######## design 1 ########
Figure 1. Routed metal, one color a layer (design 1).
Only two layers are drawn.
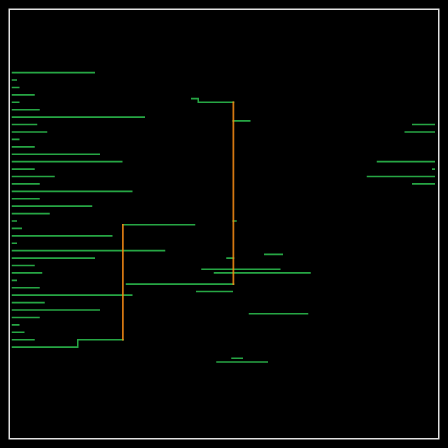

`src/rtl/alu_uart_sequencer.sv`:
```
// alu_uart_sequencer: runs one ALU transaction per rx command and ships the result byte to the UART tx core.
// Optional feature: define ALU_SEQ_STATUS_EN to append a status byte after each result byte.
module alu_uart_sequencer #(
    parameter int DATA_BITS   = 8,
    parameter int OPCODE_BITS = 6,
    parameter int ALU_LATENCY = 1,
    parameter int TX_TIMEOUT  = 4096
) (
    input  logic                   i_clk,
    input  logic                   i_rst,
    input  logic                   i_operation_ready,
    input  logic [DATA_BITS-1:0]   i_operando1,
    input  logic [DATA_BITS-1:0]   i_operando2,
    input  logic [OPCODE_BITS-1:0] i_opcode,
    output logic [DATA_BITS-1:0]   o_alu_a,
    output logic [DATA_BITS-1:0]   o_alu_b,
    output logic [OPCODE_BITS-1:0] o_alu_op,
    input  logic [DATA_BITS-1:0]   i_alu_result,
    output logic [DATA_BITS-1:0]   o_tx_data,
    output logic                   o_tx_start,
    input  logic                   i_tx_done,
    output logic                   o_busy,
    output logic                   o_overrun,
    output logic                   o_timeout
);
    localparam int TW = $clog2(TX_TIMEOUT);

`ifdef ALU_SEQ_STATUS_EN
    typedef enum logic [1:0] {IDLE, EXEC, WAIT_TX, STATUS_TX} state_t;
`else
    typedef enum logic [1:0] {IDLE, EXEC, WAIT_TX} state_t;
`endif

    state_t                 state_q, state_d;
    logic [3:0]             lat_q, lat_d;
    logic [TW-1:0]          to_q, to_d, to_inc;
    logic [DATA_BITS-1:0]   alu_a_q, alu_a_d, alu_b_q, alu_b_d, tx_data_q, tx_data_d;
    logic [OPCODE_BITS-1:0] alu_op_q, alu_op_d;
    logic                   tx_start_q, tx_start_d, overrun_q, overrun_d, timeout_q, timeout_d;

    assign to_inc = (to_q == '1) ? to_q : to_q + 1'b1;

`ifdef ALU_SEQ_STATUS_EN
    logic [DATA_BITS-1:0] status_byte;
    assign status_byte = {{(DATA_BITS-4){1'b0}}, timeout_q, overrun_q, tx_data_q[DATA_BITS-1], tx_data_q == '0};
`endif

    // next-state and datapath: capture, latency countdown, tx handshake with timeout
    always_comb begin
        state_d    = state_q;
        lat_d      = lat_q;
        to_d       = to_q;
        alu_a_d    = alu_a_q;
        alu_b_d    = alu_b_q;
        alu_op_d   = alu_op_q;
        tx_data_d  = tx_data_q;
        tx_start_d = 1'b0;
        timeout_d  = timeout_q;
        overrun_d  = overrun_q | (i_operation_ready && state_q != IDLE);
        case (state_q)
            IDLE: begin
                if (i_operation_ready) begin
                    alu_a_d  = i_operando1;
                    alu_b_d  = i_operando2;
                    alu_op_d = i_opcode;
                    lat_d    = 4'(ALU_LATENCY);
                    state_d  = EXEC;
                end
            end
            EXEC: begin
                if (lat_q == 4'd1) begin
                    tx_data_d  = i_alu_result;
                    tx_start_d = 1'b1;
                    to_d       = '0;
                    state_d    = WAIT_TX;
                end else begin
                    lat_d = (lat_q == 4'd0) ? lat_q : lat_q - 4'd1;
                end
            end
            default: begin
                to_d = to_inc;
                if (!tx_start_q && i_tx_done) begin
`ifdef ALU_SEQ_STATUS_EN
                    if (state_q == WAIT_TX) begin
                        tx_data_d  = status_byte;
                        tx_start_d = 1'b1;
                        to_d       = '0;
                        state_d    = STATUS_TX;
                    end else begin
                        state_d = IDLE;
                    end
`else
                    state_d = IDLE;
`endif
                end else if (to_inc == TW'(TX_TIMEOUT - 1)) begin
                    timeout_d = 1'b1;
                    state_d   = IDLE;
                end
            end
        endcase
    end

    // state register; reset clears everything immediately, including the tx start strobe
    always_ff @(posedge i_clk or posedge i_rst) begin
        if (i_rst) begin
            state_q    <= IDLE;
            lat_q      <= '0;
            to_q       <= '0;
            alu_a_q    <= '0;
            alu_b_q    <= '0;
            alu_op_q   <= '0;
            tx_data_q  <= '0;
            tx_start_q <= 1'b0;
            overrun_q  <= 1'b0;
            timeout_q  <= 1'b0;
        end else begin
            state_q    <= state_d;
            lat_q      <= lat_d;
            to_q       <= to_d;
            alu_a_q    <= alu_a_d;
            alu_b_q    <= alu_b_d;
            alu_op_q   <= alu_op_d;
            tx_data_q  <= tx_data_d;
            tx_start_q <= tx_start_d;
            overrun_q  <= overrun_d;
            timeout_q  <= timeout_d;
        end
    end

    assign o_alu_a    = alu_a_q;
    assign o_alu_b    = alu_b_q;
    assign o_alu_op   = alu_op_q;
    assign o_tx_data  = tx_data_q;
    assign o_tx_start = tx_start_q;
    assign o_busy     = state_q != IDLE;
    assign o_overrun  = overrun_q;
    assign o_timeout  = timeout_q;
endmodule

```
`config.mk`:
```
export PLATFORM = sky130hd
export DESIGN_NAME = alu_uart_sequencer
export DESIGN_NICKNAME = d
export VERILOG_FILES = /design/src/rtl/alu_uart_sequencer.sv
export SDC_FILE = /design/constraint.sdc
export NUM_CORES = 1
export LEC_CHECK = 0
export ABC_AREA = 1
export CAP_MARGIN = 30
export CORE_MARGIN = 4
export CORE_UTILIZATION = 50
export CTS_BUF_LIST = sky130_fd_sc_hd__clkbuf_16
export DETAILED_ROUTE_END_ITERATION = 7
export GPL_ROUTABILITY_DRIVEN = 1
export GPL_TIMING_DRIVEN = 0
export PLACE_DENSITY = 0.82
export SYNTH_ARGS = -nofsm -noshare
export SYNTH_HDL_FRONTEND = slang
export SYNTH_SLANG_ARGS = --single-unit
```
`constraint.sdc`:
```
create_clock -name i_clk -period 2.9 [get_ports i_clk]
set_input_delay 0.58 -clock i_clk [delete_from_list [all_inputs] [get_ports i_clk]]
set_output_delay 0.58 -clock i_clk [all_outputs]
set_load 0.01 [all_outputs]
```
######## design 2 ########
===== config.mk =====
export PLATFORM = sky130hd
export DESIGN_NAME = pwm_line_scheduler_flat
export DESIGN_NICKNAME = d
export VERILOG_FILES = /design/src/rtl/pwm_line_scheduler_pkg.sv /design/src/rtl/pwm_line_scheduler_if.sv /design/src/rtl/pwm_line_scheduler_shadow_buf.sv /design/src/rtl/pwm_line_scheduler.sv /design/src/flat_wrapper.sv
export SDC_FILE = /design/constraint.sdc
export NUM_CORES = 1
export LEC_CHECK = 0
export CAP_MARGIN = 0
export CORE_MARGIN = 4
export CORE_UTILIZATION = 49
export DETAILED_ROUTE_END_ITERATION = 10
export HOLD_SLACK_MARGIN = 0.06
export MAX_ROUTING_LAYER = met4
export PLACE_DENSITY = 0.85
export SLEW_MARGIN = 15
export SYNTH_ARGS = -nofsm -noshare
export SYNTH_HDL_FRONTEND = slang
export SYNTH_SLANG_ARGS = --single-unit

===== constraint.sdc =====
create_clock -name clk -period 4.65 [get_ports clk]
set_input_delay 0.6975 -clock clk [delete_from_list [all_inputs] [get_ports clk]]
set_output_delay 0.6975 -clock clk [all_outputs]
set_load 0.01 [all_outputs]

===== src/rtl/pwm_line_scheduler_pkg.sv =====
// Shared types and defaults for the PWM line scheduler and its shadow buffer.
package pwm_pkg;

  typedef enum logic [1:0] {
    IDLE  = 2'd0,
    BLANK = 2'd1,
    STALL = 2'd2,
    RUN   = 2'd3
  } sched_state_t;

  localparam int DEF_DATA_W  = 8;
  localparam int LINE_CYCLES = 2 ** DEF_DATA_W;

endpackage


===== src/rtl/pwm_line_scheduler_if.sv =====
// Duty byte stream into the scheduler: valid/ready handshake, one byte per transfer.
interface pwm_line_scheduler_if #(
  parameter int DATA_W = 8
);
  logic              data_valid;
  logic [DATA_W-1:0] data_in;
  logic              data_ready;

  modport master (output data_valid, output data_in, input data_ready);
  modport slave  (input data_valid, input data_in, output data_ready);
endinterface


===== src/rtl/pwm_line_scheduler_shadow_buf.sv =====
// Shadow duty registers with fill index; commit copies them (plus any same-cycle byte) to the live duty outputs.
module pwm_shadow_buf
  import pwm_pkg::*;
#(
  parameter int NUM_CH = 8,
  parameter int DATA_W = DEF_DATA_W
) (
  input  logic                     clk,
  input  logic                     rst,
  input  logic                     i_wr,
  input  logic [DATA_W-1:0]        i_wr_dat,
  input  logic                     i_commit,
  output logic                     o_full,
  output logic                     o_full_next,
  output logic [NUM_CH*DATA_W-1:0] o_duty
);
  localparam int FILL_W = $clog2(NUM_CH + 1);

  logic [DATA_W-1:0]        r_shadow [NUM_CH];
  logic [FILL_W-1:0]        r_fill_idx;
  logic [NUM_CH*DATA_W-1:0] w_merged;

  assign o_full      = (r_fill_idx == FILL_W'(NUM_CH));
  assign o_full_next = o_full || (i_wr && (r_fill_idx == FILL_W'(NUM_CH - 1)));

  // Byte landing in the commit cycle must be part of the committed line.
  always_comb begin
    w_merged = '0;
    for (int k = 0; k < NUM_CH; k++) begin
      w_merged[k*DATA_W +: DATA_W] = (i_wr && (r_fill_idx == FILL_W'(k))) ? i_wr_dat : r_shadow[k];
    end
  end

  always_ff @(posedge clk or posedge rst) begin
    if (rst) begin
      for (int k = 0; k < NUM_CH; k++) r_shadow[k] <= '0;
      r_fill_idx <= '0;
      o_duty     <= '0;
    end else begin
      for (int k = 0; k < NUM_CH; k++) begin
        if (i_wr && (r_fill_idx == FILL_W'(k))) r_shadow[k] <= i_wr_dat;
      end
      if (i_commit) begin
        o_duty     <= w_merged;
        r_fill_idx <= '0;
      end else if (i_wr) begin
        r_fill_idx <= r_fill_idx + FILL_W'(1);
      end
    end
  end
endmodule


===== src/rtl/pwm_line_scheduler.sv =====
// Row-scanned PWM line sequencer: blanking gap, 2**DATA_W-cycle display, double-buffered duties.
// Optional underrun counter on STALL entry under PWM_SCHED_UNDERRUN_CNT_EN.
module pwm_line_scheduler
  import pwm_pkg::*;
#(
  parameter int NUM_CH     = 8,
  parameter int DATA_W     = DEF_DATA_W,
  parameter int NUM_ROWS   = 16,
  parameter int GAP_CYCLES = 4
) (
  input  logic                        clk,
  input  logic                        rst,
  input  logic                        enable,
  pwm_line_scheduler_if.slave         s_if,
  output logic [NUM_CH*DATA_W-1:0]    duty,
  output logic                        cnt_rst,
  output logic                        hsync,
  output logic [$clog2(NUM_ROWS)-1:0] row_addr,
  output logic                        frame_done,
  output logic                        busy
`ifdef PWM_SCHED_UNDERRUN_CNT_EN
  ,
  input  logic                        underrun_clr,
  output logic [15:0]                 underrun_cnt
`endif
);
  localparam int ROW_W = $clog2(NUM_ROWS);
  localparam int GAP_W = $clog2(GAP_CYCLES + 1);

  sched_state_t      r_state;
  logic [GAP_W-1:0]  r_gap_cnt;
  logic [DATA_W-1:0] r_line_cnt;

  logic w_xfer, w_full, w_full_next, w_commit, w_gap_end, w_line_end;

  assign s_if.data_ready = busy && !w_full;
  assign w_xfer          = s_if.data_valid && s_if.data_ready;
  assign w_gap_end       = (r_gap_cnt == GAP_W'(GAP_CYCLES - 1));
  assign w_line_end      = &r_line_cnt;
  assign w_commit        = w_full_next && (((r_state == BLANK) && w_gap_end) || (r_state == STALL));

  pwm_shadow_buf #(
    .NUM_CH (NUM_CH),
    .DATA_W (DATA_W)
  ) u_shadow (
    .clk         (clk),
    .rst         (rst),
    .i_wr        (w_xfer),
    .i_wr_dat    (s_if.data_in),
    .i_commit    (w_commit),
    .o_full      (w_full),
    .o_full_next (w_full_next),
    .o_duty      (duty)
  );

  always_ff @(posedge clk or posedge rst) begin
    if (rst) begin
      r_state    <= IDLE;
      r_gap_cnt  <= '0;
      r_line_cnt <= '0;
      row_addr   <= '0;
      frame_done <= 1'b0;
      hsync      <= 1'b0;
      cnt_rst    <= 1'b1;
      busy       <= 1'b0;
    end else begin
      frame_done <= 1'b0;
      case (r_state)
        IDLE: begin
          if (enable) begin
            r_state   <= BLANK;
            r_gap_cnt <= '0;
            busy      <= 1'b1;
          end
        end
        BLANK, STALL: begin
          if ((r_state == BLANK) && !w_gap_end) begin
            r_gap_cnt <= r_gap_cnt + GAP_W'(1);
          end else if (w_commit) begin
            r_state    <= RUN;
            r_line_cnt <= '0;
            hsync      <= 1'b1;
            cnt_rst    <= 1'b0;
          end else begin
            r_state <= STALL;
          end
        end
        RUN: begin
          r_line_cnt <= r_line_cnt + DATA_W'(1);
          if (w_line_end) begin
            hsync     <= 1'b0;
            cnt_rst   <= 1'b1;
            r_gap_cnt <= '0;
            if (row_addr == ROW_W'(NUM_ROWS - 1)) begin
              row_addr   <= '0;
              frame_done <= 1'b1;
            end else begin
              row_addr <= row_addr + ROW_W'(1);
            end
            // Partial shadow contents survive a trip through IDLE.
            if (enable) begin
              r_state <= BLANK;
            end else begin
              r_state <= IDLE;
              busy    <= 1'b0;
            end
          end
        end
        default: r_state <= IDLE;
      endcase
    end
  end

`ifdef PWM_SCHED_UNDERRUN_CNT_EN
  always_ff @(posedge clk or posedge rst) begin
    if (rst) begin
      underrun_cnt <= '0;
    end else if (underrun_clr) begin
      underrun_cnt <= '0;
    end else if ((r_state == BLANK) && w_gap_end && !w_commit && (underrun_cnt != 16'hFFFF)) begin
      underrun_cnt <= underrun_cnt + 16'd1;
    end
  end
`endif
endmodule

===== src/flat_wrapper.sv =====
// flat-port wrapper written by rule: the top's interface ports become plain ports
module pwm_line_scheduler_flat import pwm_pkg::*;
#(
  parameter int NUM_CH     = 8,
  parameter int DATA_W     = DEF_DATA_W,
  parameter int NUM_ROWS   = 16,
  parameter int GAP_CYCLES = 4
)
  (clk, rst, enable, duty, cnt_rst, hsync, row_addr, frame_done, busy, s_if_data_valid, s_if_data_in, s_if_data_ready);
  pwm_line_scheduler_if #(.DATA_W(DATA_W)) s_if_i ();
  input  logic clk;
  input  logic rst;
  input  logic enable;
  output logic [NUM_CH*DATA_W-1:0] duty;
  output logic cnt_rst;
  output logic hsync;
  output logic [$clog2(NUM_ROWS)-1:0] row_addr;
  output logic frame_done;
  output logic busy;
  input wire logic [$bits(s_if_i.data_valid)-1:0] s_if_data_valid;
  input wire logic [$bits(s_if_i.data_in)-1:0] s_if_data_in;
  output wire logic [$bits(s_if_i.data_ready)-1:0] s_if_data_ready;
  assign s_if_i.data_valid = s_if_data_valid;
  assign s_if_i.data_in = s_if_data_in;
  assign s_if_data_ready = s_if_i.data_ready;
  pwm_line_scheduler #(.NUM_CH(NUM_CH), .DATA_W(DATA_W), .NUM_ROWS(NUM_ROWS), .GAP_CYCLES(GAP_CYCLES)) u_core (.clk(clk), .rst(rst), .enable(enable), .s_if(s_if_i), .duty(duty), .cnt_rst(cnt_rst), .hsync(hsync), .row_addr(row_addr), .frame_done(frame_done), .busy(busy));
endmodule

Figure 2. Routing congestion (design 1).
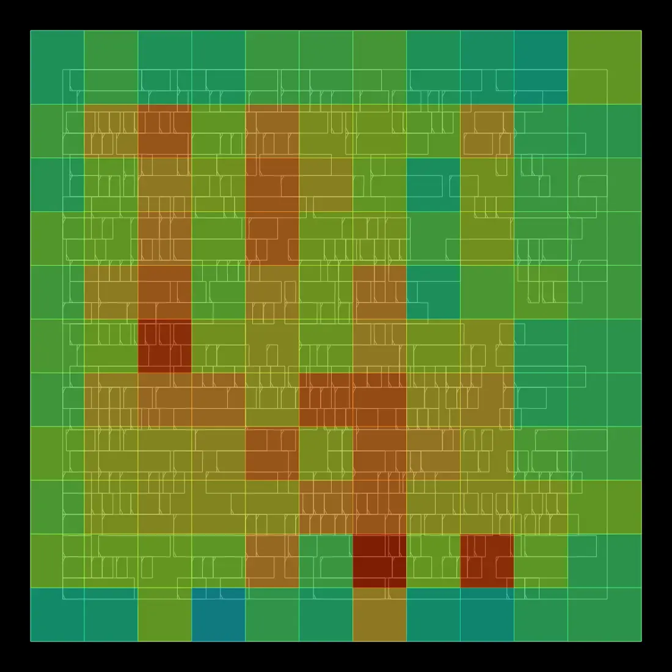
met3 usage: 7.11%
Top Usage Layer GRT: met2
GRT met2 Usage: 32.7%
total track usage: 20.3%
drt wl/cell: 12.6 microns

Figure 3. Cell sizes after repair (design 1).
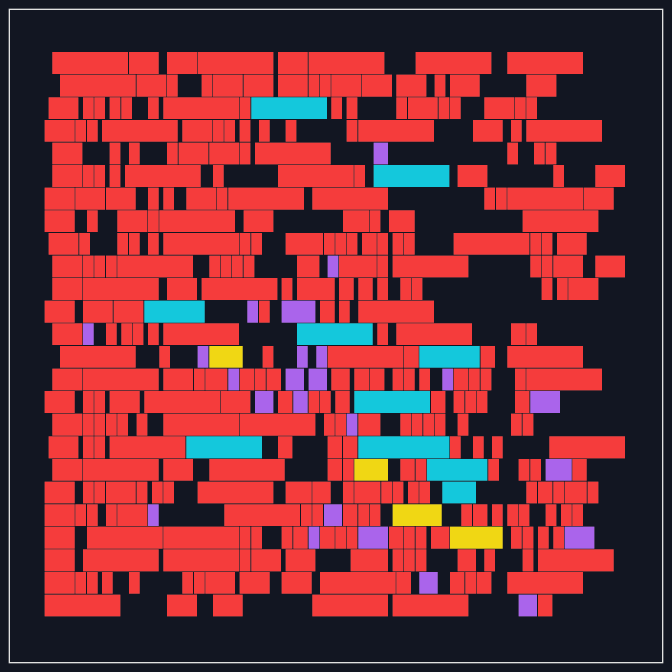
legend:
  yellow:
    size: drive 3 to 4
    cells: 4
    share: 1.0%
  purple:
    size: drive 2
    cells: 24
    share: 6.3%
    most_used: inv_2
  red:
    size: drive 1 or less
    cells: 344
    share: 90%
    most_used: nand2_1
  cyan:
    size: drive 6 and up
    cells: 10
    share: 2.6%
    most_used: clkbuf_16

## Picture notes: Figure 1
legend:
  orange:
    layer: met4
    wire_length: 54.4 microns
  green:
    layer: met3
    wire_length: 466 microns

==> impl_metrics.tcl, design 1 <==
# metrics dict for downstream scripts
set metrics [dict create \
    status "complete, no violations" \
    synth_area_per_cell_sq_um 8.11 \
    clkCellAreaFrac_pct 4.79 \
    syn2layout_area_growth_pct 37.8 \
    pg_seq_mw 1.15 \
    setup_viol_count_final 0 \
    slew_viol_final 0 \
    p_seq_share_pct 35.9 \
    ff_count 51 \
    seq_area_sq_mm 0.00128 \
    critPathKind "flop to output pin" \
    clockBufferDepth 2 \
    r2r_cells 13 \
    critPathLaunch "state_q[0]" \
    p_switching_mw 1.17 \
    root_buffer "clkbuf_16" \
    n_antenna_cell 0 \
    hold_end "o_alu_b[1]" \
    yosysWarnings 0 \
    r2r_end "state_q[0]" \
]
-- design 1: stage by stage --
step | std cells | utilization (%) | area (sq um) | hold WS [ns] | setup slack [ns]
3_3_place_gp | 440 | 68.1 | 3240 | 0.453 | 0.0924
2_1_floorplan | 306 | - | 2480 | 0.451 | 1.09
3_5_place_dp | 441 | 68.5 | 3260 | 0.458 | 0.767
4_1_cts | 449 | 71.9 | 3420 | 0.474 | 0.760
5_1_grt | 449 | 71.9 | 3420 | 0.493 | 0.706
6_report | 449 | 71.9 | 3420 | 0.471 | 0.780
-- design 1: sequential cells by signal (all words and copies together) (netlist names), 2 cells and up --
register / flops
state_q: 2
o_alu_op: 6
o_alu_a: 8
lat_q: 4
o_tx_data: 8
to_q: 12
o_alu_b: 8
-- design 1: metal layers --
metal | routed length, microns | vias up | track usage (%)
li1 | - | 1109 | -
met1 | 2450 | 1000 | 26.3
met2 | 2700 | 64 | 32.7
met3 | 466 | 7 | 7.11
met4 | 54 | 0 | 4.90
met5 | 0 | - | 0
Figure 4. Selected gate families (design 2).
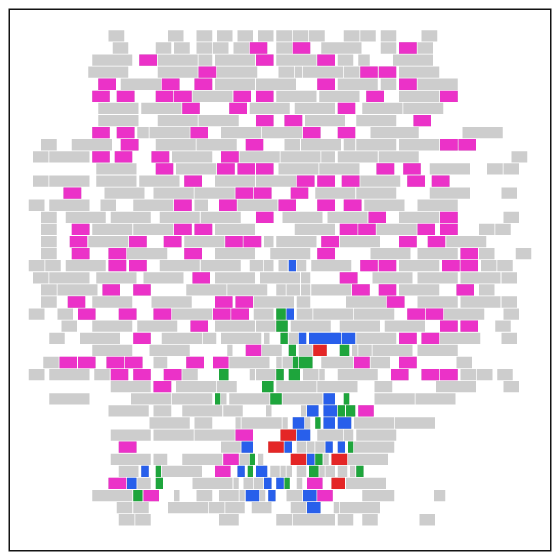
legend:
  green:
    family: NAND gates
    cells: 27
    most_used: nand2_1
    where: bottom middle
  red:
    family: AND-OR and OR-AND gates
    cells: 6
    where: bottom middle
  blue:
    family: inverting AOI/OAI gates
    cells: 27
    where: bottom middle
  magenta:
    family: multiplexers
    cells: 140
    most_used: mux2_2

==> impl_metrics.tcl, design 2 <==
# metrics dict for downstream scripts
set metrics [dict create \
    wl_microns 13200 \
    r2r_end "u_core.u_shadow.o_duty[62]" \
    status "complete, no violations" \
    hold_viol_final 0 \
    drive_gt1_share_pct 33.0 \
    grt_pass1_wl_microns 21500 \
    period_used_pct 59.0 \
    yosysWarnings 0 \
    internal_power_mw 2.10 \
    path_delay_family "buffers and inverters" \
    final_cells 708 \
    busiest_layer "met2" \
    logic_gates 249 \
    die_area_sq_mm 0.0147 \
    rsz0062_at_grt "false" \
]
## design 2: how the worst min path moves through the flow
stage / slack [ns] / depth (start not counted) / start / end
6_report: 0.50 / 1 / u_core.u_shadow.r_shadow[18] / u_core.u_shadow.r_shadow[18]
5_1_grt: 0.51 / 1 / u_core.u_shadow.r_shadow[40] / u_core.u_shadow.r_shadow[40]
4_1_cts: 0.50 / 1 / u_core.u_shadow.r_shadow[18] / u_core.u_shadow.r_shadow[18]
3_5_place_dp: 0.48 / 1 / u_core.u_shadow.r_shadow[18] / u_core.u_shadow.r_shadow[18]
3_3_place_gp: 0.48 / 1 / u_core.u_shadow.r_shadow[2] / u_core.u_shadow.r_shadow[2]
2_1_floorplan: 0.47 / 1 / u_core.u_shadow.r_shadow[24] / u_core.u_shadow.r_shadow[24]
## design 2: flip-flops by register name, indices dropped and copies added (netlist names)
register	cells
u_core.r_line_cnt	8
u_core.u_shadow.r_fill_idx	4
u_core.row_addr	4
u_core.cnt_rst	1
u_core.frame_done	1
u_core.u_shadow.r_shadow	64
u_core.r_gap_cnt	3
u_core.r_state	2
u_core.hsync	1
u_core.busy	1
u_core.u_shadow.o_duty	64

==> layout pictures side by side <==
Register map, names as in the netlist.
The bar under the picture is 20 microns long. Other sequential cells in the stronger gray, the rest of the logic in the fainter gray.
shot_01.png
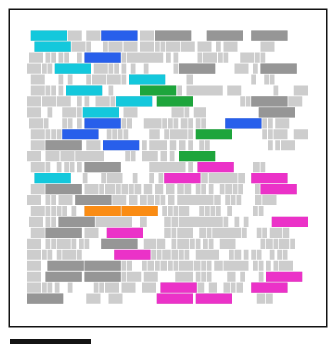
shot_02.png
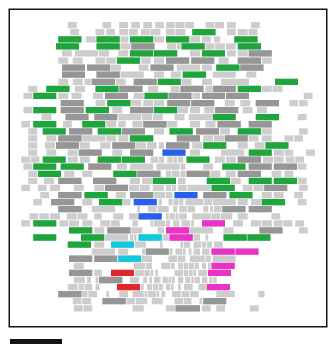
- most cells: shot_02.png
- most sequential cells: shot_02.png
- design 1 = shot_01.png
- design 2 = shot_02.png

Key to shot_02.png:
legend:
  green:
    name_in_the_netlist: `u_core.u_shadow.o_duty`
    placed_flops: 64
  red:
    name_in_the_netlist: `u_core.r_state`
    placed_flops: 2
  cyan:
    name_in_the_netlist: `u_core.r_gap_cnt`
    placed_flops: 3
  magenta:
    name_in_the_netlist: `u_core.r_line_cnt`
    placed_flops: 8
  blue:
    name_in_the_netlist: `u_core.u_shadow.r_fill_idx`
    placed_flops: 4
    where: middle


######## design 3 ########
Figure 5. Routing congestion (design 3).
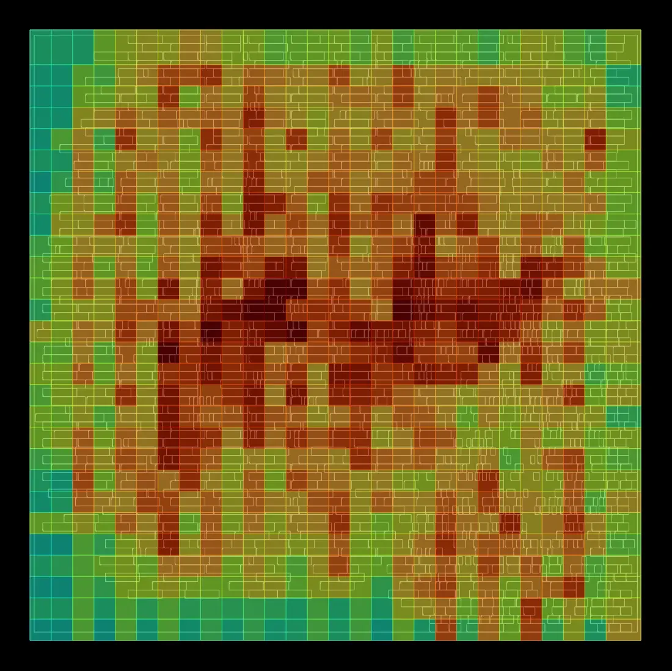

### src/rtl/conv_pkg.sv
// Shared constants for the 3x3 convolution accelerator: bus addresses, status layout,
// output-stage state encoding and default image geometry.
package conv_pkg;

    localparam int IMG_WIDTH_DEF  = 8;
    localparam int IMG_HEIGHT_DEF = 8;

    localparam logic [3:0] ADDR_POP    = 4'd0;
    localparam logic [3:0] ADDR_STATUS = 4'd1;
    localparam logic [3:0] ADDR_CLEAR  = 4'd2;
    localparam logic [3:0] ADDR_SHIFT  = 4'd3;

    localparam int ST_EMPTY     = 0;
    localparam int ST_FULL      = 1;
    localparam int ST_OVERFLOW  = 2;
    localparam int ST_DONE      = 3;
    localparam int ST_COUNT_LSB = 8;

    typedef enum logic [1:0] {
        IDLE = 2'd0,
        RUN  = 2'd1,
        DONE = 2'd2
    } state_t;

endpackage

### src/rtl/conv_out_fifo.sv
// Synchronous 8-bit output FIFO; a push and a pop in the same cycle both succeed even when full.
module conv_out_fifo #(
    parameter int DEPTH = 64
) (
    input  logic                     clk,
    input  logic                     rst,
    input  logic                     clr,
    input  logic                     push,
    input  logic [7:0]               din,
    input  logic                     pop,
    output logic [7:0]               dout,
    output logic                     full,
    output logic                     empty,
    output logic [$clog2(DEPTH):0]   count
);
    localparam int AW = $clog2(DEPTH);
    localparam int CW = AW + 1;

    logic [7:0]    mem [DEPTH];
    logic [AW-1:0] wr_ptr;
    logic [AW-1:0] rd_ptr;
    logic          wr_ok;
    logic          rd_ok;

    assign rd_ok = pop & ~empty;
    assign wr_ok = push & (~full | rd_ok);
    assign full  = (count == CW'(DEPTH));
    assign empty = (count == '0);
    assign dout  = mem[rd_ptr];

    always_ff @(posedge clk) begin
        if (wr_ok && !clr)
            mem[wr_ptr] <= din;
    end

    always_ff @(posedge clk or posedge rst) begin
        if (rst) begin
            wr_ptr <= '0;
            rd_ptr <= '0;
            count  <= '0;
        end else if (clr) begin
            wr_ptr <= '0;
            rd_ptr <= '0;
            count  <= '0;
        end else begin
            if (wr_ok)
                wr_ptr <= wr_ptr + AW'(1);
            if (rd_ok)
                rd_ptr <= rd_ptr + AW'(1);
            case ({wr_ok, rd_ok})
                2'b10:   count <= count + CW'(1);
                2'b01:   count <= count - CW'(1);
                default: count <= count;
            endcase
        end
    end

endmodule

### src/rtl/conv_out_stage.sv
// Convolution output stage: border masking, shift/activation/saturation, output FIFO and bus.
// Build option CONV_OUT_RELU_EN selects ReLU with unsigned 0..255 results; otherwise signed -128..127.
module conv_out_stage
    import conv_pkg::*;
#(
    parameter int IMG_WIDTH  = IMG_WIDTH_DEF,
    parameter int IMG_HEIGHT = IMG_HEIGHT_DEF,
    parameter int FIFO_DEPTH = 64
) (
    input  logic        clk,
    input  logic        rst,
    input  logic        pix_valid,
    input  logic [31:0] conv_y,
    input  logic [3:0]  addr,
    input  logic        en,
    input  logic        we,
    input  logic [31:0] din,
    output logic [31:0] dout
);
    localparam int COL_W = (IMG_WIDTH  > 1) ? $clog2(IMG_WIDTH)  : 1;
    localparam int ROW_W = (IMG_HEIGHT > 1) ? $clog2(IMG_HEIGHT) : 1;
    localparam int CNT_W = $clog2(FIFO_DEPTH) + 1;

    function automatic logic [7:0] saturate(input logic signed [31:0] v);
`ifdef CONV_OUT_RELU_EN
        if (v < 0)
            return 8'h00;
        else if (v > 32'sd255)
            return 8'hFF;
        else
            return v[7:0];
`else
        if (v < -32'sd128)
            return 8'h80;
        else if (v > 32'sd127)
            return 8'h7F;
        else
            return v[7:0];
`endif
    endfunction

    function automatic logic [31:0] extend(input logic [7:0] b);
`ifdef CONV_OUT_RELU_EN
        return {24'd0, b};
`else
        return {{24{b[7]}}, b};
`endif
    endfunction

    state_t            state;
    state_t            state_next;
    logic [COL_W-1:0]  col;
    logic [ROW_W-1:0]  row;
    logic              clear;
    logic              pix_ok;
    logic              last_col;
    logic              last_pix;
    logic              pos_ok;
    logic              vld_p1;
    logic              push;
    logic              pop;
    logic [4:0]        shift;
    logic              overflow;
    logic              done;
    logic signed [31:0] y_p1;
    logic signed [31:0] sh_p1;
    logic [7:0]        res_p1;
    logic [7:0]        head;
    logic              full;
    logic              empty;
    logic [CNT_W-1:0]  count;
    logic [31:0]       status;
    logic              unused_din;

    assign unused_din = ^din[31:5];

    assign clear    = en & we & (addr == ADDR_CLEAR);
    assign pix_ok   = pix_valid & ~clear;
    assign last_col = (col == COL_W'(IMG_WIDTH - 1));
    assign last_pix = last_col && (row == ROW_W'(IMG_HEIGHT - 1));
    assign pos_ok   = (row >= ROW_W'(2)) && (col >= COL_W'(2));

    always_ff @(posedge clk or posedge rst) begin
        if (rst) begin
            row <= '0;
            col <= '0;
        end else if (clear) begin
            row <= '0;
            col <= '0;
        end else if (pix_ok) begin
            if (last_col) begin
                col <= '0;
                row <= (row == ROW_W'(IMG_HEIGHT - 1)) ? '0 : row + ROW_W'(1);
            end else begin
                col <= col + COL_W'(1);
            end
        end
    end

    always_ff @(posedge clk or posedge rst) begin
        if (rst)
            state <= IDLE;
        else
            state <= state_next;
    end

    always_comb begin
        state_next = state;
        if (clear)
            state_next = IDLE;
        else if (pix_ok)
            state_next = last_pix ? DONE : RUN;
    end

    // Stage p0 -> p1: the engine result for a masked-in pixel arrives one cycle later.
    always_ff @(posedge clk or posedge rst) begin
        if (rst)
            vld_p1 <= 1'b0;
        else if (clear)
            vld_p1 <= 1'b0;
        else
            vld_p1 <= pix_ok & pos_ok;
    end

    // Stage p1: combinational post-processing straight into the FIFO write port.
    assign y_p1   = conv_y;
    assign sh_p1  = y_p1 >>> shift;
    assign res_p1 = saturate(sh_p1);
    assign push   = vld_p1 & ~clear;
    assign pop    = en & ~we & (addr == ADDR_POP) & ~empty;

    conv_out_fifo #(
        .DEPTH (FIFO_DEPTH)
    ) u_fifo (
        .clk   (clk),
        .rst   (rst),
        .clr   (clear),
        .push  (push),
        .din   (res_p1),
        .pop   (pop),
        .dout  (head),
        .full  (full),
        .empty (empty),
        .count (count)
    );

    always_ff @(posedge clk or posedge rst) begin
        if (rst) begin
            shift    <= '0;
            overflow <= 1'b0;
            done     <= 1'b0;
        end else begin
            if (en && we && addr == ADDR_SHIFT)
                shift <= din[4:0];
            if (clear) begin
                overflow <= 1'b0;
                done     <= 1'b0;
            end else begin
                if (push && full && !pop)
                    overflow <= 1'b1;
                if (state_next == DONE && state != DONE)
                    done <= 1'b1;
            end
        end
    end

    always_comb begin
        status                       = '0;
        status[ST_EMPTY]             = empty;
        status[ST_FULL]              = full;
        status[ST_OVERFLOW]          = overflow;
        status[ST_DONE]              = done;
        status[ST_COUNT_LSB +: 8]    = 8'(count);
    end

    // Registered read port: one cycle of valid data, zero otherwise.
    always_ff @(posedge clk or posedge rst) begin
        if (rst) begin
            dout <= '0;
        end else if (en && !we) begin
            case (addr)
                ADDR_POP:    dout <= empty ? 32'd0 : extend(head);
                ADDR_STATUS: dout <= status;
                default:     dout <= '0;
            endcase
        end else begin
            dout <= '0;
        end
    end

endmodule

### config.mk
export PLATFORM = sky130hd
export DESIGN_NAME = conv_out_stage
export DESIGN_NICKNAME = d
export VERILOG_FILES = /design/src/rtl/conv_pkg.sv /design/src/rtl/conv_out_fifo.sv /design/src/rtl/conv_out_stage.sv
export SDC_FILE = /design/constraint.sdc
export NUM_CORES = 1
export LEC_CHECK = 0
export CAP_MARGIN = 20
export CORE_MARGIN = 1
export CORE_UTILIZATION = 65
export DETAILED_ROUTE_END_ITERATION = 10
export PLACE_DENSITY = 0.85
export SLEW_MARGIN = 0
export SYNTH_ARGS = -nofsm -noshare
export SYNTH_HDL_FRONTEND = slang
export SYNTH_HIERARCHICAL = 1
export SYNTH_SLANG_ARGS = --single-unit
### constraint.sdc
create_clock -name clk -period 7 [get_ports clk]
set_input_delay 0.7 -clock clk [delete_from_list [all_inputs] [get_ports clk]]
set_output_delay 0.7 -clock clk [all_outputs]
set_load 0.05 [all_outputs]
######## design 4 ########
File: src/rtl/vme_adapter_pkg.sv
// vme_adapter_pkg
//   Shared types and constants for the VME event adapter.
//   - cycle_state_t : bus cycle tracker states (IDLE, READ, WRITE)
//   - ERR_*         : protocol error codes; lower code has higher priority
package vme_adapter_pkg;

   typedef enum logic [1:0] {
      IDLE  = 2'd0,
      READ  = 2'd1,
      WRITE = 2'd2
   } cycle_state_t;

   localparam logic [2:0] ERR_NONE     = 3'd0;
   localparam logic [2:0] ERR_SET_SET  = 3'd1;
   localparam logic [2:0] ERR_CLR_CLR  = 3'd2;
   localparam logic [2:0] ERR_SET_CLR  = 3'd3;
   localparam logic [2:0] ERR_STROBE   = 3'd4;
   localparam logic [2:0] ERR_ACK_IDLE = 3'd5;

endpackage

File: src/rtl/vme_edge_sync.sv
// vme_edge_sync
//   Synchronises one asynchronous level and turns its edges into registered
//   one-cycle pulses.
//   Ports:
//     clk      in   rising-edge clock
//     reset    in   asynchronous active-high reset
//     a_i      in   asynchronous level
//     plus_o   out  one-cycle pulse after a synchronised 0->1 edge
//     minus_o  out  one-cycle pulse after a synchronised 1->0 edge
//   A change on a_i shows up as a pulse in the cycle after the
//   (SYNC_STAGES+1)th rising edge: SYNC_STAGES edges through the chain, one
//   more to register the pulse.
module vme_edge_sync #(
   parameter int SYNC_STAGES = 2
) (
   input  logic clk,
   input  logic reset,
   input  logic a_i,
   output logic plus_o,
   output logic minus_o
);

   logic [SYNC_STAGES-1:0] sync_q;
   logic                   prev_q;
   logic                   plus_q;
   logic                   minus_q;
   logic                   sync_w;

   assign sync_w = sync_q[SYNC_STAGES-1];

   always_ff @(posedge clk or posedge reset) begin
      if (reset) begin
         sync_q  <= '0;
         prev_q  <= 1'b0;
         plus_q  <= 1'b0;
         minus_q <= 1'b0;
      end else begin
         sync_q  <= {sync_q[SYNC_STAGES-2:0], a_i};
         prev_q  <= sync_w;
         plus_q  <= sync_w & ~prev_q;
         minus_q <= ~sync_w & prev_q;
      end
   end

   assign plus_o  = plus_q;
   assign minus_o = minus_q;

endmodule

File: src/rtl/vme_event_adapter.sv
// vme_event_adapter
//   Environment-side stage of the VME bus controller.
//   Ports:
//     clk, reset                   clock / async active-high reset
//     dsr, dsw, ldtack             asynchronous bus levels in
//     dsr_PLUS .. ldtack_MINUS     edge events to the controller (1-cycle)
//     d_MINUSa                     loopback event one cycle after d falls
//     lds_*, d_*, dtack_*          controller events driving the levels
//     lds, d, dtack                registered bus levels out
//     proto_err, err_code          sticky first-error flag and its code
//     cycle_state_o                cycle tracker state, for observation
//   Handshake: there is no valid/ready flow control. Every event is a
//   one-cycle pulse that is acted on in the cycle it is high; levels move on
//   the edge that samples the event.
module vme_event_adapter
   import vme_adapter_pkg::*;
#(
   parameter int SYNC_STAGES = 2
) (
   input  logic         clk,
   input  logic         reset,
   input  logic         dsr,
   input  logic         dsw,
   input  logic         ldtack,
   output logic         dsr_PLUS,
   output logic         dsr_MINUS,
   output logic         dsw_PLUS,
   output logic         dsw_MINUS,
   output logic         ldtack_PLUS,
   output logic         ldtack_PLUSa,
   output logic         ldtack_MINUS,
   output logic         d_MINUSa,
   input  logic         lds_PLUS,
   input  logic         lds_MINUS,
   input  logic         lds_MINUSa,
   input  logic         d_PLUS,
   input  logic         d_PLUSa,
   input  logic         d_MINUS,
   input  logic         dtack_PLUS,
   input  logic         dtack_PLUSa,
   input  logic         dtack_MINUS,
   output logic         lds,
   output logic         d,
   output logic         dtack,
   output logic         proto_err,
   output logic [2:0]   err_code,
   output cycle_state_t cycle_state_o
);

   // Bit positions in the packed level vectors.
   localparam int L_LDS = 2;
   localparam int L_D   = 1;
   localparam int L_DT  = 0;

   logic dsr_rise, dsr_fall, dsw_rise, dsw_fall, ack_rise, ack_fall;
   logic both_rise;

   vme_edge_sync #(.SYNC_STAGES(SYNC_STAGES)) u_sync_dsr (
      .clk(clk), .reset(reset), .a_i(dsr),
      .plus_o(dsr_rise), .minus_o(dsr_fall));

   vme_edge_sync #(.SYNC_STAGES(SYNC_STAGES)) u_sync_dsw (
      .clk(clk), .reset(reset), .a_i(dsw),
      .plus_o(dsw_rise), .minus_o(dsw_fall));

   vme_edge_sync #(.SYNC_STAGES(SYNC_STAGES)) u_sync_ack (
      .clk(clk), .reset(reset), .a_i(ldtack),
      .plus_o(ack_rise), .minus_o(ack_fall));

   assign both_rise = dsr_rise & dsw_rise;

   // ---------------------------------------------------------------- cycle FSM
   cycle_state_t state_q;
   logic         strobe_gone_q;   // strobe already fell, waiting for dtack_MINUS
   logic [2:0]   lvl_q;

   always_ff @(posedge clk or posedge reset) begin
      if (reset) begin
         state_q       <= IDLE;
         strobe_gone_q <= 1'b0;
      end else begin
         case (state_q)
            IDLE: begin
               strobe_gone_q <= 1'b0;
               if (!both_rise) begin
                  if (dsr_rise)      state_q <= READ;
                  else if (dsw_rise) state_q <= WRITE;
               end
            end
            READ: begin
               if (dsr_fall || strobe_gone_q) begin
                  if (!lvl_q[L_DT] || dtack_MINUS) begin
                     state_q       <= IDLE;
                     strobe_gone_q <= 1'b0;
                  end else begin
                     strobe_gone_q <= 1'b1;
                  end
               end
            end
            WRITE: begin
               if (dsw_fall || strobe_gone_q) begin
                  if (!lvl_q[L_DT] || dtack_MINUS) begin
                     state_q       <= IDLE;
                     strobe_gone_q <= 1'b0;
                  end else begin
                     strobe_gone_q <= 1'b1;
                  end
               end
            end
            default: begin
               state_q       <= IDLE;
               strobe_gone_q <= 1'b0;
            end
         endcase
      end
   end

   // Event outputs are ANDs of flops only: the pulses and the state are all
   // registered on the same clock, so no combinational input reaches them.
   // A simultaneous strobe rise suppresses both PLUS pulses.
   assign dsr_PLUS     = dsr_rise & ~dsw_rise;
   assign dsw_PLUS     = dsw_rise & ~dsr_rise;
   assign dsr_MINUS    = dsr_fall;
   assign dsw_MINUS    = dsw_fall;
   assign ldtack_PLUS  = ack_rise & (state_q != WRITE);
   assign ldtack_PLUSa = ack_rise & (state_q == WRITE);
   assign ldtack_MINUS = ack_fall;

   // ---------------------------------------------------------------- levels
   logic [2:0] set_w, clr_w, lvl_d;
   logic       d_prev_q, d_minusa_q;
   logic       proto_err_q;
   logic [2:0] err_code_q, err_now;

   assign set_w = {lds_PLUS, d_PLUS | d_PLUSa, dtack_PLUS | dtack_PLUSa};
   assign clr_w = {lds_MINUS | lds_MINUSa, d_MINUS, dtack_MINUS};

   // Set-only -> 1, clear-only -> 0, both or neither -> hold.
   assign lvl_d = (lvl_q & ~(clr_w & ~set_w)) | (set_w & ~clr_w);

   // Lowest code wins when several errors occur in the same cycle.
   always_comb begin
      err_now = ERR_NONE;
      if (|(set_w & ~clr_w & lvl_q))
         err_now = ERR_SET_SET;
      else if (|(clr_w & ~set_w & ~lvl_q))
         err_now = ERR_CLR_CLR;
      else if (|(set_w & clr_w))
         err_now = ERR_SET_CLR;
      else if (both_rise || (state_q == READ && dsw_rise) ||
               (state_q == WRITE && dsr_rise))
         err_now = ERR_STROBE;
      else if (ack_rise && state_q == IDLE)
         err_now = ERR_ACK_IDLE;
   end

   always_ff @(posedge clk or posedge reset) begin
      if (reset) begin
         lvl_q       <= 3'b000;
         d_prev_q    <= 1'b0;
         d_minusa_q  <= 1'b0;
         proto_err_q <= 1'b0;
         err_code_q  <= ERR_NONE;
      end else begin
         lvl_q      <= lvl_d;
         d_prev_q   <= lvl_q[L_D];
         d_minusa_q <= d_prev_q & ~lvl_q[L_D];
         if (!proto_err_q && err_now != ERR_NONE) begin
            proto_err_q <= 1'b1;
            err_code_q  <= err_now;
         end
      end
   end

   assign lds           = lvl_q[L_LDS];
   assign d             = lvl_q[L_D];
   assign dtack         = lvl_q[L_DT];
   assign d_MINUSa      = d_minusa_q;
   assign proto_err     = proto_err_q;
   assign err_code      = err_code_q;
   assign cycle_state_o = state_q;

endmodule

File: config.mk
export PLATFORM = sky130hd
export DESIGN_NAME = vme_event_adapter
export DESIGN_NICKNAME = d
export VERILOG_FILES = /design/src/rtl/vme_adapter_pkg.sv /design/src/rtl/vme_edge_sync.sv /design/src/rtl/vme_event_adapter.sv
export SDC_FILE = /design/constraint.sdc
export NUM_CORES = 1
export LEC_CHECK = 0
export CAP_MARGIN = 10
export CORE_MARGIN = 5
export CORE_UTILIZATION = 31
export CTS_BUF_LIST = sky130_fd_sc_hd__clkbuf_8 sky130_fd_sc_hd__clkbuf_16
export DETAILED_ROUTE_END_ITERATION = 7
export DONT_BUFFER_PORTS = 1
export PLACE_DENSITY_LB_ADDON = 0.3
export SLEW_MARGIN = 25
export SYNTH_ARGS = -nofsm -noshare
export SYNTH_HDL_FRONTEND = slang
export SYNTH_SLANG_ARGS = --single-unit
File: constraint.sdc
create_clock -name clk -period 3.9 [get_ports clk]
set_input_delay 0.78 -clock clk [delete_from_list [all_inputs] [get_ports clk]]
set_output_delay 0.78 -clock clk [all_outputs]
set_load 0.01 [all_outputs]
Figure 6. Selected gate families (design 3).
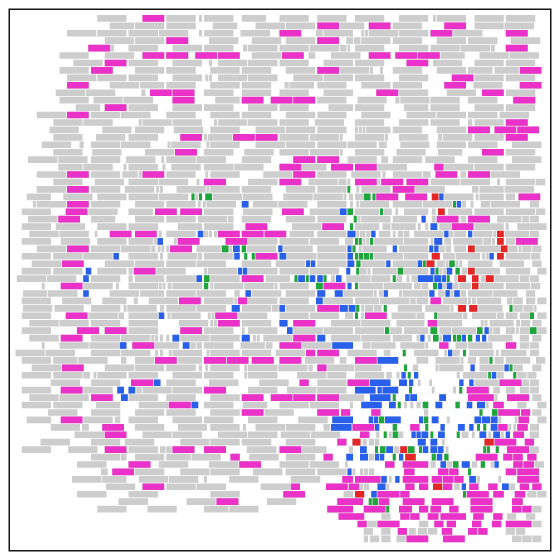
legend:
  green:
    family: NAND gates
    cells: 97
    most_used: nand2_1
  magenta:
    family: multiplexers
    cells: 244
    most_used: mux4_2
    where: widely spread
  red:
    family: AND-OR and OR-AND gates
    cells: 22
    most_used: a21o_1
    where: right middle
  blue:
    family: inverting AOI/OAI gates
    cells: 150
    most_used: a21oi_1

Figure 7. Signal wires on met4 (design 3).
The bar under the picture is 50 microns long.
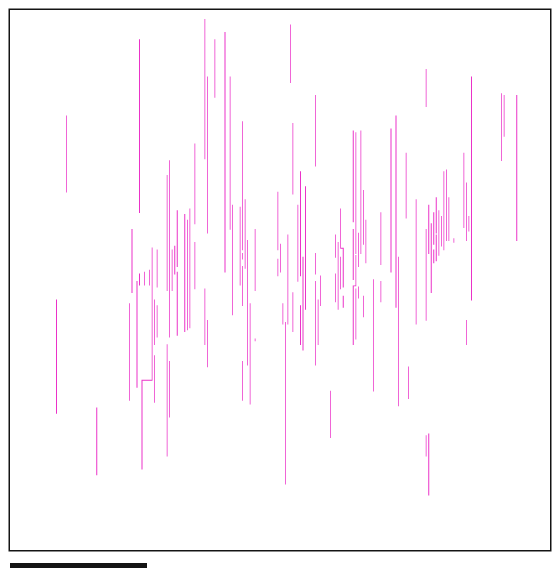
nets with wire on the layer: 85
share of all routed wire: 5.0%
main direction: vertical
longest straight run: 87.7 microns
wire length on this layer: 3030 microns

## Picture notes: Figure 5
met3 usage: 6.88%
post-layout util: 73.2%

==> impl_metrics.tcl, design 3 <==
# metrics dict for downstream scripts
set metrics [dict create \
    comb_area_share_pct 27.3 \
    synth_flops 562 \
    final_cells 2024 \
    critical_path_arrival_ns 5.47 \
    status "complete, no violations" \
    final_cell_mix "edfxtp_1, mux4_2, nor2_1" \
    synth_area_per_cell_sq_um 17.6 \
    hold_class "flop to flop" \
    fp_util_pct 66.0 \
    logic_area_sq_mm 0.00753 \
    ir_drop_uv 269 \
    antenna_found_initial 1 \
    max_cap_viol_count 0 \
    pg_comb_mw 1.86 \
    final_antenna_net_count 0 \
    clk-power_mw 2.71 \
    r2r_end "u_fifo/mem[35][1]" \
    cts_tree "done" \
    rows 71 \
    endpoint "u_fifo/mem[35][1]" \
    ys_cells 1412 \
    buffers 106 \
    fin_ws_ns 1.88 \
    cts_resized 0 \
    dieWidth_microns 198 \
    preCtsSetupSlack_ns 1.75 \
    power-top-group "sequential cells" \
    finalPower_mw 8.56 \
    p_seq_share_pct 46.6 \
]
-- design 3: cell families after synthesis --
| family | share of synthesized area (%) |
|---|---|
| DFF | 66.9 |
| buffers and inverters | 3.26 |
| muxes | 18.8 |
| AOI/OAI and AO/OA | 4.78 |
| xor gates and xnor gates | 0.388 |
| adders and majority gates | 0.634 |
| and+or+nand+nor | 5.26 |
-- design 3: worst register-to-register path: cells and delay by family (launching register included) --
kind            cells  cell delay (ns)
simple gates        1             0.14
flops               1             0.32
buf+inv             3             1.76
mux                 2             0.82
compound gates      3             1.83
-- design 3: metal layers --
layer | share of wire [%] | global-route usage (%)
met1 | 35 | 43.4
met2 | 48 | 51.4
met3 | 11 | 6.88
met4 | 5.0 | 14.4
met5 | 0.021 | 1.15
-- design 3: registers in the layout, summed over array words and instances, names as in the netlist, 2 cells and up --
signal         count
dout              15
u_fifo/mem       512
u_fifo/rd_ptr      6
row                3
shift              5
u_fifo/wr_ptr      6
u_fifo/count       7
col                3
state              2
Figure 8. Selected gate families (design 4).
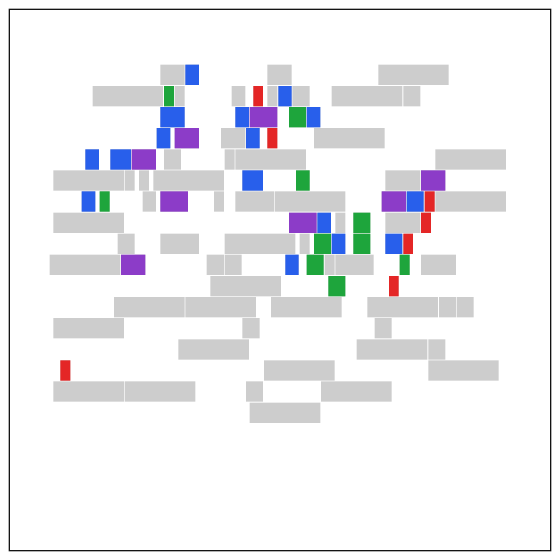
legend:
  green:
    family: NAND gates
    cells: 10
    most_used: nand2b_1
  red:
    family: inverters
    cells: 7
    most_used: inv_1
  blue:
    family: inverting AOI/OAI gates
    cells: 16
    most_used: o21ai_0
  purple:
    family: AND-OR and OR-AND gates
    cells: 8
    most_used: a22o_1

==> impl_metrics.tcl, design 4 <==
# metrics dict for downstream scripts
set metrics [dict create \
    ir_drop_uv 241 \
    nets 118 \
    endpoint "ldtack_PLUS" \
    ys_sh_xor_pct 0 \
    placed_area_sq_mm 0.00116 \
    synth_adder_area_share_pct 3.41 \
    finalPower_mw 0.607 \
    layout.nonclk_buf_share_pct 0 \
    wl_met1_microns 816 \
    path_clk_slew_ns 0.09 \
    synth_cell_types 24 \
    setup_viol_count_final 0 \
    buffers 0 \
    die_area_sq_mm 0.00484 \
    drive_gt1_share_pct 8.00 \
    dp_hpwl_microns 1510 \
    status "complete, no violations" \
    power.density_mw_per_mm2 505 \
    comb_area_share_pct 33.1 \
    grt_pass1_vias 760 \
]
==> design 4: cells in the mapped netlist <==
cell	n	share of area [%]
dfrtp_1	27	61
nor2b_1	10	5.7
nor2_1	8	2.7
inv_1	7	2.4
o21ai_0	7	3.2
nand2b_1	6	3.4
a21oi_1	4	1.8
a22o_1	3	2.4
ha_1	3	3.4
nand2_1	3	1.0
nor3_1	2	0.91
nor4b_1	2	1.6
o21ba_2	2	1.8
o22ai_1	2	1.1
a211o_1	1	0.80
and2_1	1	0.57
nand3_1	1	0.45
o211ai_1	1	0.68
o21ai_2	1	0.80
o21bai_1	1	0.68
o22a_1	1	0.80
o32a_1	1	0.91
or2_1	1	0.57
or2_4	1	0.80
==> design 4: layout by cell type, fill, tap and decap left out, drive strengths merged, types with 4 or more instances in the layout <==
cell type | Yosys | routed
nor2 | 8 | 8
inv | 7 | 8
nor2b | 10 | 10
a21oi | 4 | 4
dfrtp | 27 | 27
o21ai | 8 | 8
nand2b | 6 | 6
==> design 4: sequential cells by signal (all words and copies together), names as in the netlist, 2 cells and up <==
name / cells
u_sync_ack.sync_q: 2
u_sync_dsw.sync_q: 2
u_sync_dsr.sync_q: 2
lvl_q: 3
cycle_state_o: 2
err_code: 3

######## design 5 ########
## src/rtl/sync_fifo_flex.sv

```systemverilog
// Parametrised single-clock FIFO with occupancy count, threshold flags,
// sticky error flags, synchronous flush and standard/FWFT read modes.
module sync_fifo_flex #(
    parameter int WIDTH    = 8,
    parameter int DEPTH    = 16,
    parameter int AF_LEVEL = 14,
    parameter int AE_LEVEL = 2,
    parameter int FWFT     = 0
) (
    input  logic                   clk,
    input  logic                   rst,
    input  logic                   flush,
    input  logic                   clr_err,
    input  logic                   wr_en,
    input  logic [WIDTH-1:0]       wr_data,
    input  logic                   rd_en,
    output logic [WIDTH-1:0]       rd_data,
    output logic                   rd_valid,
    output logic                   full,
    output logic                   empty,
    output logic                   almost_full,
    output logic                   almost_empty,
    output logic [$clog2(DEPTH):0] count,
    output logic                   overflow,
    output logic                   underflow
);
    localparam int AW = $clog2(DEPTH);
    localparam int CW = AW + 1;

    logic [WIDTH-1:0] mem_q [DEPTH];
    logic [AW-1:0]    wr_ptr_q, wr_ptr_d, rd_ptr_q, rd_ptr_d;
    logic [CW-1:0]    count_q, count_d;
    logic [WIDTH-1:0] rd_data_q, rd_data_d;
    logic             rd_valid_q, rd_valid_d;
    logic             ovf_q, ovf_d, unf_q, unf_d;
    logic             rd_acc, wr_acc, mem_we;

    // All status flags derive from the count register alone.
    assign full         = (count_q == CW'(DEPTH));
    assign empty        = (count_q == '0);
    assign almost_full  = (count_q >= CW'(AF_LEVEL));
    assign almost_empty = (count_q <= CW'(AE_LEVEL));
    assign count        = count_q;
    assign overflow     = ovf_q;
    assign underflow    = unf_q;

    always_comb begin
        wr_ptr_d   = wr_ptr_q;
        rd_ptr_d   = rd_ptr_q;
        count_d    = count_q;
        rd_data_d  = rd_data_q;
        rd_valid_d = 1'b0;
        ovf_d      = clr_err ? 1'b0 : ovf_q;
        unf_d      = clr_err ? 1'b0 : unf_q;
        rd_acc     = rd_en && !empty;
        // A read frees a slot in the same edge, so a full FIFO still takes the write.
        wr_acc     = wr_en && (!full || rd_acc);
        mem_we     = 1'b0;
        if (flush) begin
            wr_ptr_d  = '0;
            rd_ptr_d  = '0;
            count_d   = '0;
            rd_data_d = '0;
        end else begin
            mem_we     = wr_acc;
            rd_valid_d = rd_acc;
            if (wr_acc) wr_ptr_d = wr_ptr_q + AW'(1);
            if (rd_acc) begin
                rd_ptr_d  = rd_ptr_q + AW'(1);
                rd_data_d = mem_q[rd_ptr_q];
            end
            case ({wr_acc, rd_acc})
                2'b10:   count_d = count_q + CW'(1);
                2'b01:   count_d = count_q - CW'(1);
                default: count_d = count_q;
            endcase
            if (wr_en && !wr_acc) ovf_d = 1'b1;
            if (rd_en && empty)   unf_d = 1'b1;
        end
    end

    always_ff @(posedge clk or posedge rst) begin
        if (rst) begin
            wr_ptr_q   <= '0;
            rd_ptr_q   <= '0;
            count_q    <= '0;
            rd_data_q  <= '0;
            rd_valid_q <= 1'b0;
            ovf_q      <= 1'b0;
            unf_q      <= 1'b0;
        end else begin
            wr_ptr_q   <= wr_ptr_d;
            rd_ptr_q   <= rd_ptr_d;
            count_q    <= count_d;
            rd_data_q  <= rd_data_d;
            rd_valid_q <= rd_valid_d;
            ovf_q      <= ovf_d;
            unf_q      <= unf_d;
        end
    end

    always_ff @(posedge clk) begin
        if (mem_we) mem_q[wr_ptr_q] <= wr_data;
    end

    // FWFT presents the head word combinationally; standard mode uses the read register.
    assign rd_data  = (FWFT != 0) ? (empty ? '0 : mem_q[rd_ptr_q]) : rd_data_q;
    assign rd_valid = (FWFT != 0) ? !empty : rd_valid_q;
endmodule

```

## config.mk

```make
export PLATFORM = sky130hd
export DESIGN_NAME = sync_fifo_flex
export DESIGN_NICKNAME = d
export VERILOG_FILES = /design/src/rtl/sync_fifo_flex.sv
export SDC_FILE = /design/constraint.sdc
export NUM_CORES = 1
export LEC_CHECK = 0
export CAP_MARGIN = 20
export CORE_ASPECT_RATIO = 0.6
export CORE_UTILIZATION = 50
export CTS_BUF_LIST = sky130_fd_sc_hd__clkbuf_4
export CTS_CLUSTER_SIZE = 10
export DETAILED_ROUTE_END_ITERATION = 8
export GPL_TIMING_DRIVEN = 0
export PLACE_DENSITY = 0.64
export SLEW_MARGIN = 20
export SYNTH_ARGS = -nofsm -noshare
export SYNTH_HDL_FRONTEND = slang
export SYNTH_SLANG_ARGS = --single-unit
```

## constraint.sdc

```tcl
create_clock -name clk -period 3 [get_ports clk]
set_input_delay 0.75 -clock clk [delete_from_list [all_inputs] [get_ports clk]]
set_output_delay 0.75 -clock clk [all_outputs]
set_load 0.01 [all_outputs]
```

######## design 6 ########
$ cat src/rtl/wfg_capture_spi_pkg.sv
`default_nettype none
// ============================================================================
// Module   : wfg_capture_spi_pkg
// Brief    : Shared types and helpers for the SPI capture receiver.
// Revision : 1.0 - initial release
// ============================================================================
package wfg_capture_spi_pkg;

  // Frame size selector as carried by cfg_dff_q_i
  typedef enum logic [1:0] {
    DFF_8  = 2'd0,
    DFF_16 = 2'd1,
    DFF_24 = 2'd2,
    DFF_32 = 2'd3
  } dff_e;

  // Frame FSM states
  typedef enum logic [0:0] {
    IDLE   = 1'b0,
    ACTIVE = 1'b1
  } state_e;

  localparam int MAX_FRAME_BITS = 32;

  // Number of bits in one frame for a given frame-size selector
  function automatic logic [5:0] dff_bits(input dff_e dff);
    logic [5:0] bits;
    bits = 6'd32;
    case (dff)
      DFF_8:   bits = 6'd8;
      DFF_16:  bits = 6'd16;
      DFF_24:  bits = 6'd24;
      DFF_32:  bits = 6'd32;
      default: bits = 6'd32;
    endcase
    return bits;
  endfunction

endpackage
`default_nettype wire

$ cat src/rtl/wfg_capture_spi_if.sv
`default_nettype none
// ============================================================================
// Module   : wfg_capture_spi_if
// Brief    : AXI-Stream link from the SPI capture receiver to the recorder.
// Revision : 1.0 - initial release
// ============================================================================
interface wfg_capture_spi_if #(
  parameter int AXIS_DATA_WIDTH = 32
);

  logic                       tvalid;
  logic                       tready;
  logic [AXIS_DATA_WIDTH-1:0] tdata;
  logic                       tlast;

  modport master (
    output tvalid,
    output tdata,
    output tlast,
    input  tready
  );

  modport slave (
    input  tvalid,
    input  tdata,
    input  tlast,
    output tready
  );

endinterface
`default_nettype wire

$ cat src/rtl/wfg_capture_spi_sync.sv
`default_nettype none
// ============================================================================
// Module   : wfg_capture_spi_sync
// Brief    : Two-flop synchroniser plus one edge-detect stage producing
//            single-cycle rise/fall pulses. Edge pulses are suppressed until
//            the chain has been refilled after reset, so the all-zero reset
//            contents cannot fake an edge against an idle-high pin.
// Revision : 1.0 - initial release
// ============================================================================
module wfg_capture_spi_sync (
  input  wire logic clk,
  input  wire logic rst_n,
  input  wire logic async_i,
  output logic      sync_o,
  output logic      rise_o,
  output logic      fall_o
);

  logic       meta_q,  meta_d;
  logic       sync_q,  sync_d;
  logic       dly_q,   dly_d;
  logic [1:0] prime_q, prime_d;
  logic       primed;

  // Next-state for the synchroniser chain and the post-reset priming counter
  always_comb begin
    meta_d  = async_i;
    sync_d  = meta_q;
    dly_d   = sync_q;
    prime_d = prime_q;
    if (prime_q != 2'd3) begin
      prime_d = prime_q + 2'd1;
    end
  end

  // Synchroniser, edge-detect and priming registers
  always_ff @(posedge clk or negedge rst_n) begin
    if (!rst_n) begin
      meta_q  <= 1'b0;
      sync_q  <= 1'b0;
      dly_q   <= 1'b0;
      prime_q <= 2'd0;
    end else begin
      meta_q  <= meta_d;
      sync_q  <= sync_d;
      dly_q   <= dly_d;
      prime_q <= prime_d;
    end
  end

  assign primed = (prime_q == 2'd3);
  assign sync_o = sync_q;
  assign rise_o = primed &  sync_q & ~dly_q;
  assign fall_o = primed & ~sync_q &  dly_q;

endmodule
`default_nettype wire

$ cat src/rtl/wfg_capture_spi.sv
`default_nettype none
// ============================================================================
// Module   : wfg_capture_spi
// Brief    : SPI slave receiver. Oversamples SCLK/CS/SDI in the core clock,
//            deserialises 8/16/24/32-bit frames and emits them on an
//            AXI-Stream master port, with tlast on the final word of each
//            chip-select window.
// Options  : WFG_CAPTURE_SPI_PARTIAL_EN - emit a zero-padded partial word at
//            chip-select release instead of discarding it.
// Revision : 1.0 - initial release
// ============================================================================
module wfg_capture_spi
  import wfg_capture_spi_pkg::*;
#(
  parameter int AXIS_DATA_WIDTH = 32
) (
  input  wire logic       clk,
  input  wire logic       rst_n,
  input  wire logic       ctrl_en_q_i,
  input  wire logic       cfg_cpol_q_i,
  input  wire logic       cfg_cpha_q_i,
  input  wire logic       cfg_lsbfirst_q_i,
  input  wire logic [1:0] cfg_dff_q_i,
  input  wire logic       cfg_sspol_q_i,
  input  wire logic       wfg_capture_spi_sclk_i,
  input  wire logic       wfg_capture_spi_cs_i,
  input  wire logic       wfg_capture_spi_sdi_i,
  wfg_capture_spi_if.master axis,
  output logic            status_ovf_o,
  output logic            status_busy_o
);

  localparam int W = AXIS_DATA_WIDTH;

  // Synchronised SPI pins
  logic sclk_sync, sclk_rise, sclk_fall;
  logic cs_sync,   cs_rise,   cs_fall;
  logic sdi_sync,  sdi_rise,  sdi_fall;
  logic unused_sync;

  wfg_capture_spi_sync u_sync_sclk (
    .clk(clk), .rst_n(rst_n), .async_i(wfg_capture_spi_sclk_i),
    .sync_o(sclk_sync), .rise_o(sclk_rise), .fall_o(sclk_fall)
  );
  wfg_capture_spi_sync u_sync_cs (
    .clk(clk), .rst_n(rst_n), .async_i(wfg_capture_spi_cs_i),
    .sync_o(cs_sync), .rise_o(cs_rise), .fall_o(cs_fall)
  );
  wfg_capture_spi_sync u_sync_sdi (
    .clk(clk), .rst_n(rst_n), .async_i(wfg_capture_spi_sdi_i),
    .sync_o(sdi_sync), .rise_o(sdi_rise), .fall_o(sdi_fall)
  );

  assign unused_sync = &{1'b0, sclk_sync, cs_rise, cs_fall, sdi_rise, sdi_fall};

  // Frame state and configuration latched at window entry
  state_e      state_q,  state_d;
  logic [4:0]  bitcnt_q, bitcnt_d;
  logic [31:0] shift_q,  shift_d;
  logic        lsb_q,    lsb_d;
  logic        rise_q,   rise_d;
  logic        sspol_q,  sspol_d;
  dff_e        dff_q,    dff_d;

  // One-entry pend buffer
  logic [31:0] pend_word_q,  pend_word_d;
  logic        pend_last_q,  pend_last_d;
  logic        pend_valid_q, pend_valid_d;

  // AXIS output register and status
  logic         tvalid_q, tvalid_d;
  logic [W-1:0] tdata_q,  tdata_d;
  logic         tlast_q,  tlast_d;
  logic         ovf_q,    ovf_d;

  // Per-cycle scratch
  logic        out_free;
  logic        sample;
  logic        word_done;
  logic [31:0] captured;
  logic [4:0]  pos;
  logic [5:0]  nbits;

  // Frame FSM, deserialiser, pend buffer and output register next-state
  always_comb begin
    state_d      = state_q;
    bitcnt_d     = bitcnt_q;
    shift_d      = shift_q;
    lsb_d        = lsb_q;
    rise_d       = rise_q;
    sspol_d      = sspol_q;
    dff_d        = dff_q;
    pend_word_d  = pend_word_q;
    pend_last_d  = pend_last_q;
    pend_valid_d = pend_valid_q;
    tvalid_d     = tvalid_q;
    tdata_d      = tdata_q;
    tlast_d      = tlast_q;
    ovf_d        = ovf_q;
    out_free     = !tvalid_q || axis.tready;
    sample       = 1'b0;
    word_done    = 1'b0;
    captured     = shift_q;
    pos          = 5'd0;
    nbits        = dff_bits(dff_q);

    // A completed handshake empties the output unless reloaded below
    if (tvalid_q && axis.tready) begin
      tvalid_d = 1'b0;
    end

    if (!ctrl_en_q_i) begin
      state_d      = IDLE;
      bitcnt_d     = 5'd0;
      shift_d      = 32'd0;
      pend_valid_d = 1'b0;
      pend_last_d  = 1'b0;
      pend_word_d  = 32'd0;
      ovf_d        = 1'b0;
    end else begin
      case (state_q)
        IDLE: begin
          if (cs_sync == cfg_sspol_q_i) begin
            state_d  = ACTIVE;
            bitcnt_d = 5'd0;
            shift_d  = 32'd0;
            lsb_d    = cfg_lsbfirst_q_i;
            rise_d   = (cfg_cpol_q_i == cfg_cpha_q_i);
            sspol_d  = cfg_sspol_q_i;
            dff_d    = dff_e'(cfg_dff_q_i);
          end
        end

        ACTIVE: begin
          sample = rise_q ? sclk_rise : sclk_fall;
          if (sample) begin
            pos = lsb_q ? bitcnt_q : 5'(nbits - 6'd1 - {1'b0, bitcnt_q});
            captured[pos] = sdi_sync;
            if ({1'b0, bitcnt_q} == nbits - 6'd1) begin
              word_done = 1'b1;
              bitcnt_d  = 5'd0;
              shift_d   = 32'd0;
            end else begin
              bitcnt_d  = bitcnt_q + 5'd1;
              shift_d   = captured;
            end
          end

          // A new word pushes any pend word out (not last) or is dropped
          if (word_done) begin
            if (!pend_valid_q) begin
              pend_word_d  = captured;
              pend_last_d  = 1'b0;
              pend_valid_d = 1'b1;
            end else if (out_free) begin
              tvalid_d     = 1'b1;
              tdata_d      = '0;
              tdata_d[31:0] = pend_word_q;
              tlast_d      = 1'b0;
              out_free     = 1'b0;
              pend_word_d  = captured;
              pend_last_d  = 1'b0;
            end else begin
              ovf_d = 1'b1;
            end
          end

          // Window close is evaluated after this cycle's bit is captured
          if (cs_sync != sspol_q) begin
            state_d = IDLE;
`ifdef WFG_CAPTURE_SPI_PARTIAL_EN
            if (bitcnt_d != 5'd0) begin
              if (!pend_valid_d) begin
                pend_word_d  = shift_d;
                pend_last_d  = 1'b1;
                pend_valid_d = 1'b1;
              end else if (out_free) begin
                tvalid_d      = 1'b1;
                tdata_d       = '0;
                tdata_d[31:0] = pend_word_d;
                tlast_d       = 1'b0;
                out_free      = 1'b0;
                pend_word_d   = shift_d;
                pend_last_d   = 1'b1;
              end else begin
                ovf_d       = 1'b1;
                pend_last_d = 1'b1;
              end
            end else if (pend_valid_d) begin
              pend_last_d = 1'b1;
            end
`else
            if (pend_valid_d) begin
              pend_last_d = 1'b1;
            end
`endif
            bitcnt_d = 5'd0;
            shift_d  = 32'd0;
          end
        end

        default: state_d = IDLE;
      endcase
    end

    // A closed pend entry drains into a free output register
    if (out_free && pend_valid_d && pend_last_d) begin
      tvalid_d      = 1'b1;
      tdata_d       = '0;
      tdata_d[31:0] = pend_word_d;
      tlast_d       = 1'b1;
      pend_valid_d  = 1'b0;
      pend_last_d   = 1'b0;
    end
  end

  // State, pend and output registers
  always_ff @(posedge clk or negedge rst_n) begin
    if (!rst_n) begin
      state_q      <= IDLE;
      bitcnt_q     <= 5'd0;
      shift_q      <= 32'd0;
      lsb_q        <= 1'b0;
      rise_q       <= 1'b0;
      sspol_q      <= 1'b0;
      dff_q        <= DFF_8;
      pend_word_q  <= 32'd0;
      pend_last_q  <= 1'b0;
      pend_valid_q <= 1'b0;
      tvalid_q     <= 1'b0;
      tdata_q      <= '0;
      tlast_q      <= 1'b0;
      ovf_q        <= 1'b0;
    end else begin
      state_q      <= state_d;
      bitcnt_q     <= bitcnt_d;
      shift_q      <= shift_d;
      lsb_q        <= lsb_d;
      rise_q       <= rise_d;
      sspol_q      <= sspol_d;
      dff_q        <= dff_d;
      pend_word_q  <= pend_word_d;
      pend_last_q  <= pend_last_d;
      pend_valid_q <= pend_valid_d;
      tvalid_q     <= tvalid_d;
      tdata_q      <= tdata_d;
      tlast_q      <= tlast_d;
      ovf_q        <= ovf_d;
    end
  end

  assign axis.tvalid   = tvalid_q;
  assign axis.tdata    = tdata_q;
  assign axis.tlast    = tlast_q;
  assign status_ovf_o  = ovf_q;
  assign status_busy_o = (state_q == ACTIVE);

endmodule
`default_nettype wire
$ cat src/flat_wrapper.sv
// flat-port wrapper written by rule: the top's interface ports become plain ports
module wfg_capture_spi_flat import wfg_capture_spi_pkg::*;
#(
  parameter int AXIS_DATA_WIDTH = 32
)
  (clk, rst_n, ctrl_en_q_i, cfg_cpol_q_i, cfg_cpha_q_i, cfg_lsbfirst_q_i, cfg_dff_q_i, cfg_sspol_q_i, wfg_capture_spi_sclk_i, wfg_capture_spi_cs_i, wfg_capture_spi_sdi_i, status_ovf_o, status_busy_o, axis_tvalid, axis_tdata, axis_tlast, axis_tready);
  wfg_capture_spi_if #(.AXIS_DATA_WIDTH(AXIS_DATA_WIDTH)) axis_i ();
  input  wire logic clk;
  input  wire logic rst_n;
  input  wire logic ctrl_en_q_i;
  input  wire logic cfg_cpol_q_i;
  input  wire logic cfg_cpha_q_i;
  input  wire logic cfg_lsbfirst_q_i;
  input  wire logic [1:0] cfg_dff_q_i;
  input  wire logic cfg_sspol_q_i;
  input  wire logic wfg_capture_spi_sclk_i;
  input  wire logic wfg_capture_spi_cs_i;
  input  wire logic wfg_capture_spi_sdi_i;
  output logic status_ovf_o;
  output logic status_busy_o;
  output wire logic [$bits(axis_i.tvalid)-1:0] axis_tvalid;
  output wire logic [$bits(axis_i.tdata)-1:0] axis_tdata;
  output wire logic [$bits(axis_i.tlast)-1:0] axis_tlast;
  input wire logic [$bits(axis_i.tready)-1:0] axis_tready;
  assign axis_tvalid = axis_i.tvalid;
  assign axis_tdata = axis_i.tdata;
  assign axis_tlast = axis_i.tlast;
  assign axis_i.tready = axis_tready;
  wfg_capture_spi #(.AXIS_DATA_WIDTH(AXIS_DATA_WIDTH)) u_core (.clk(clk), .rst_n(rst_n), .ctrl_en_q_i(ctrl_en_q_i), .cfg_cpol_q_i(cfg_cpol_q_i), .cfg_cpha_q_i(cfg_cpha_q_i), .cfg_lsbfirst_q_i(cfg_lsbfirst_q_i), .cfg_dff_q_i(cfg_dff_q_i), .cfg_sspol_q_i(cfg_sspol_q_i), .wfg_capture_spi_sclk_i(wfg_capture_spi_sclk_i), .wfg_capture_spi_cs_i(wfg_capture_spi_cs_i), .wfg_capture_spi_sdi_i(wfg_capture_spi_sdi_i), .axis(axis_i), .status_ovf_o(status_ovf_o), .status_busy_o(status_busy_o));
endmodule
$ cat config.mk
export PLATFORM = sky130hd
export DESIGN_NAME = wfg_capture_spi_flat
export DESIGN_NICKNAME = d
export VERILOG_FILES = /design/src/rtl/wfg_capture_spi_pkg.sv /design/src/rtl/wfg_capture_spi_if.sv /design/src/rtl/wfg_capture_spi_sync.sv /design/src/rtl/wfg_capture_spi.sv /design/src/flat_wrapper.sv
export SDC_FILE = /design/constraint.sdc
export NUM_CORES = 1
export LEC_CHECK = 0
export CORE_UTILIZATION = 58
export CTS_CLUSTER_DIAMETER = 40
export DETAILED_ROUTE_END_ITERATION = 10
export PLACE_DENSITY = 0.78
export SYNTH_ARGS = -nofsm -noshare
export SYNTH_HDL_FRONTEND = slang
export SYNTH_SLANG_ARGS = --single-unit
$ cat constraint.sdc
create_clock -name clk -period 3.14 [get_ports clk]
set_input_delay 0.314 -clock clk [delete_from_list [all_inputs] [get_ports clk]]
set_output_delay 0.314 -clock clk [all_outputs]
set_load 0.01 [all_outputs]
######## design 7 ########
[src/rtl/mfcc_ctrl_pkg.sv]
// mfcc_ctrl_pkg: shared frame-sequencer state type, default widths and the "unlimited frames" constant
package mfcc_ctrl_pkg;
  typedef enum logic [2:0] {IDLE, WAIT_WIN, WAIT_HAM, WAIT_FFT, WAIT_CONS, ADVANCE} seq_state_t;
  localparam int FRAME_CNT_WIDTH_DEF = 16;
  localparam int WDT_CYCLES_DEF = 65535;
  localparam int UNLIMITED_FRAMES = 0;
endpackage

[src/rtl/stage_watchdog.sv]
// stage_watchdog: per-stage dwell counter (clr restarts it, saturates at WDT_CYCLES); expired flags the last allowed cycle while en
module stage_watchdog #(
  parameter int WDT_CYCLES = 65535
) (
  input  logic clk,
  input  logic rst_n,
  input  logic clr,
  input  logic en,
  output logic expired
);
  localparam int W = $clog2(WDT_CYCLES + 1);
  logic [W-1:0] cnt;
  always_ff @(posedge clk or negedge rst_n)
    if (!rst_n) cnt <= '0;
    else cnt <= clr ? '0 : (cnt == W'(WDT_CYCLES) ? cnt : cnt + W'(1));
  assign expired = en && cnt == W'(WDT_CYCLES - 1);
endmodule

[src/rtl/mfcc_frame_sequencer.sv]
// mfcc_frame_sequencer: orders win->ham->fft->consumer per frame; in run_i/stop_i/win_ready_i/win_idle_i/ham_done_i/fft_done_i/pwr_consumed_i, out win_move_o/ham_start_o/fft_start_o/frame_done_o pulses, frame_cnt_o, busy_o, error_o (watchdog via SEQ_WATCHDOG_EN)
module mfcc_frame_sequencer
  import mfcc_ctrl_pkg::*;
#(
  parameter int MAX_FRAMES = UNLIMITED_FRAMES,
  parameter int FRAME_CNT_WIDTH = FRAME_CNT_WIDTH_DEF,
  parameter int WDT_CYCLES = WDT_CYCLES_DEF
) (
  input  logic clk,
  input  logic rst_n,
  input  logic run_i,
  input  logic stop_i,
  input  logic win_ready_i,
  input  logic win_idle_i,
  output logic win_move_o,
  output logic ham_start_o,
  input  logic ham_done_i,
  output logic fft_start_o,
  input  logic fft_done_i,
  input  logic pwr_consumed_i,
  output logic frame_done_o,
  output logic [FRAME_CNT_WIDTH-1:0] frame_cnt_o,
  output logic busy_o,
  output logic error_o
);
  seq_state_t state, state_nxt;
  logic stop_pend, ham_nxt, fft_nxt, done_nxt, move_nxt, wdt_trip, at_limit, unused_in;
  logic [FRAME_CNT_WIDTH-1:0] cnt_nxt;
  assign unused_in = win_idle_i ^ (WDT_CYCLES == 0);
  assign at_limit = MAX_FRAMES != 0 && frame_cnt_o == FRAME_CNT_WIDTH'(MAX_FRAMES);
  assign busy_o = state != IDLE;
`ifdef SEQ_WATCHDOG_EN
  logic wdt_en;
  assign wdt_en = state inside {WAIT_HAM, WAIT_FFT, WAIT_CONS};
  stage_watchdog #(.WDT_CYCLES(WDT_CYCLES)) u_wdt (
    .clk(clk), .rst_n(rst_n), .clr(state_nxt != state), .en(wdt_en), .expired(wdt_trip)
  );
  always_ff @(posedge clk or negedge rst_n)
    if (!rst_n) error_o <= 1'b0;
    else error_o <= wdt_trip ? 1'b1 : (state == IDLE && run_i) ? 1'b0 : error_o;
`else
  assign wdt_trip = 1'b0;
  assign error_o = 1'b0;
`endif
  always_comb begin
    state_nxt = state;
    cnt_nxt = frame_cnt_o;
    ham_nxt = 1'b0;
    fft_nxt = 1'b0;
    done_nxt = 1'b0;
    move_nxt = 1'b0;
    if (wdt_trip) state_nxt = IDLE;
    else
      case (state)
        IDLE: if (run_i) begin
          cnt_nxt = '0;
          state_nxt = WAIT_WIN;
        end
        WAIT_WIN: if (win_ready_i) begin
          ham_nxt = 1'b1;
          state_nxt = WAIT_HAM;
        end
        WAIT_HAM: if (ham_done_i) begin
          fft_nxt = 1'b1;
          state_nxt = WAIT_FFT;
        end
        WAIT_FFT: state_nxt = fft_done_i ? WAIT_CONS : WAIT_FFT;
        WAIT_CONS: if (pwr_consumed_i) begin
          done_nxt = 1'b1;
          cnt_nxt = frame_cnt_o + FRAME_CNT_WIDTH'(1);
          state_nxt = ADVANCE;
        end
        ADVANCE: begin
          move_nxt = 1'b1;
          state_nxt = (stop_pend || stop_i || !run_i || at_limit) ? IDLE : WAIT_WIN;
        end
        default: state_nxt = IDLE;
      endcase
  end
  always_ff @(posedge clk or negedge rst_n)
    if (!rst_n) begin
      state <= IDLE;
      stop_pend <= 1'b0;
      frame_cnt_o <= '0;
      ham_start_o <= 1'b0;
      fft_start_o <= 1'b0;
      frame_done_o <= 1'b0;
      win_move_o <= 1'b0;
    end else begin
      state <= state_nxt;
      stop_pend <= state_nxt == IDLE ? 1'b0 : stop_pend | (state != IDLE && stop_i);
      frame_cnt_o <= cnt_nxt;
      ham_start_o <= ham_nxt;
      fft_start_o <= fft_nxt;
      frame_done_o <= done_nxt;
      win_move_o <= move_nxt;
    end
endmodule

[config.mk]
export PLATFORM = sky130hd
export DESIGN_NAME = mfcc_frame_sequencer
export DESIGN_NICKNAME = d
export VERILOG_FILES = /design/src/rtl/mfcc_ctrl_pkg.sv /design/src/rtl/stage_watchdog.sv /design/src/rtl/mfcc_frame_sequencer.sv
export SDC_FILE = /design/constraint.sdc
export NUM_CORES = 1
export LEC_CHECK = 0
export ABC_AREA = 1
export ABC_CLOCK_PERIOD_IN_PS = 2100
export CAP_MARGIN = 20
export CORE_ASPECT_RATIO = 1.75
export CORE_MARGIN = 2
export CORE_UTILIZATION = 54
export CTS_BUF_LIST = sky130_fd_sc_hd__clkbuf_2 sky130_fd_sc_hd__clkbuf_4 sky130_fd_sc_hd__clkbuf_8
export CTS_CLUSTER_SIZE = 8
export DETAILED_ROUTE_END_ITERATION = 16
export PLACE_DENSITY = 0.85
export SLEW_MARGIN = 5
export SYNTH_ARGS = -nofsm -noshare
export SYNTH_HDL_FRONTEND = slang
export SYNTH_SLANG_ARGS = --single-unit
[constraint.sdc]
create_clock -name clk -period 2.1 [get_ports clk]
set_input_delay 0.42 -clock clk [delete_from_list [all_inputs] [get_ports clk]]
set_output_delay 0.42 -clock clk [all_outputs]
set_load 0.01 [all_outputs]
######## design 8 ########
## src/rtl/case_demux_pkg.sv

```systemverilog
// Shared types, lane select codes and the lane decode used by the demux router.
package case_demux_pkg;

    typedef logic [1:0] lane_t;

    localparam lane_t LANE0 = 2'b00;
    localparam lane_t LANE1 = 2'b01;
    localparam lane_t LANE2 = 2'b10;
    localparam lane_t LANE3 = 2'b11;

    localparam int NUM_LANES = 4;

    // Map a select code to a lane index. Any code that is not explicitly
    // listed falls through to lane 1, so that lane is the catch-all.
    function automatic lane_t decode_lane(input lane_t sel);
        lane_t lane;
        case (sel)
            LANE0:   lane = 2'd0;
            LANE2:   lane = 2'd2;
            LANE3:   lane = 2'd3;
            default: lane = 2'd1;
        endcase
        return lane;
    endfunction

endpackage

```

## src/rtl/case_demux_lane.sv

```systemverilog
// One-entry holding register with a full flag for a single output lane.
// A load and a drain in the same cycle keep the lane full with the new word.
module case_demux_lane
    import case_demux_pkg::*;
#(
    parameter int W = 4
) (
    input  logic         clk,
    input  logic         rst,
    input  logic         load,
    input  logic [W-1:0] load_data,
    input  logic         out_ready,
    output logic         out_valid,
    output logic [W-1:0] out_data,
    output logic         can_load
);

    logic         full_q;
    logic         full_d;
    logic [W-1:0] data_q;
    logic [W-1:0] data_d;

    // Space is available when empty, or when the current word leaves this cycle.
    assign can_load  = !full_q || out_ready;
    assign out_valid = full_q;
    assign out_data  = data_q;

    // Next-state for the full flag and the holding register.
    always_comb begin
        full_d = full_q;
        data_d = data_q;
        if (load) begin
            full_d = 1'b1;
            data_d = load_data;
        end else if (out_ready) begin
            full_d = 1'b0;
        end
    end

    // Lane state flops; reset discards any held word.
    always_ff @(posedge clk or posedge rst) begin
        if (rst) begin
            full_q <= 1'b0;
            data_q <= '0;
        end else begin
            full_q <= full_d;
            data_q <= data_d;
        end
    end

endmodule

```

## src/rtl/case_demux_router.sv

```systemverilog
// 1-to-4 demultiplexing router: decodes the lane select, steers the accepted
// word into that lane's holding register and counts accepted words.
module case_demux_router
    import case_demux_pkg::*;
#(
    parameter int W     = 4,
    parameter int CNT_W = 8
) (
    input  logic             clk,
    input  logic             rst,
    input  logic             in_valid,
    input  logic [1:0]       in_sel,
    input  logic [W-1:0]     in_data,
    output logic             in_ready,
    output logic [3:0]       out_valid,
    input  logic [3:0]       out_ready,
    output logic [W-1:0]     out_data0,
    output logic [W-1:0]     out_data1,
    output logic [W-1:0]     out_data2,
    output logic [W-1:0]     out_data3,
    output logic [CNT_W-1:0] xfer_count
);

    lane_t                lane_sel;
    logic                 accept;
    logic [NUM_LANES-1:0] can_load;
    logic [NUM_LANES-1:0] load;
    logic [W-1:0]         lane_data [NUM_LANES];
    logic [CNT_W-1:0]     count_q;
    logic [CNT_W-1:0]     count_d;

    assign lane_sel = decode_lane(in_sel);

    // Readiness depends only on the addressed lane, so a stalled lane never
    // blocks words headed elsewhere.
    assign in_ready = can_load[lane_sel];
    assign accept   = in_valid && in_ready;

    genvar gi;
    generate
        for (gi = 0; gi < NUM_LANES; gi++) begin : g_lane
            assign load[gi] = accept && (lane_sel == lane_t'(gi));

            case_demux_lane #(.W(W)) u_lane (
                .clk       (clk),
                .rst       (rst),
                .load      (load[gi]),
                .load_data (in_data),
                .out_ready (out_ready[gi]),
                .out_valid (out_valid[gi]),
                .out_data  (lane_data[gi]),
                .can_load  (can_load[gi])
            );
        end
    endgenerate

    assign out_data0  = lane_data[0];
    assign out_data1  = lane_data[1];
    assign out_data2  = lane_data[2];
    assign out_data3  = lane_data[3];
    assign xfer_count = count_q;

    // Accepted-word counter; wraps naturally at 2^CNT_W.
    always_comb begin
        count_d = count_q;
        if (accept) begin
            count_d = count_q + CNT_W'(1);
        end
    end

    // Counter flop.
    always_ff @(posedge clk or posedge rst) begin
        if (rst) begin
            count_q <= '0;
        end else begin
            count_q <= count_d;
        end
    end

endmodule

```

## config.mk

```make
export PLATFORM = sky130hd
export DESIGN_NAME = case_demux_router
export DESIGN_NICKNAME = d
export VERILOG_FILES = /design/src/rtl/case_demux_pkg.sv /design/src/rtl/case_demux_lane.sv /design/src/rtl/case_demux_router.sv
export SDC_FILE = /design/constraint.sdc
export NUM_CORES = 1
export LEC_CHECK = 0
export CAP_MARGIN = 25
export CORE_ASPECT_RATIO = 1.2
export CORE_UTILIZATION = 44
export DETAILED_ROUTE_END_ITERATION = 8
export HOLD_SLACK_MARGIN = 0.03
export PLACE_DENSITY_LB_ADDON = 0.15
export SYNTH_ARGS = -nofsm -noshare
export SYNTH_HDL_FRONTEND = slang
export SYNTH_SLANG_ARGS = --single-unit
```

## constraint.sdc

```tcl
create_clock -name clk -period 2 [get_ports clk]
set_clock_uncertainty 0.05 [all_clocks]
set_input_delay 0.3 -clock clk [delete_from_list [all_inputs] [get_ports clk]]
set_output_delay 0.3 -clock clk [all_outputs]
set_load 0.01 [all_outputs]
```

Figure 9. Register map, names as in the netlist (design 7).
The bar under the picture is 10 microns long. Other sequential cells in the stronger gray, the rest of the logic in the fainter gray.
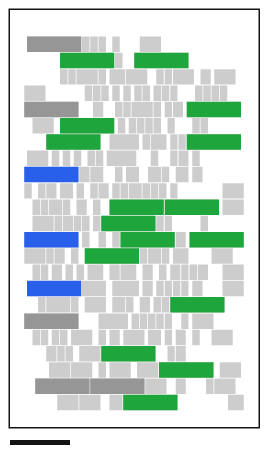
legend:
  green:
    name_in_the_netlist: `frame_cnt_o`
    placed_flops: 16
  blue:
    name_in_the_netlist: `state`
    placed_flops: 3
not colored: 5

==> impl_metrics.tcl, design 7 <==
# metrics dict for downstream scripts
set metrics [dict create \
    synth.net_count 194 \
    required_ns 1.68 \
    clock_sinks 24 \
    insertion_delay_ns 0.27 \
    p_switching_mw 0.516 \
    skew_ns 0.00382 \
    slowest_stage "clkdlybuf4s50_1" \
    rows 23 \
    status "complete, no violations" \
    met3_length_microns 112 \
    cpPeakStageDelay_ns 0.49 \
    cts_resized 0 \
    io_buffers 28 \
    synthSimpleGateAreaFrac_pct 36.4 \
    power.share.switching_pct 38.2 \
]
design 7: registers in the layout, summed over array words and instances, names as in the netlist:
signal        flops
fft_start_o       1
frame_cnt_o      16
frame_done_o      1
ham_start_o       1
state             3
stop_pend         1
win_move_o        1
design 7: how the worst max path moves through the flow:
stage,cells after the start,to,from
2_1_floorplan,8,frame_cnt_o[10],frame_cnt_o[0]
3_3_place_gp,8,frame_cnt_o[7],pwr_consumed_i
3_5_place_dp,8,frame_cnt_o[7],run_i
4_1_cts,3,busy_o,state[0]
5_1_grt,3,busy_o,state[0]
6_report,3,busy_o,state[0]
design 7: cell usage after synthesis, drive strengths merged:
library cell  instances  area [sq um]
a21oi                 6          30.0
a31oi                 1          6.26
buf                   3          23.8
conb                  1          3.75
dfrtp                24           601
ha                    1          12.5
inv                  31           116
nand2                50           195
nand3                16          95.1
nand3b                1          7.51
nand4                 7          43.8
nor2                 34           143
o21a                  1          7.51
o21ai                 6          30.0
o21bai                2          15.0
design 7: worst reg2reg max path, stage by stage (launching register included):
cell and delay, ns:
dfrtp_1 0.45, ha_1 0.20, nand2_1 0.09, inv_1 0.13, nand3_1 0.13, nor2_2 0.17
nand3_1 0.11, nand2_1 0.08, nand2_1 0.04, nor2_1 0.08
Figure 10. Selected gate families (design 5).
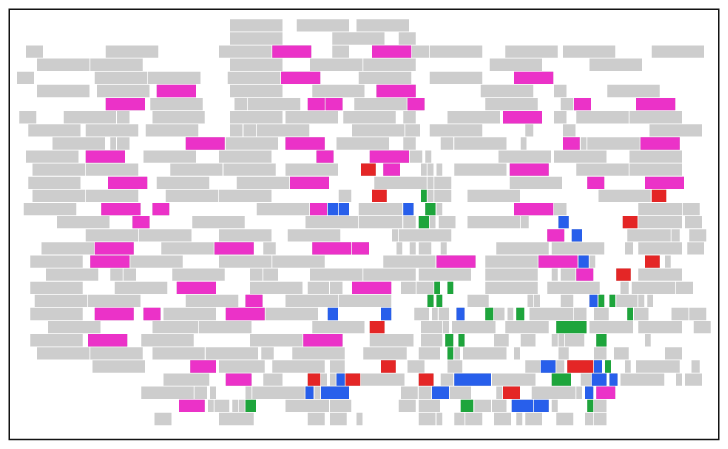
legend:
  magenta:
    family: multiplexers
    cells: 52
    most_used: mux4_2
  red:
    family: AND-OR and OR-AND gates
    cells: 13
    most_used: a31o_1
  green:
    family: NAND gates
    cells: 22
    most_used: nand2_1
  blue:
    family: inverting AOI/OAI gates
    cells: 22
    most_used: o22ai_1

Figure 11. Routing congestion (design 5).
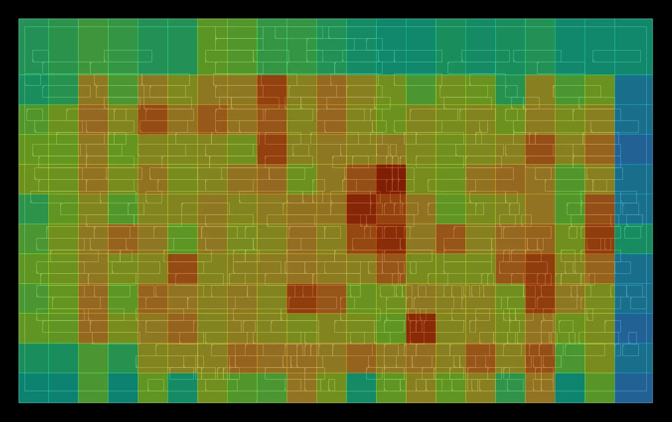
Top Usage Layer GRT: met1
total track usage: 21.8%

==> impl_metrics.tcl, design 5 <==
# metrics dict for downstream scripts
set metrics [dict create \
    finalHoldWorstSlack_ns 0.514 \
    gr-total-overflow 0 \
    hold_end "rd_data[4]" \
    comb_area_share_pct 24.3 \
    post-synth-top-area-fraction_pct 61.1 \
    die_h_microns 88.9 \
    fin_ws_ns 0.0865 \
    leakage_nw 2.42 \
    io_buffers 30 \
    grt_use_met3_pct 4.23 \
    status "complete, no violations" \
    cp-end-kind "flop" \
    core-area_sq_mm 0.0121 \
    dr_total_vias 3332 \
    worstPathCellList "or4_1 -> buf_4 -> o21a_4 -> nand2_4 -> inv_2 -> ha_4 -> nand2b_1 -> a21oi_4 -> mux2_2 -> a32oi_1 -> a21oi_1" \
]
[design 5: placed cells by master, fill, tap and decap left out, types with 2 or more instances in the layout]
cell             instances
xnor2_1                  2
bufinv_16                5
nand2_1                 12
nand2b_1                 3
mux2_4                   3
a21oi_1                  5
and2_1                   2
inv_1                    9
clkinv_4                 2
clkdlybuf4s50_1         28
a31o_1                   8
clkbuf_4                18
inv_6                    3
edfxtp_1               128
dfrtp_2                  3
clkbuf_1                 9
xor2_1                   7
o21ai_1                  2
buf_2                    7
ha_1                     7
mux4_2                  32
mux2i_1                 16
dfrtp_1                 21
nor2_1                  25
clkinvlp_4               3
nand3_1                  3
nor3_2                   4
and3_1                   2
o22ai_1                  8
buf_4                    9
[design 5: timing repair]
action                                  in CTS  in global routing
pin swaps                                    0                  1
endpoints found under the hold margin        0                  0
endpoints found under the setup margin       2                  3
buffers inserted                             2                  4
resized                                      7                  6
[design 5: sequential cells by signal, summed over array words and instances, names as in the netlist]
signal / cells
rd_ptr_q: 4
underflow: 1
overflow: 1
rd_data: 8
rd_valid: 1
count: 5
wr_ptr_q: 4
mem_q: 128
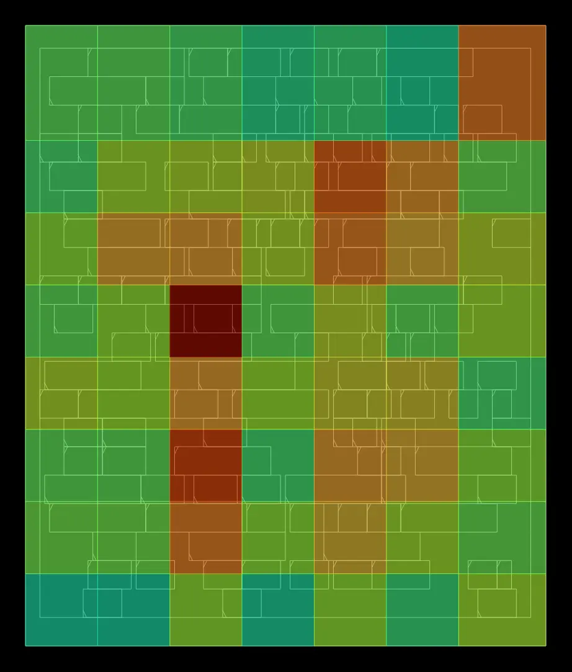
Figure 12: design 8, routing congestion.
GR Util met1: 22.0%
met3 usage: 3.59%
post-layout util: 67.8%
Top Usage Layer GRT: met2
total track usage: 18.2%

Figure 13. Selected gate families (design 8).
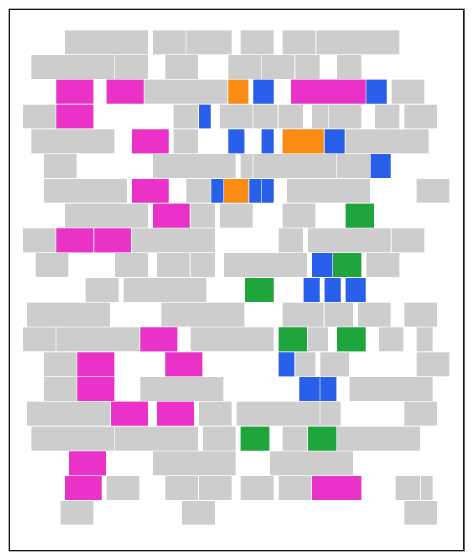
legend:
  orange:
    family: NOR gates
    cells: 3
  magenta:
    family: multiplexers
    cells: 18
    most_used: mux2_2
  green:
    family: XOR/XNOR gates
    cells: 7
    most_used: xnor2_1
  blue:
    family: NAND gates
    cells: 17

==> impl_metrics.tcl, design 8 <==
# metrics dict for downstream scripts
set metrics [dict create \
    clockBufferDepth 2 \
    slew_viol_final 0 \
    synth_flops 28 \
    critPathLaunch "out_ready[2]" \
    final_cell_mix "clkdlybuf4s50_1, dfrtp_1, mux2_2" \
    slowest_stage "mux4_2" \
    synth-edff-count 0 \
    rsz0062_at_grt "false" \
    nets 154 \
    ir_drop_uv 587 \
    drtIter0Drc 16 \
    synth_cell_types 22 \
    cts_buffers 3 \
    status "complete, no violations" \
    warning_count 26 \
    drt-wirelength-per-cell_microns 13.7 \
    cp_num_cells 4 \
    endpoint "in_ready" \
    antenna_found_initial 0 \
    root_buffer "clkbuf_4" \
    die_area_sq_mm 0.00295 \
    core-area_sq_mm 0.00255 \
    dr_total_vias 865 \
]
[design 8: layout make-up]
| cell class | count | area (sq um) |
|---|---|---|
| Clock buffer | 4 | 36.3 |
| Timing Repair Buffer | 52 | 488 |
| Sequential cell | 28 | 701 |
| Fill cell | 210 | 822 |
| Inverter | 2 | 7.51 |
| Multi-Input combinational cell | 53 | 457 |
| Tap cell | 33 | 41.3 |
[design 8: per-layer routing]
| metal | track usage (%) | routed length [microns] |
|---|---|---|
| met3 | 3.59 | 121 |
| met2 | 32.8 | 1230 |
| met4 | 4.90 | 11 |
| met1 | 22.0 | 990 |
| met5 | 0 | 0 |
[design 8: power by group]
part | switching [mW] | total [mW] | internal (mW)
clock | 0.154 | 0.265 | 0.111
sequential | 0.116 | 0.820 | 0.705
combinational | 0.229 | 0.642 | 0.413
total | 0.499 | 1.73 | 1.23
[design 8: metrics by stage]
stage          std cells  setup TNS, ns  instance area, sq um  utilization (%)  hold slack (ns)
5_1_grt              172              0                  1730             67.8            0.327
3_5_place_dp         168         -0.293                  1700             66.6            0.431
3_3_place_gp         168         -0.262                  1700             66.6            0.413
4_1_cts              172              0                  1740             68.0            0.283
2_1_floorplan         89              0                  1200                -            0.315
6_report             172              0                  1730             67.8            0.279
Figure 14. Register map, names as in the netlist (design 6).
The bar under the picture is 20 microns long. Other sequential cells in the stronger gray, the rest of the logic in the fainter gray.
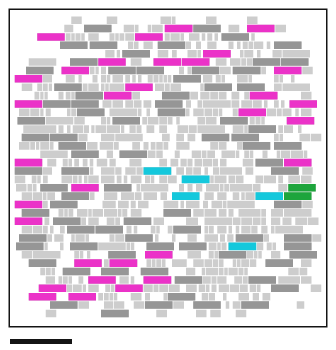
legend:
  green:
    name_in_the_netlist: `u_core.dff_q`
    placed_flops: 2
  cyan:
    name_in_the_netlist: `u_core.bitcnt_q`
    placed_flops: 5
    where: middle
  magenta:
    name_in_the_netlist: `u_core.axis.tdata`
    placed_flops: 32
    where: widely spread

==> impl_metrics.tcl, design 6 <==
# metrics dict for downstream scripts
set metrics [dict create \
    status "complete, no violations" \
    path_buffers 2 \
    synth-edff-count 0 \
    inverters 38 \
    max_cap_viol_count 0 \
    slew_headroom_pct 28.8 \
    synth_adder_area_share_pct 0.640 \
    finalPower_mw 4.01 \
    io_buffers 48 \
    path_clk_slew_ns 0.06 \
    preCtsSetupSlack_ns 0.320 \
    busiest_layer "met2" \
    gr-total-overflow 0 \
    grt_usage_pct 29.8 \
    setup_viol_count_final 0 \
    core-area_sq_mm 0.00977 \
    antenna_found_initial 0 \
    cp-start-kind "flop" \
    dp_hpwl_microns 8650 \
    root_buffer "clkbuf_8" \
    hold_class "input pin to flop" \
    io_pins 49 \
]
==> design 6: state kept, by name, summed over array words and instances (netlist names), 2 cells and up <==
name	cells
u_core.axis.tdata	32
u_core.pend_word_q	32
u_core.shift_q	32
u_core.bitcnt_q	5
u_core.dff_q	2
u_core.u_sync_sclk.prime_q	2
==> design 6: final timing paths <==
check / start / end / cells after the start
min reg2reg: u_core.u_sync_sdi.meta_q / u_core.u_sync_sdi.sync_o / 0
min in group asynchronous: rst_n / u_core.u_sync_cs.meta_q / 2
max reg2reg: u_core.bitcnt_q[3] / u_core.axis.tdata[10] / 8
min: wfg_capture_spi_cs_i / u_core.u_sync_cs.meta_q / 1
max: u_core.bitcnt_q[3] / u_core.axis.tdata[10] / 8
max in group asynchronous: rst_n / u_core.axis.tdata[14] / 3
==> design 6: power groups by stage <==
stage / Combinational [mW] / Clock [mW] / Sequential [mW]
after floorplan: 0.367 / 0 / 1.65
after global placement: 0.499 / 0 / 1.66
after detailed placement: 0.510 / 0 / 1.66
after CTS: 0.514 / 1.88 / 1.64
after global routing: 0.559 / 1.95 / 1.64
final: 0.514 / 1.86 / 1.64


## Gallery

Register map, names as in the netlist.
(a)
The bar under the picture is 10 microns long. Other cells in gray.
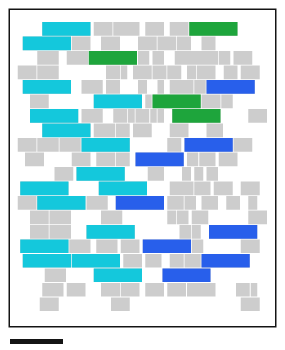
(b)
The bar under the picture is 50 microns long. Other sequential cells in the stronger gray, the rest of the logic in the fainter gray.
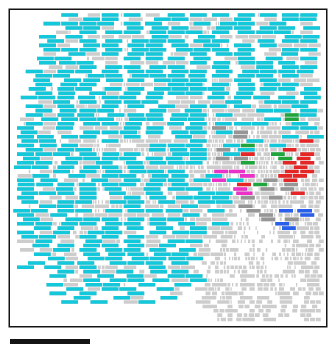
(c)
The bar under the picture is 50 microns long. Other sequential cells in the stronger gray, the rest of the logic in the fainter gray.
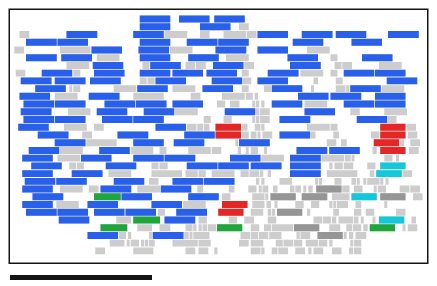
Design 5 is (c).
Design 8 is (a).
Design 3 is (b).
- smallest die: (a)
- fewest cells: (a)


==> layout pictures side by side <==
Cell sizes after repair.
picture 1
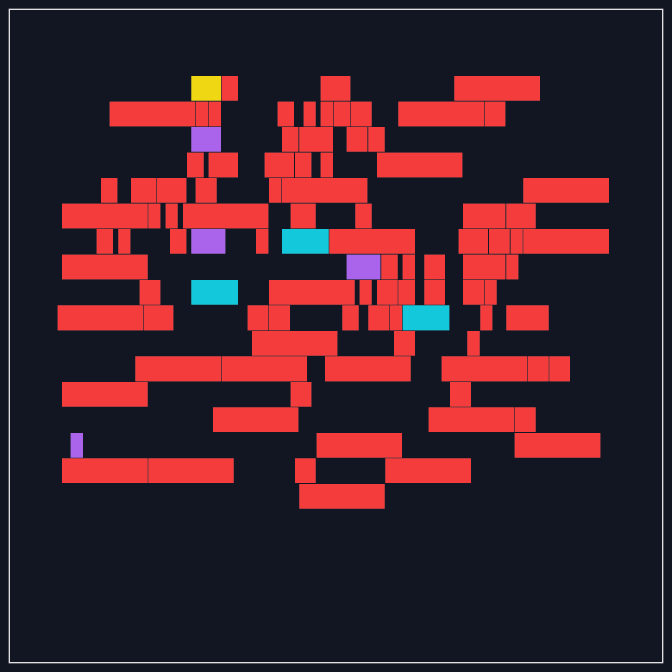
picture 2
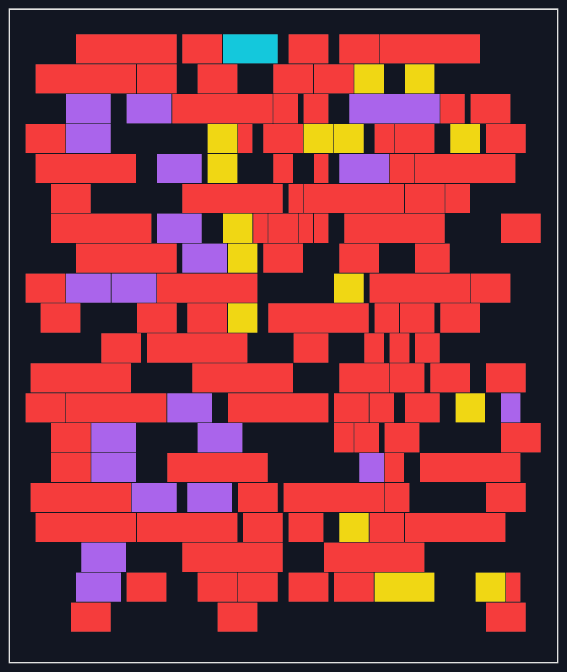
picture 3
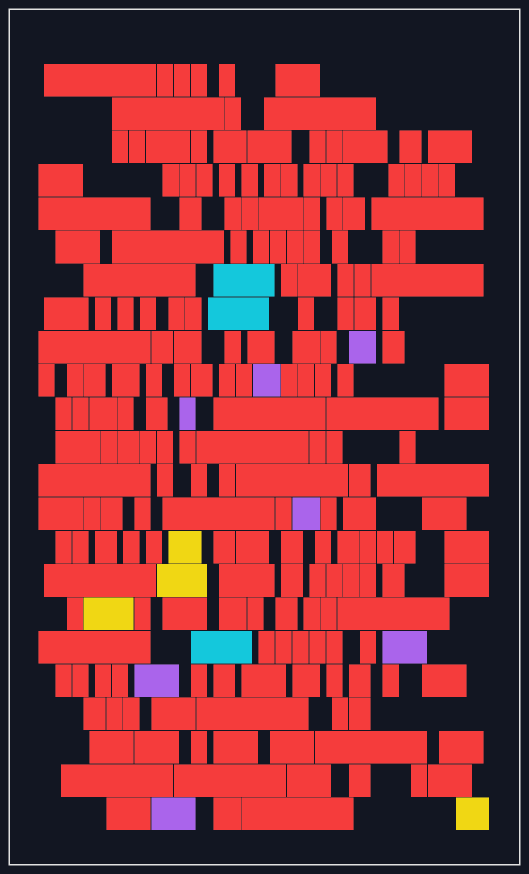
picture 1 -> design 4
picture 3 -> design 7
picture 2 -> design 8
Of these, fewest cells: picture 1
Of these, most cells: picture 3

Power is estimated from default activity; no workload was simulated.
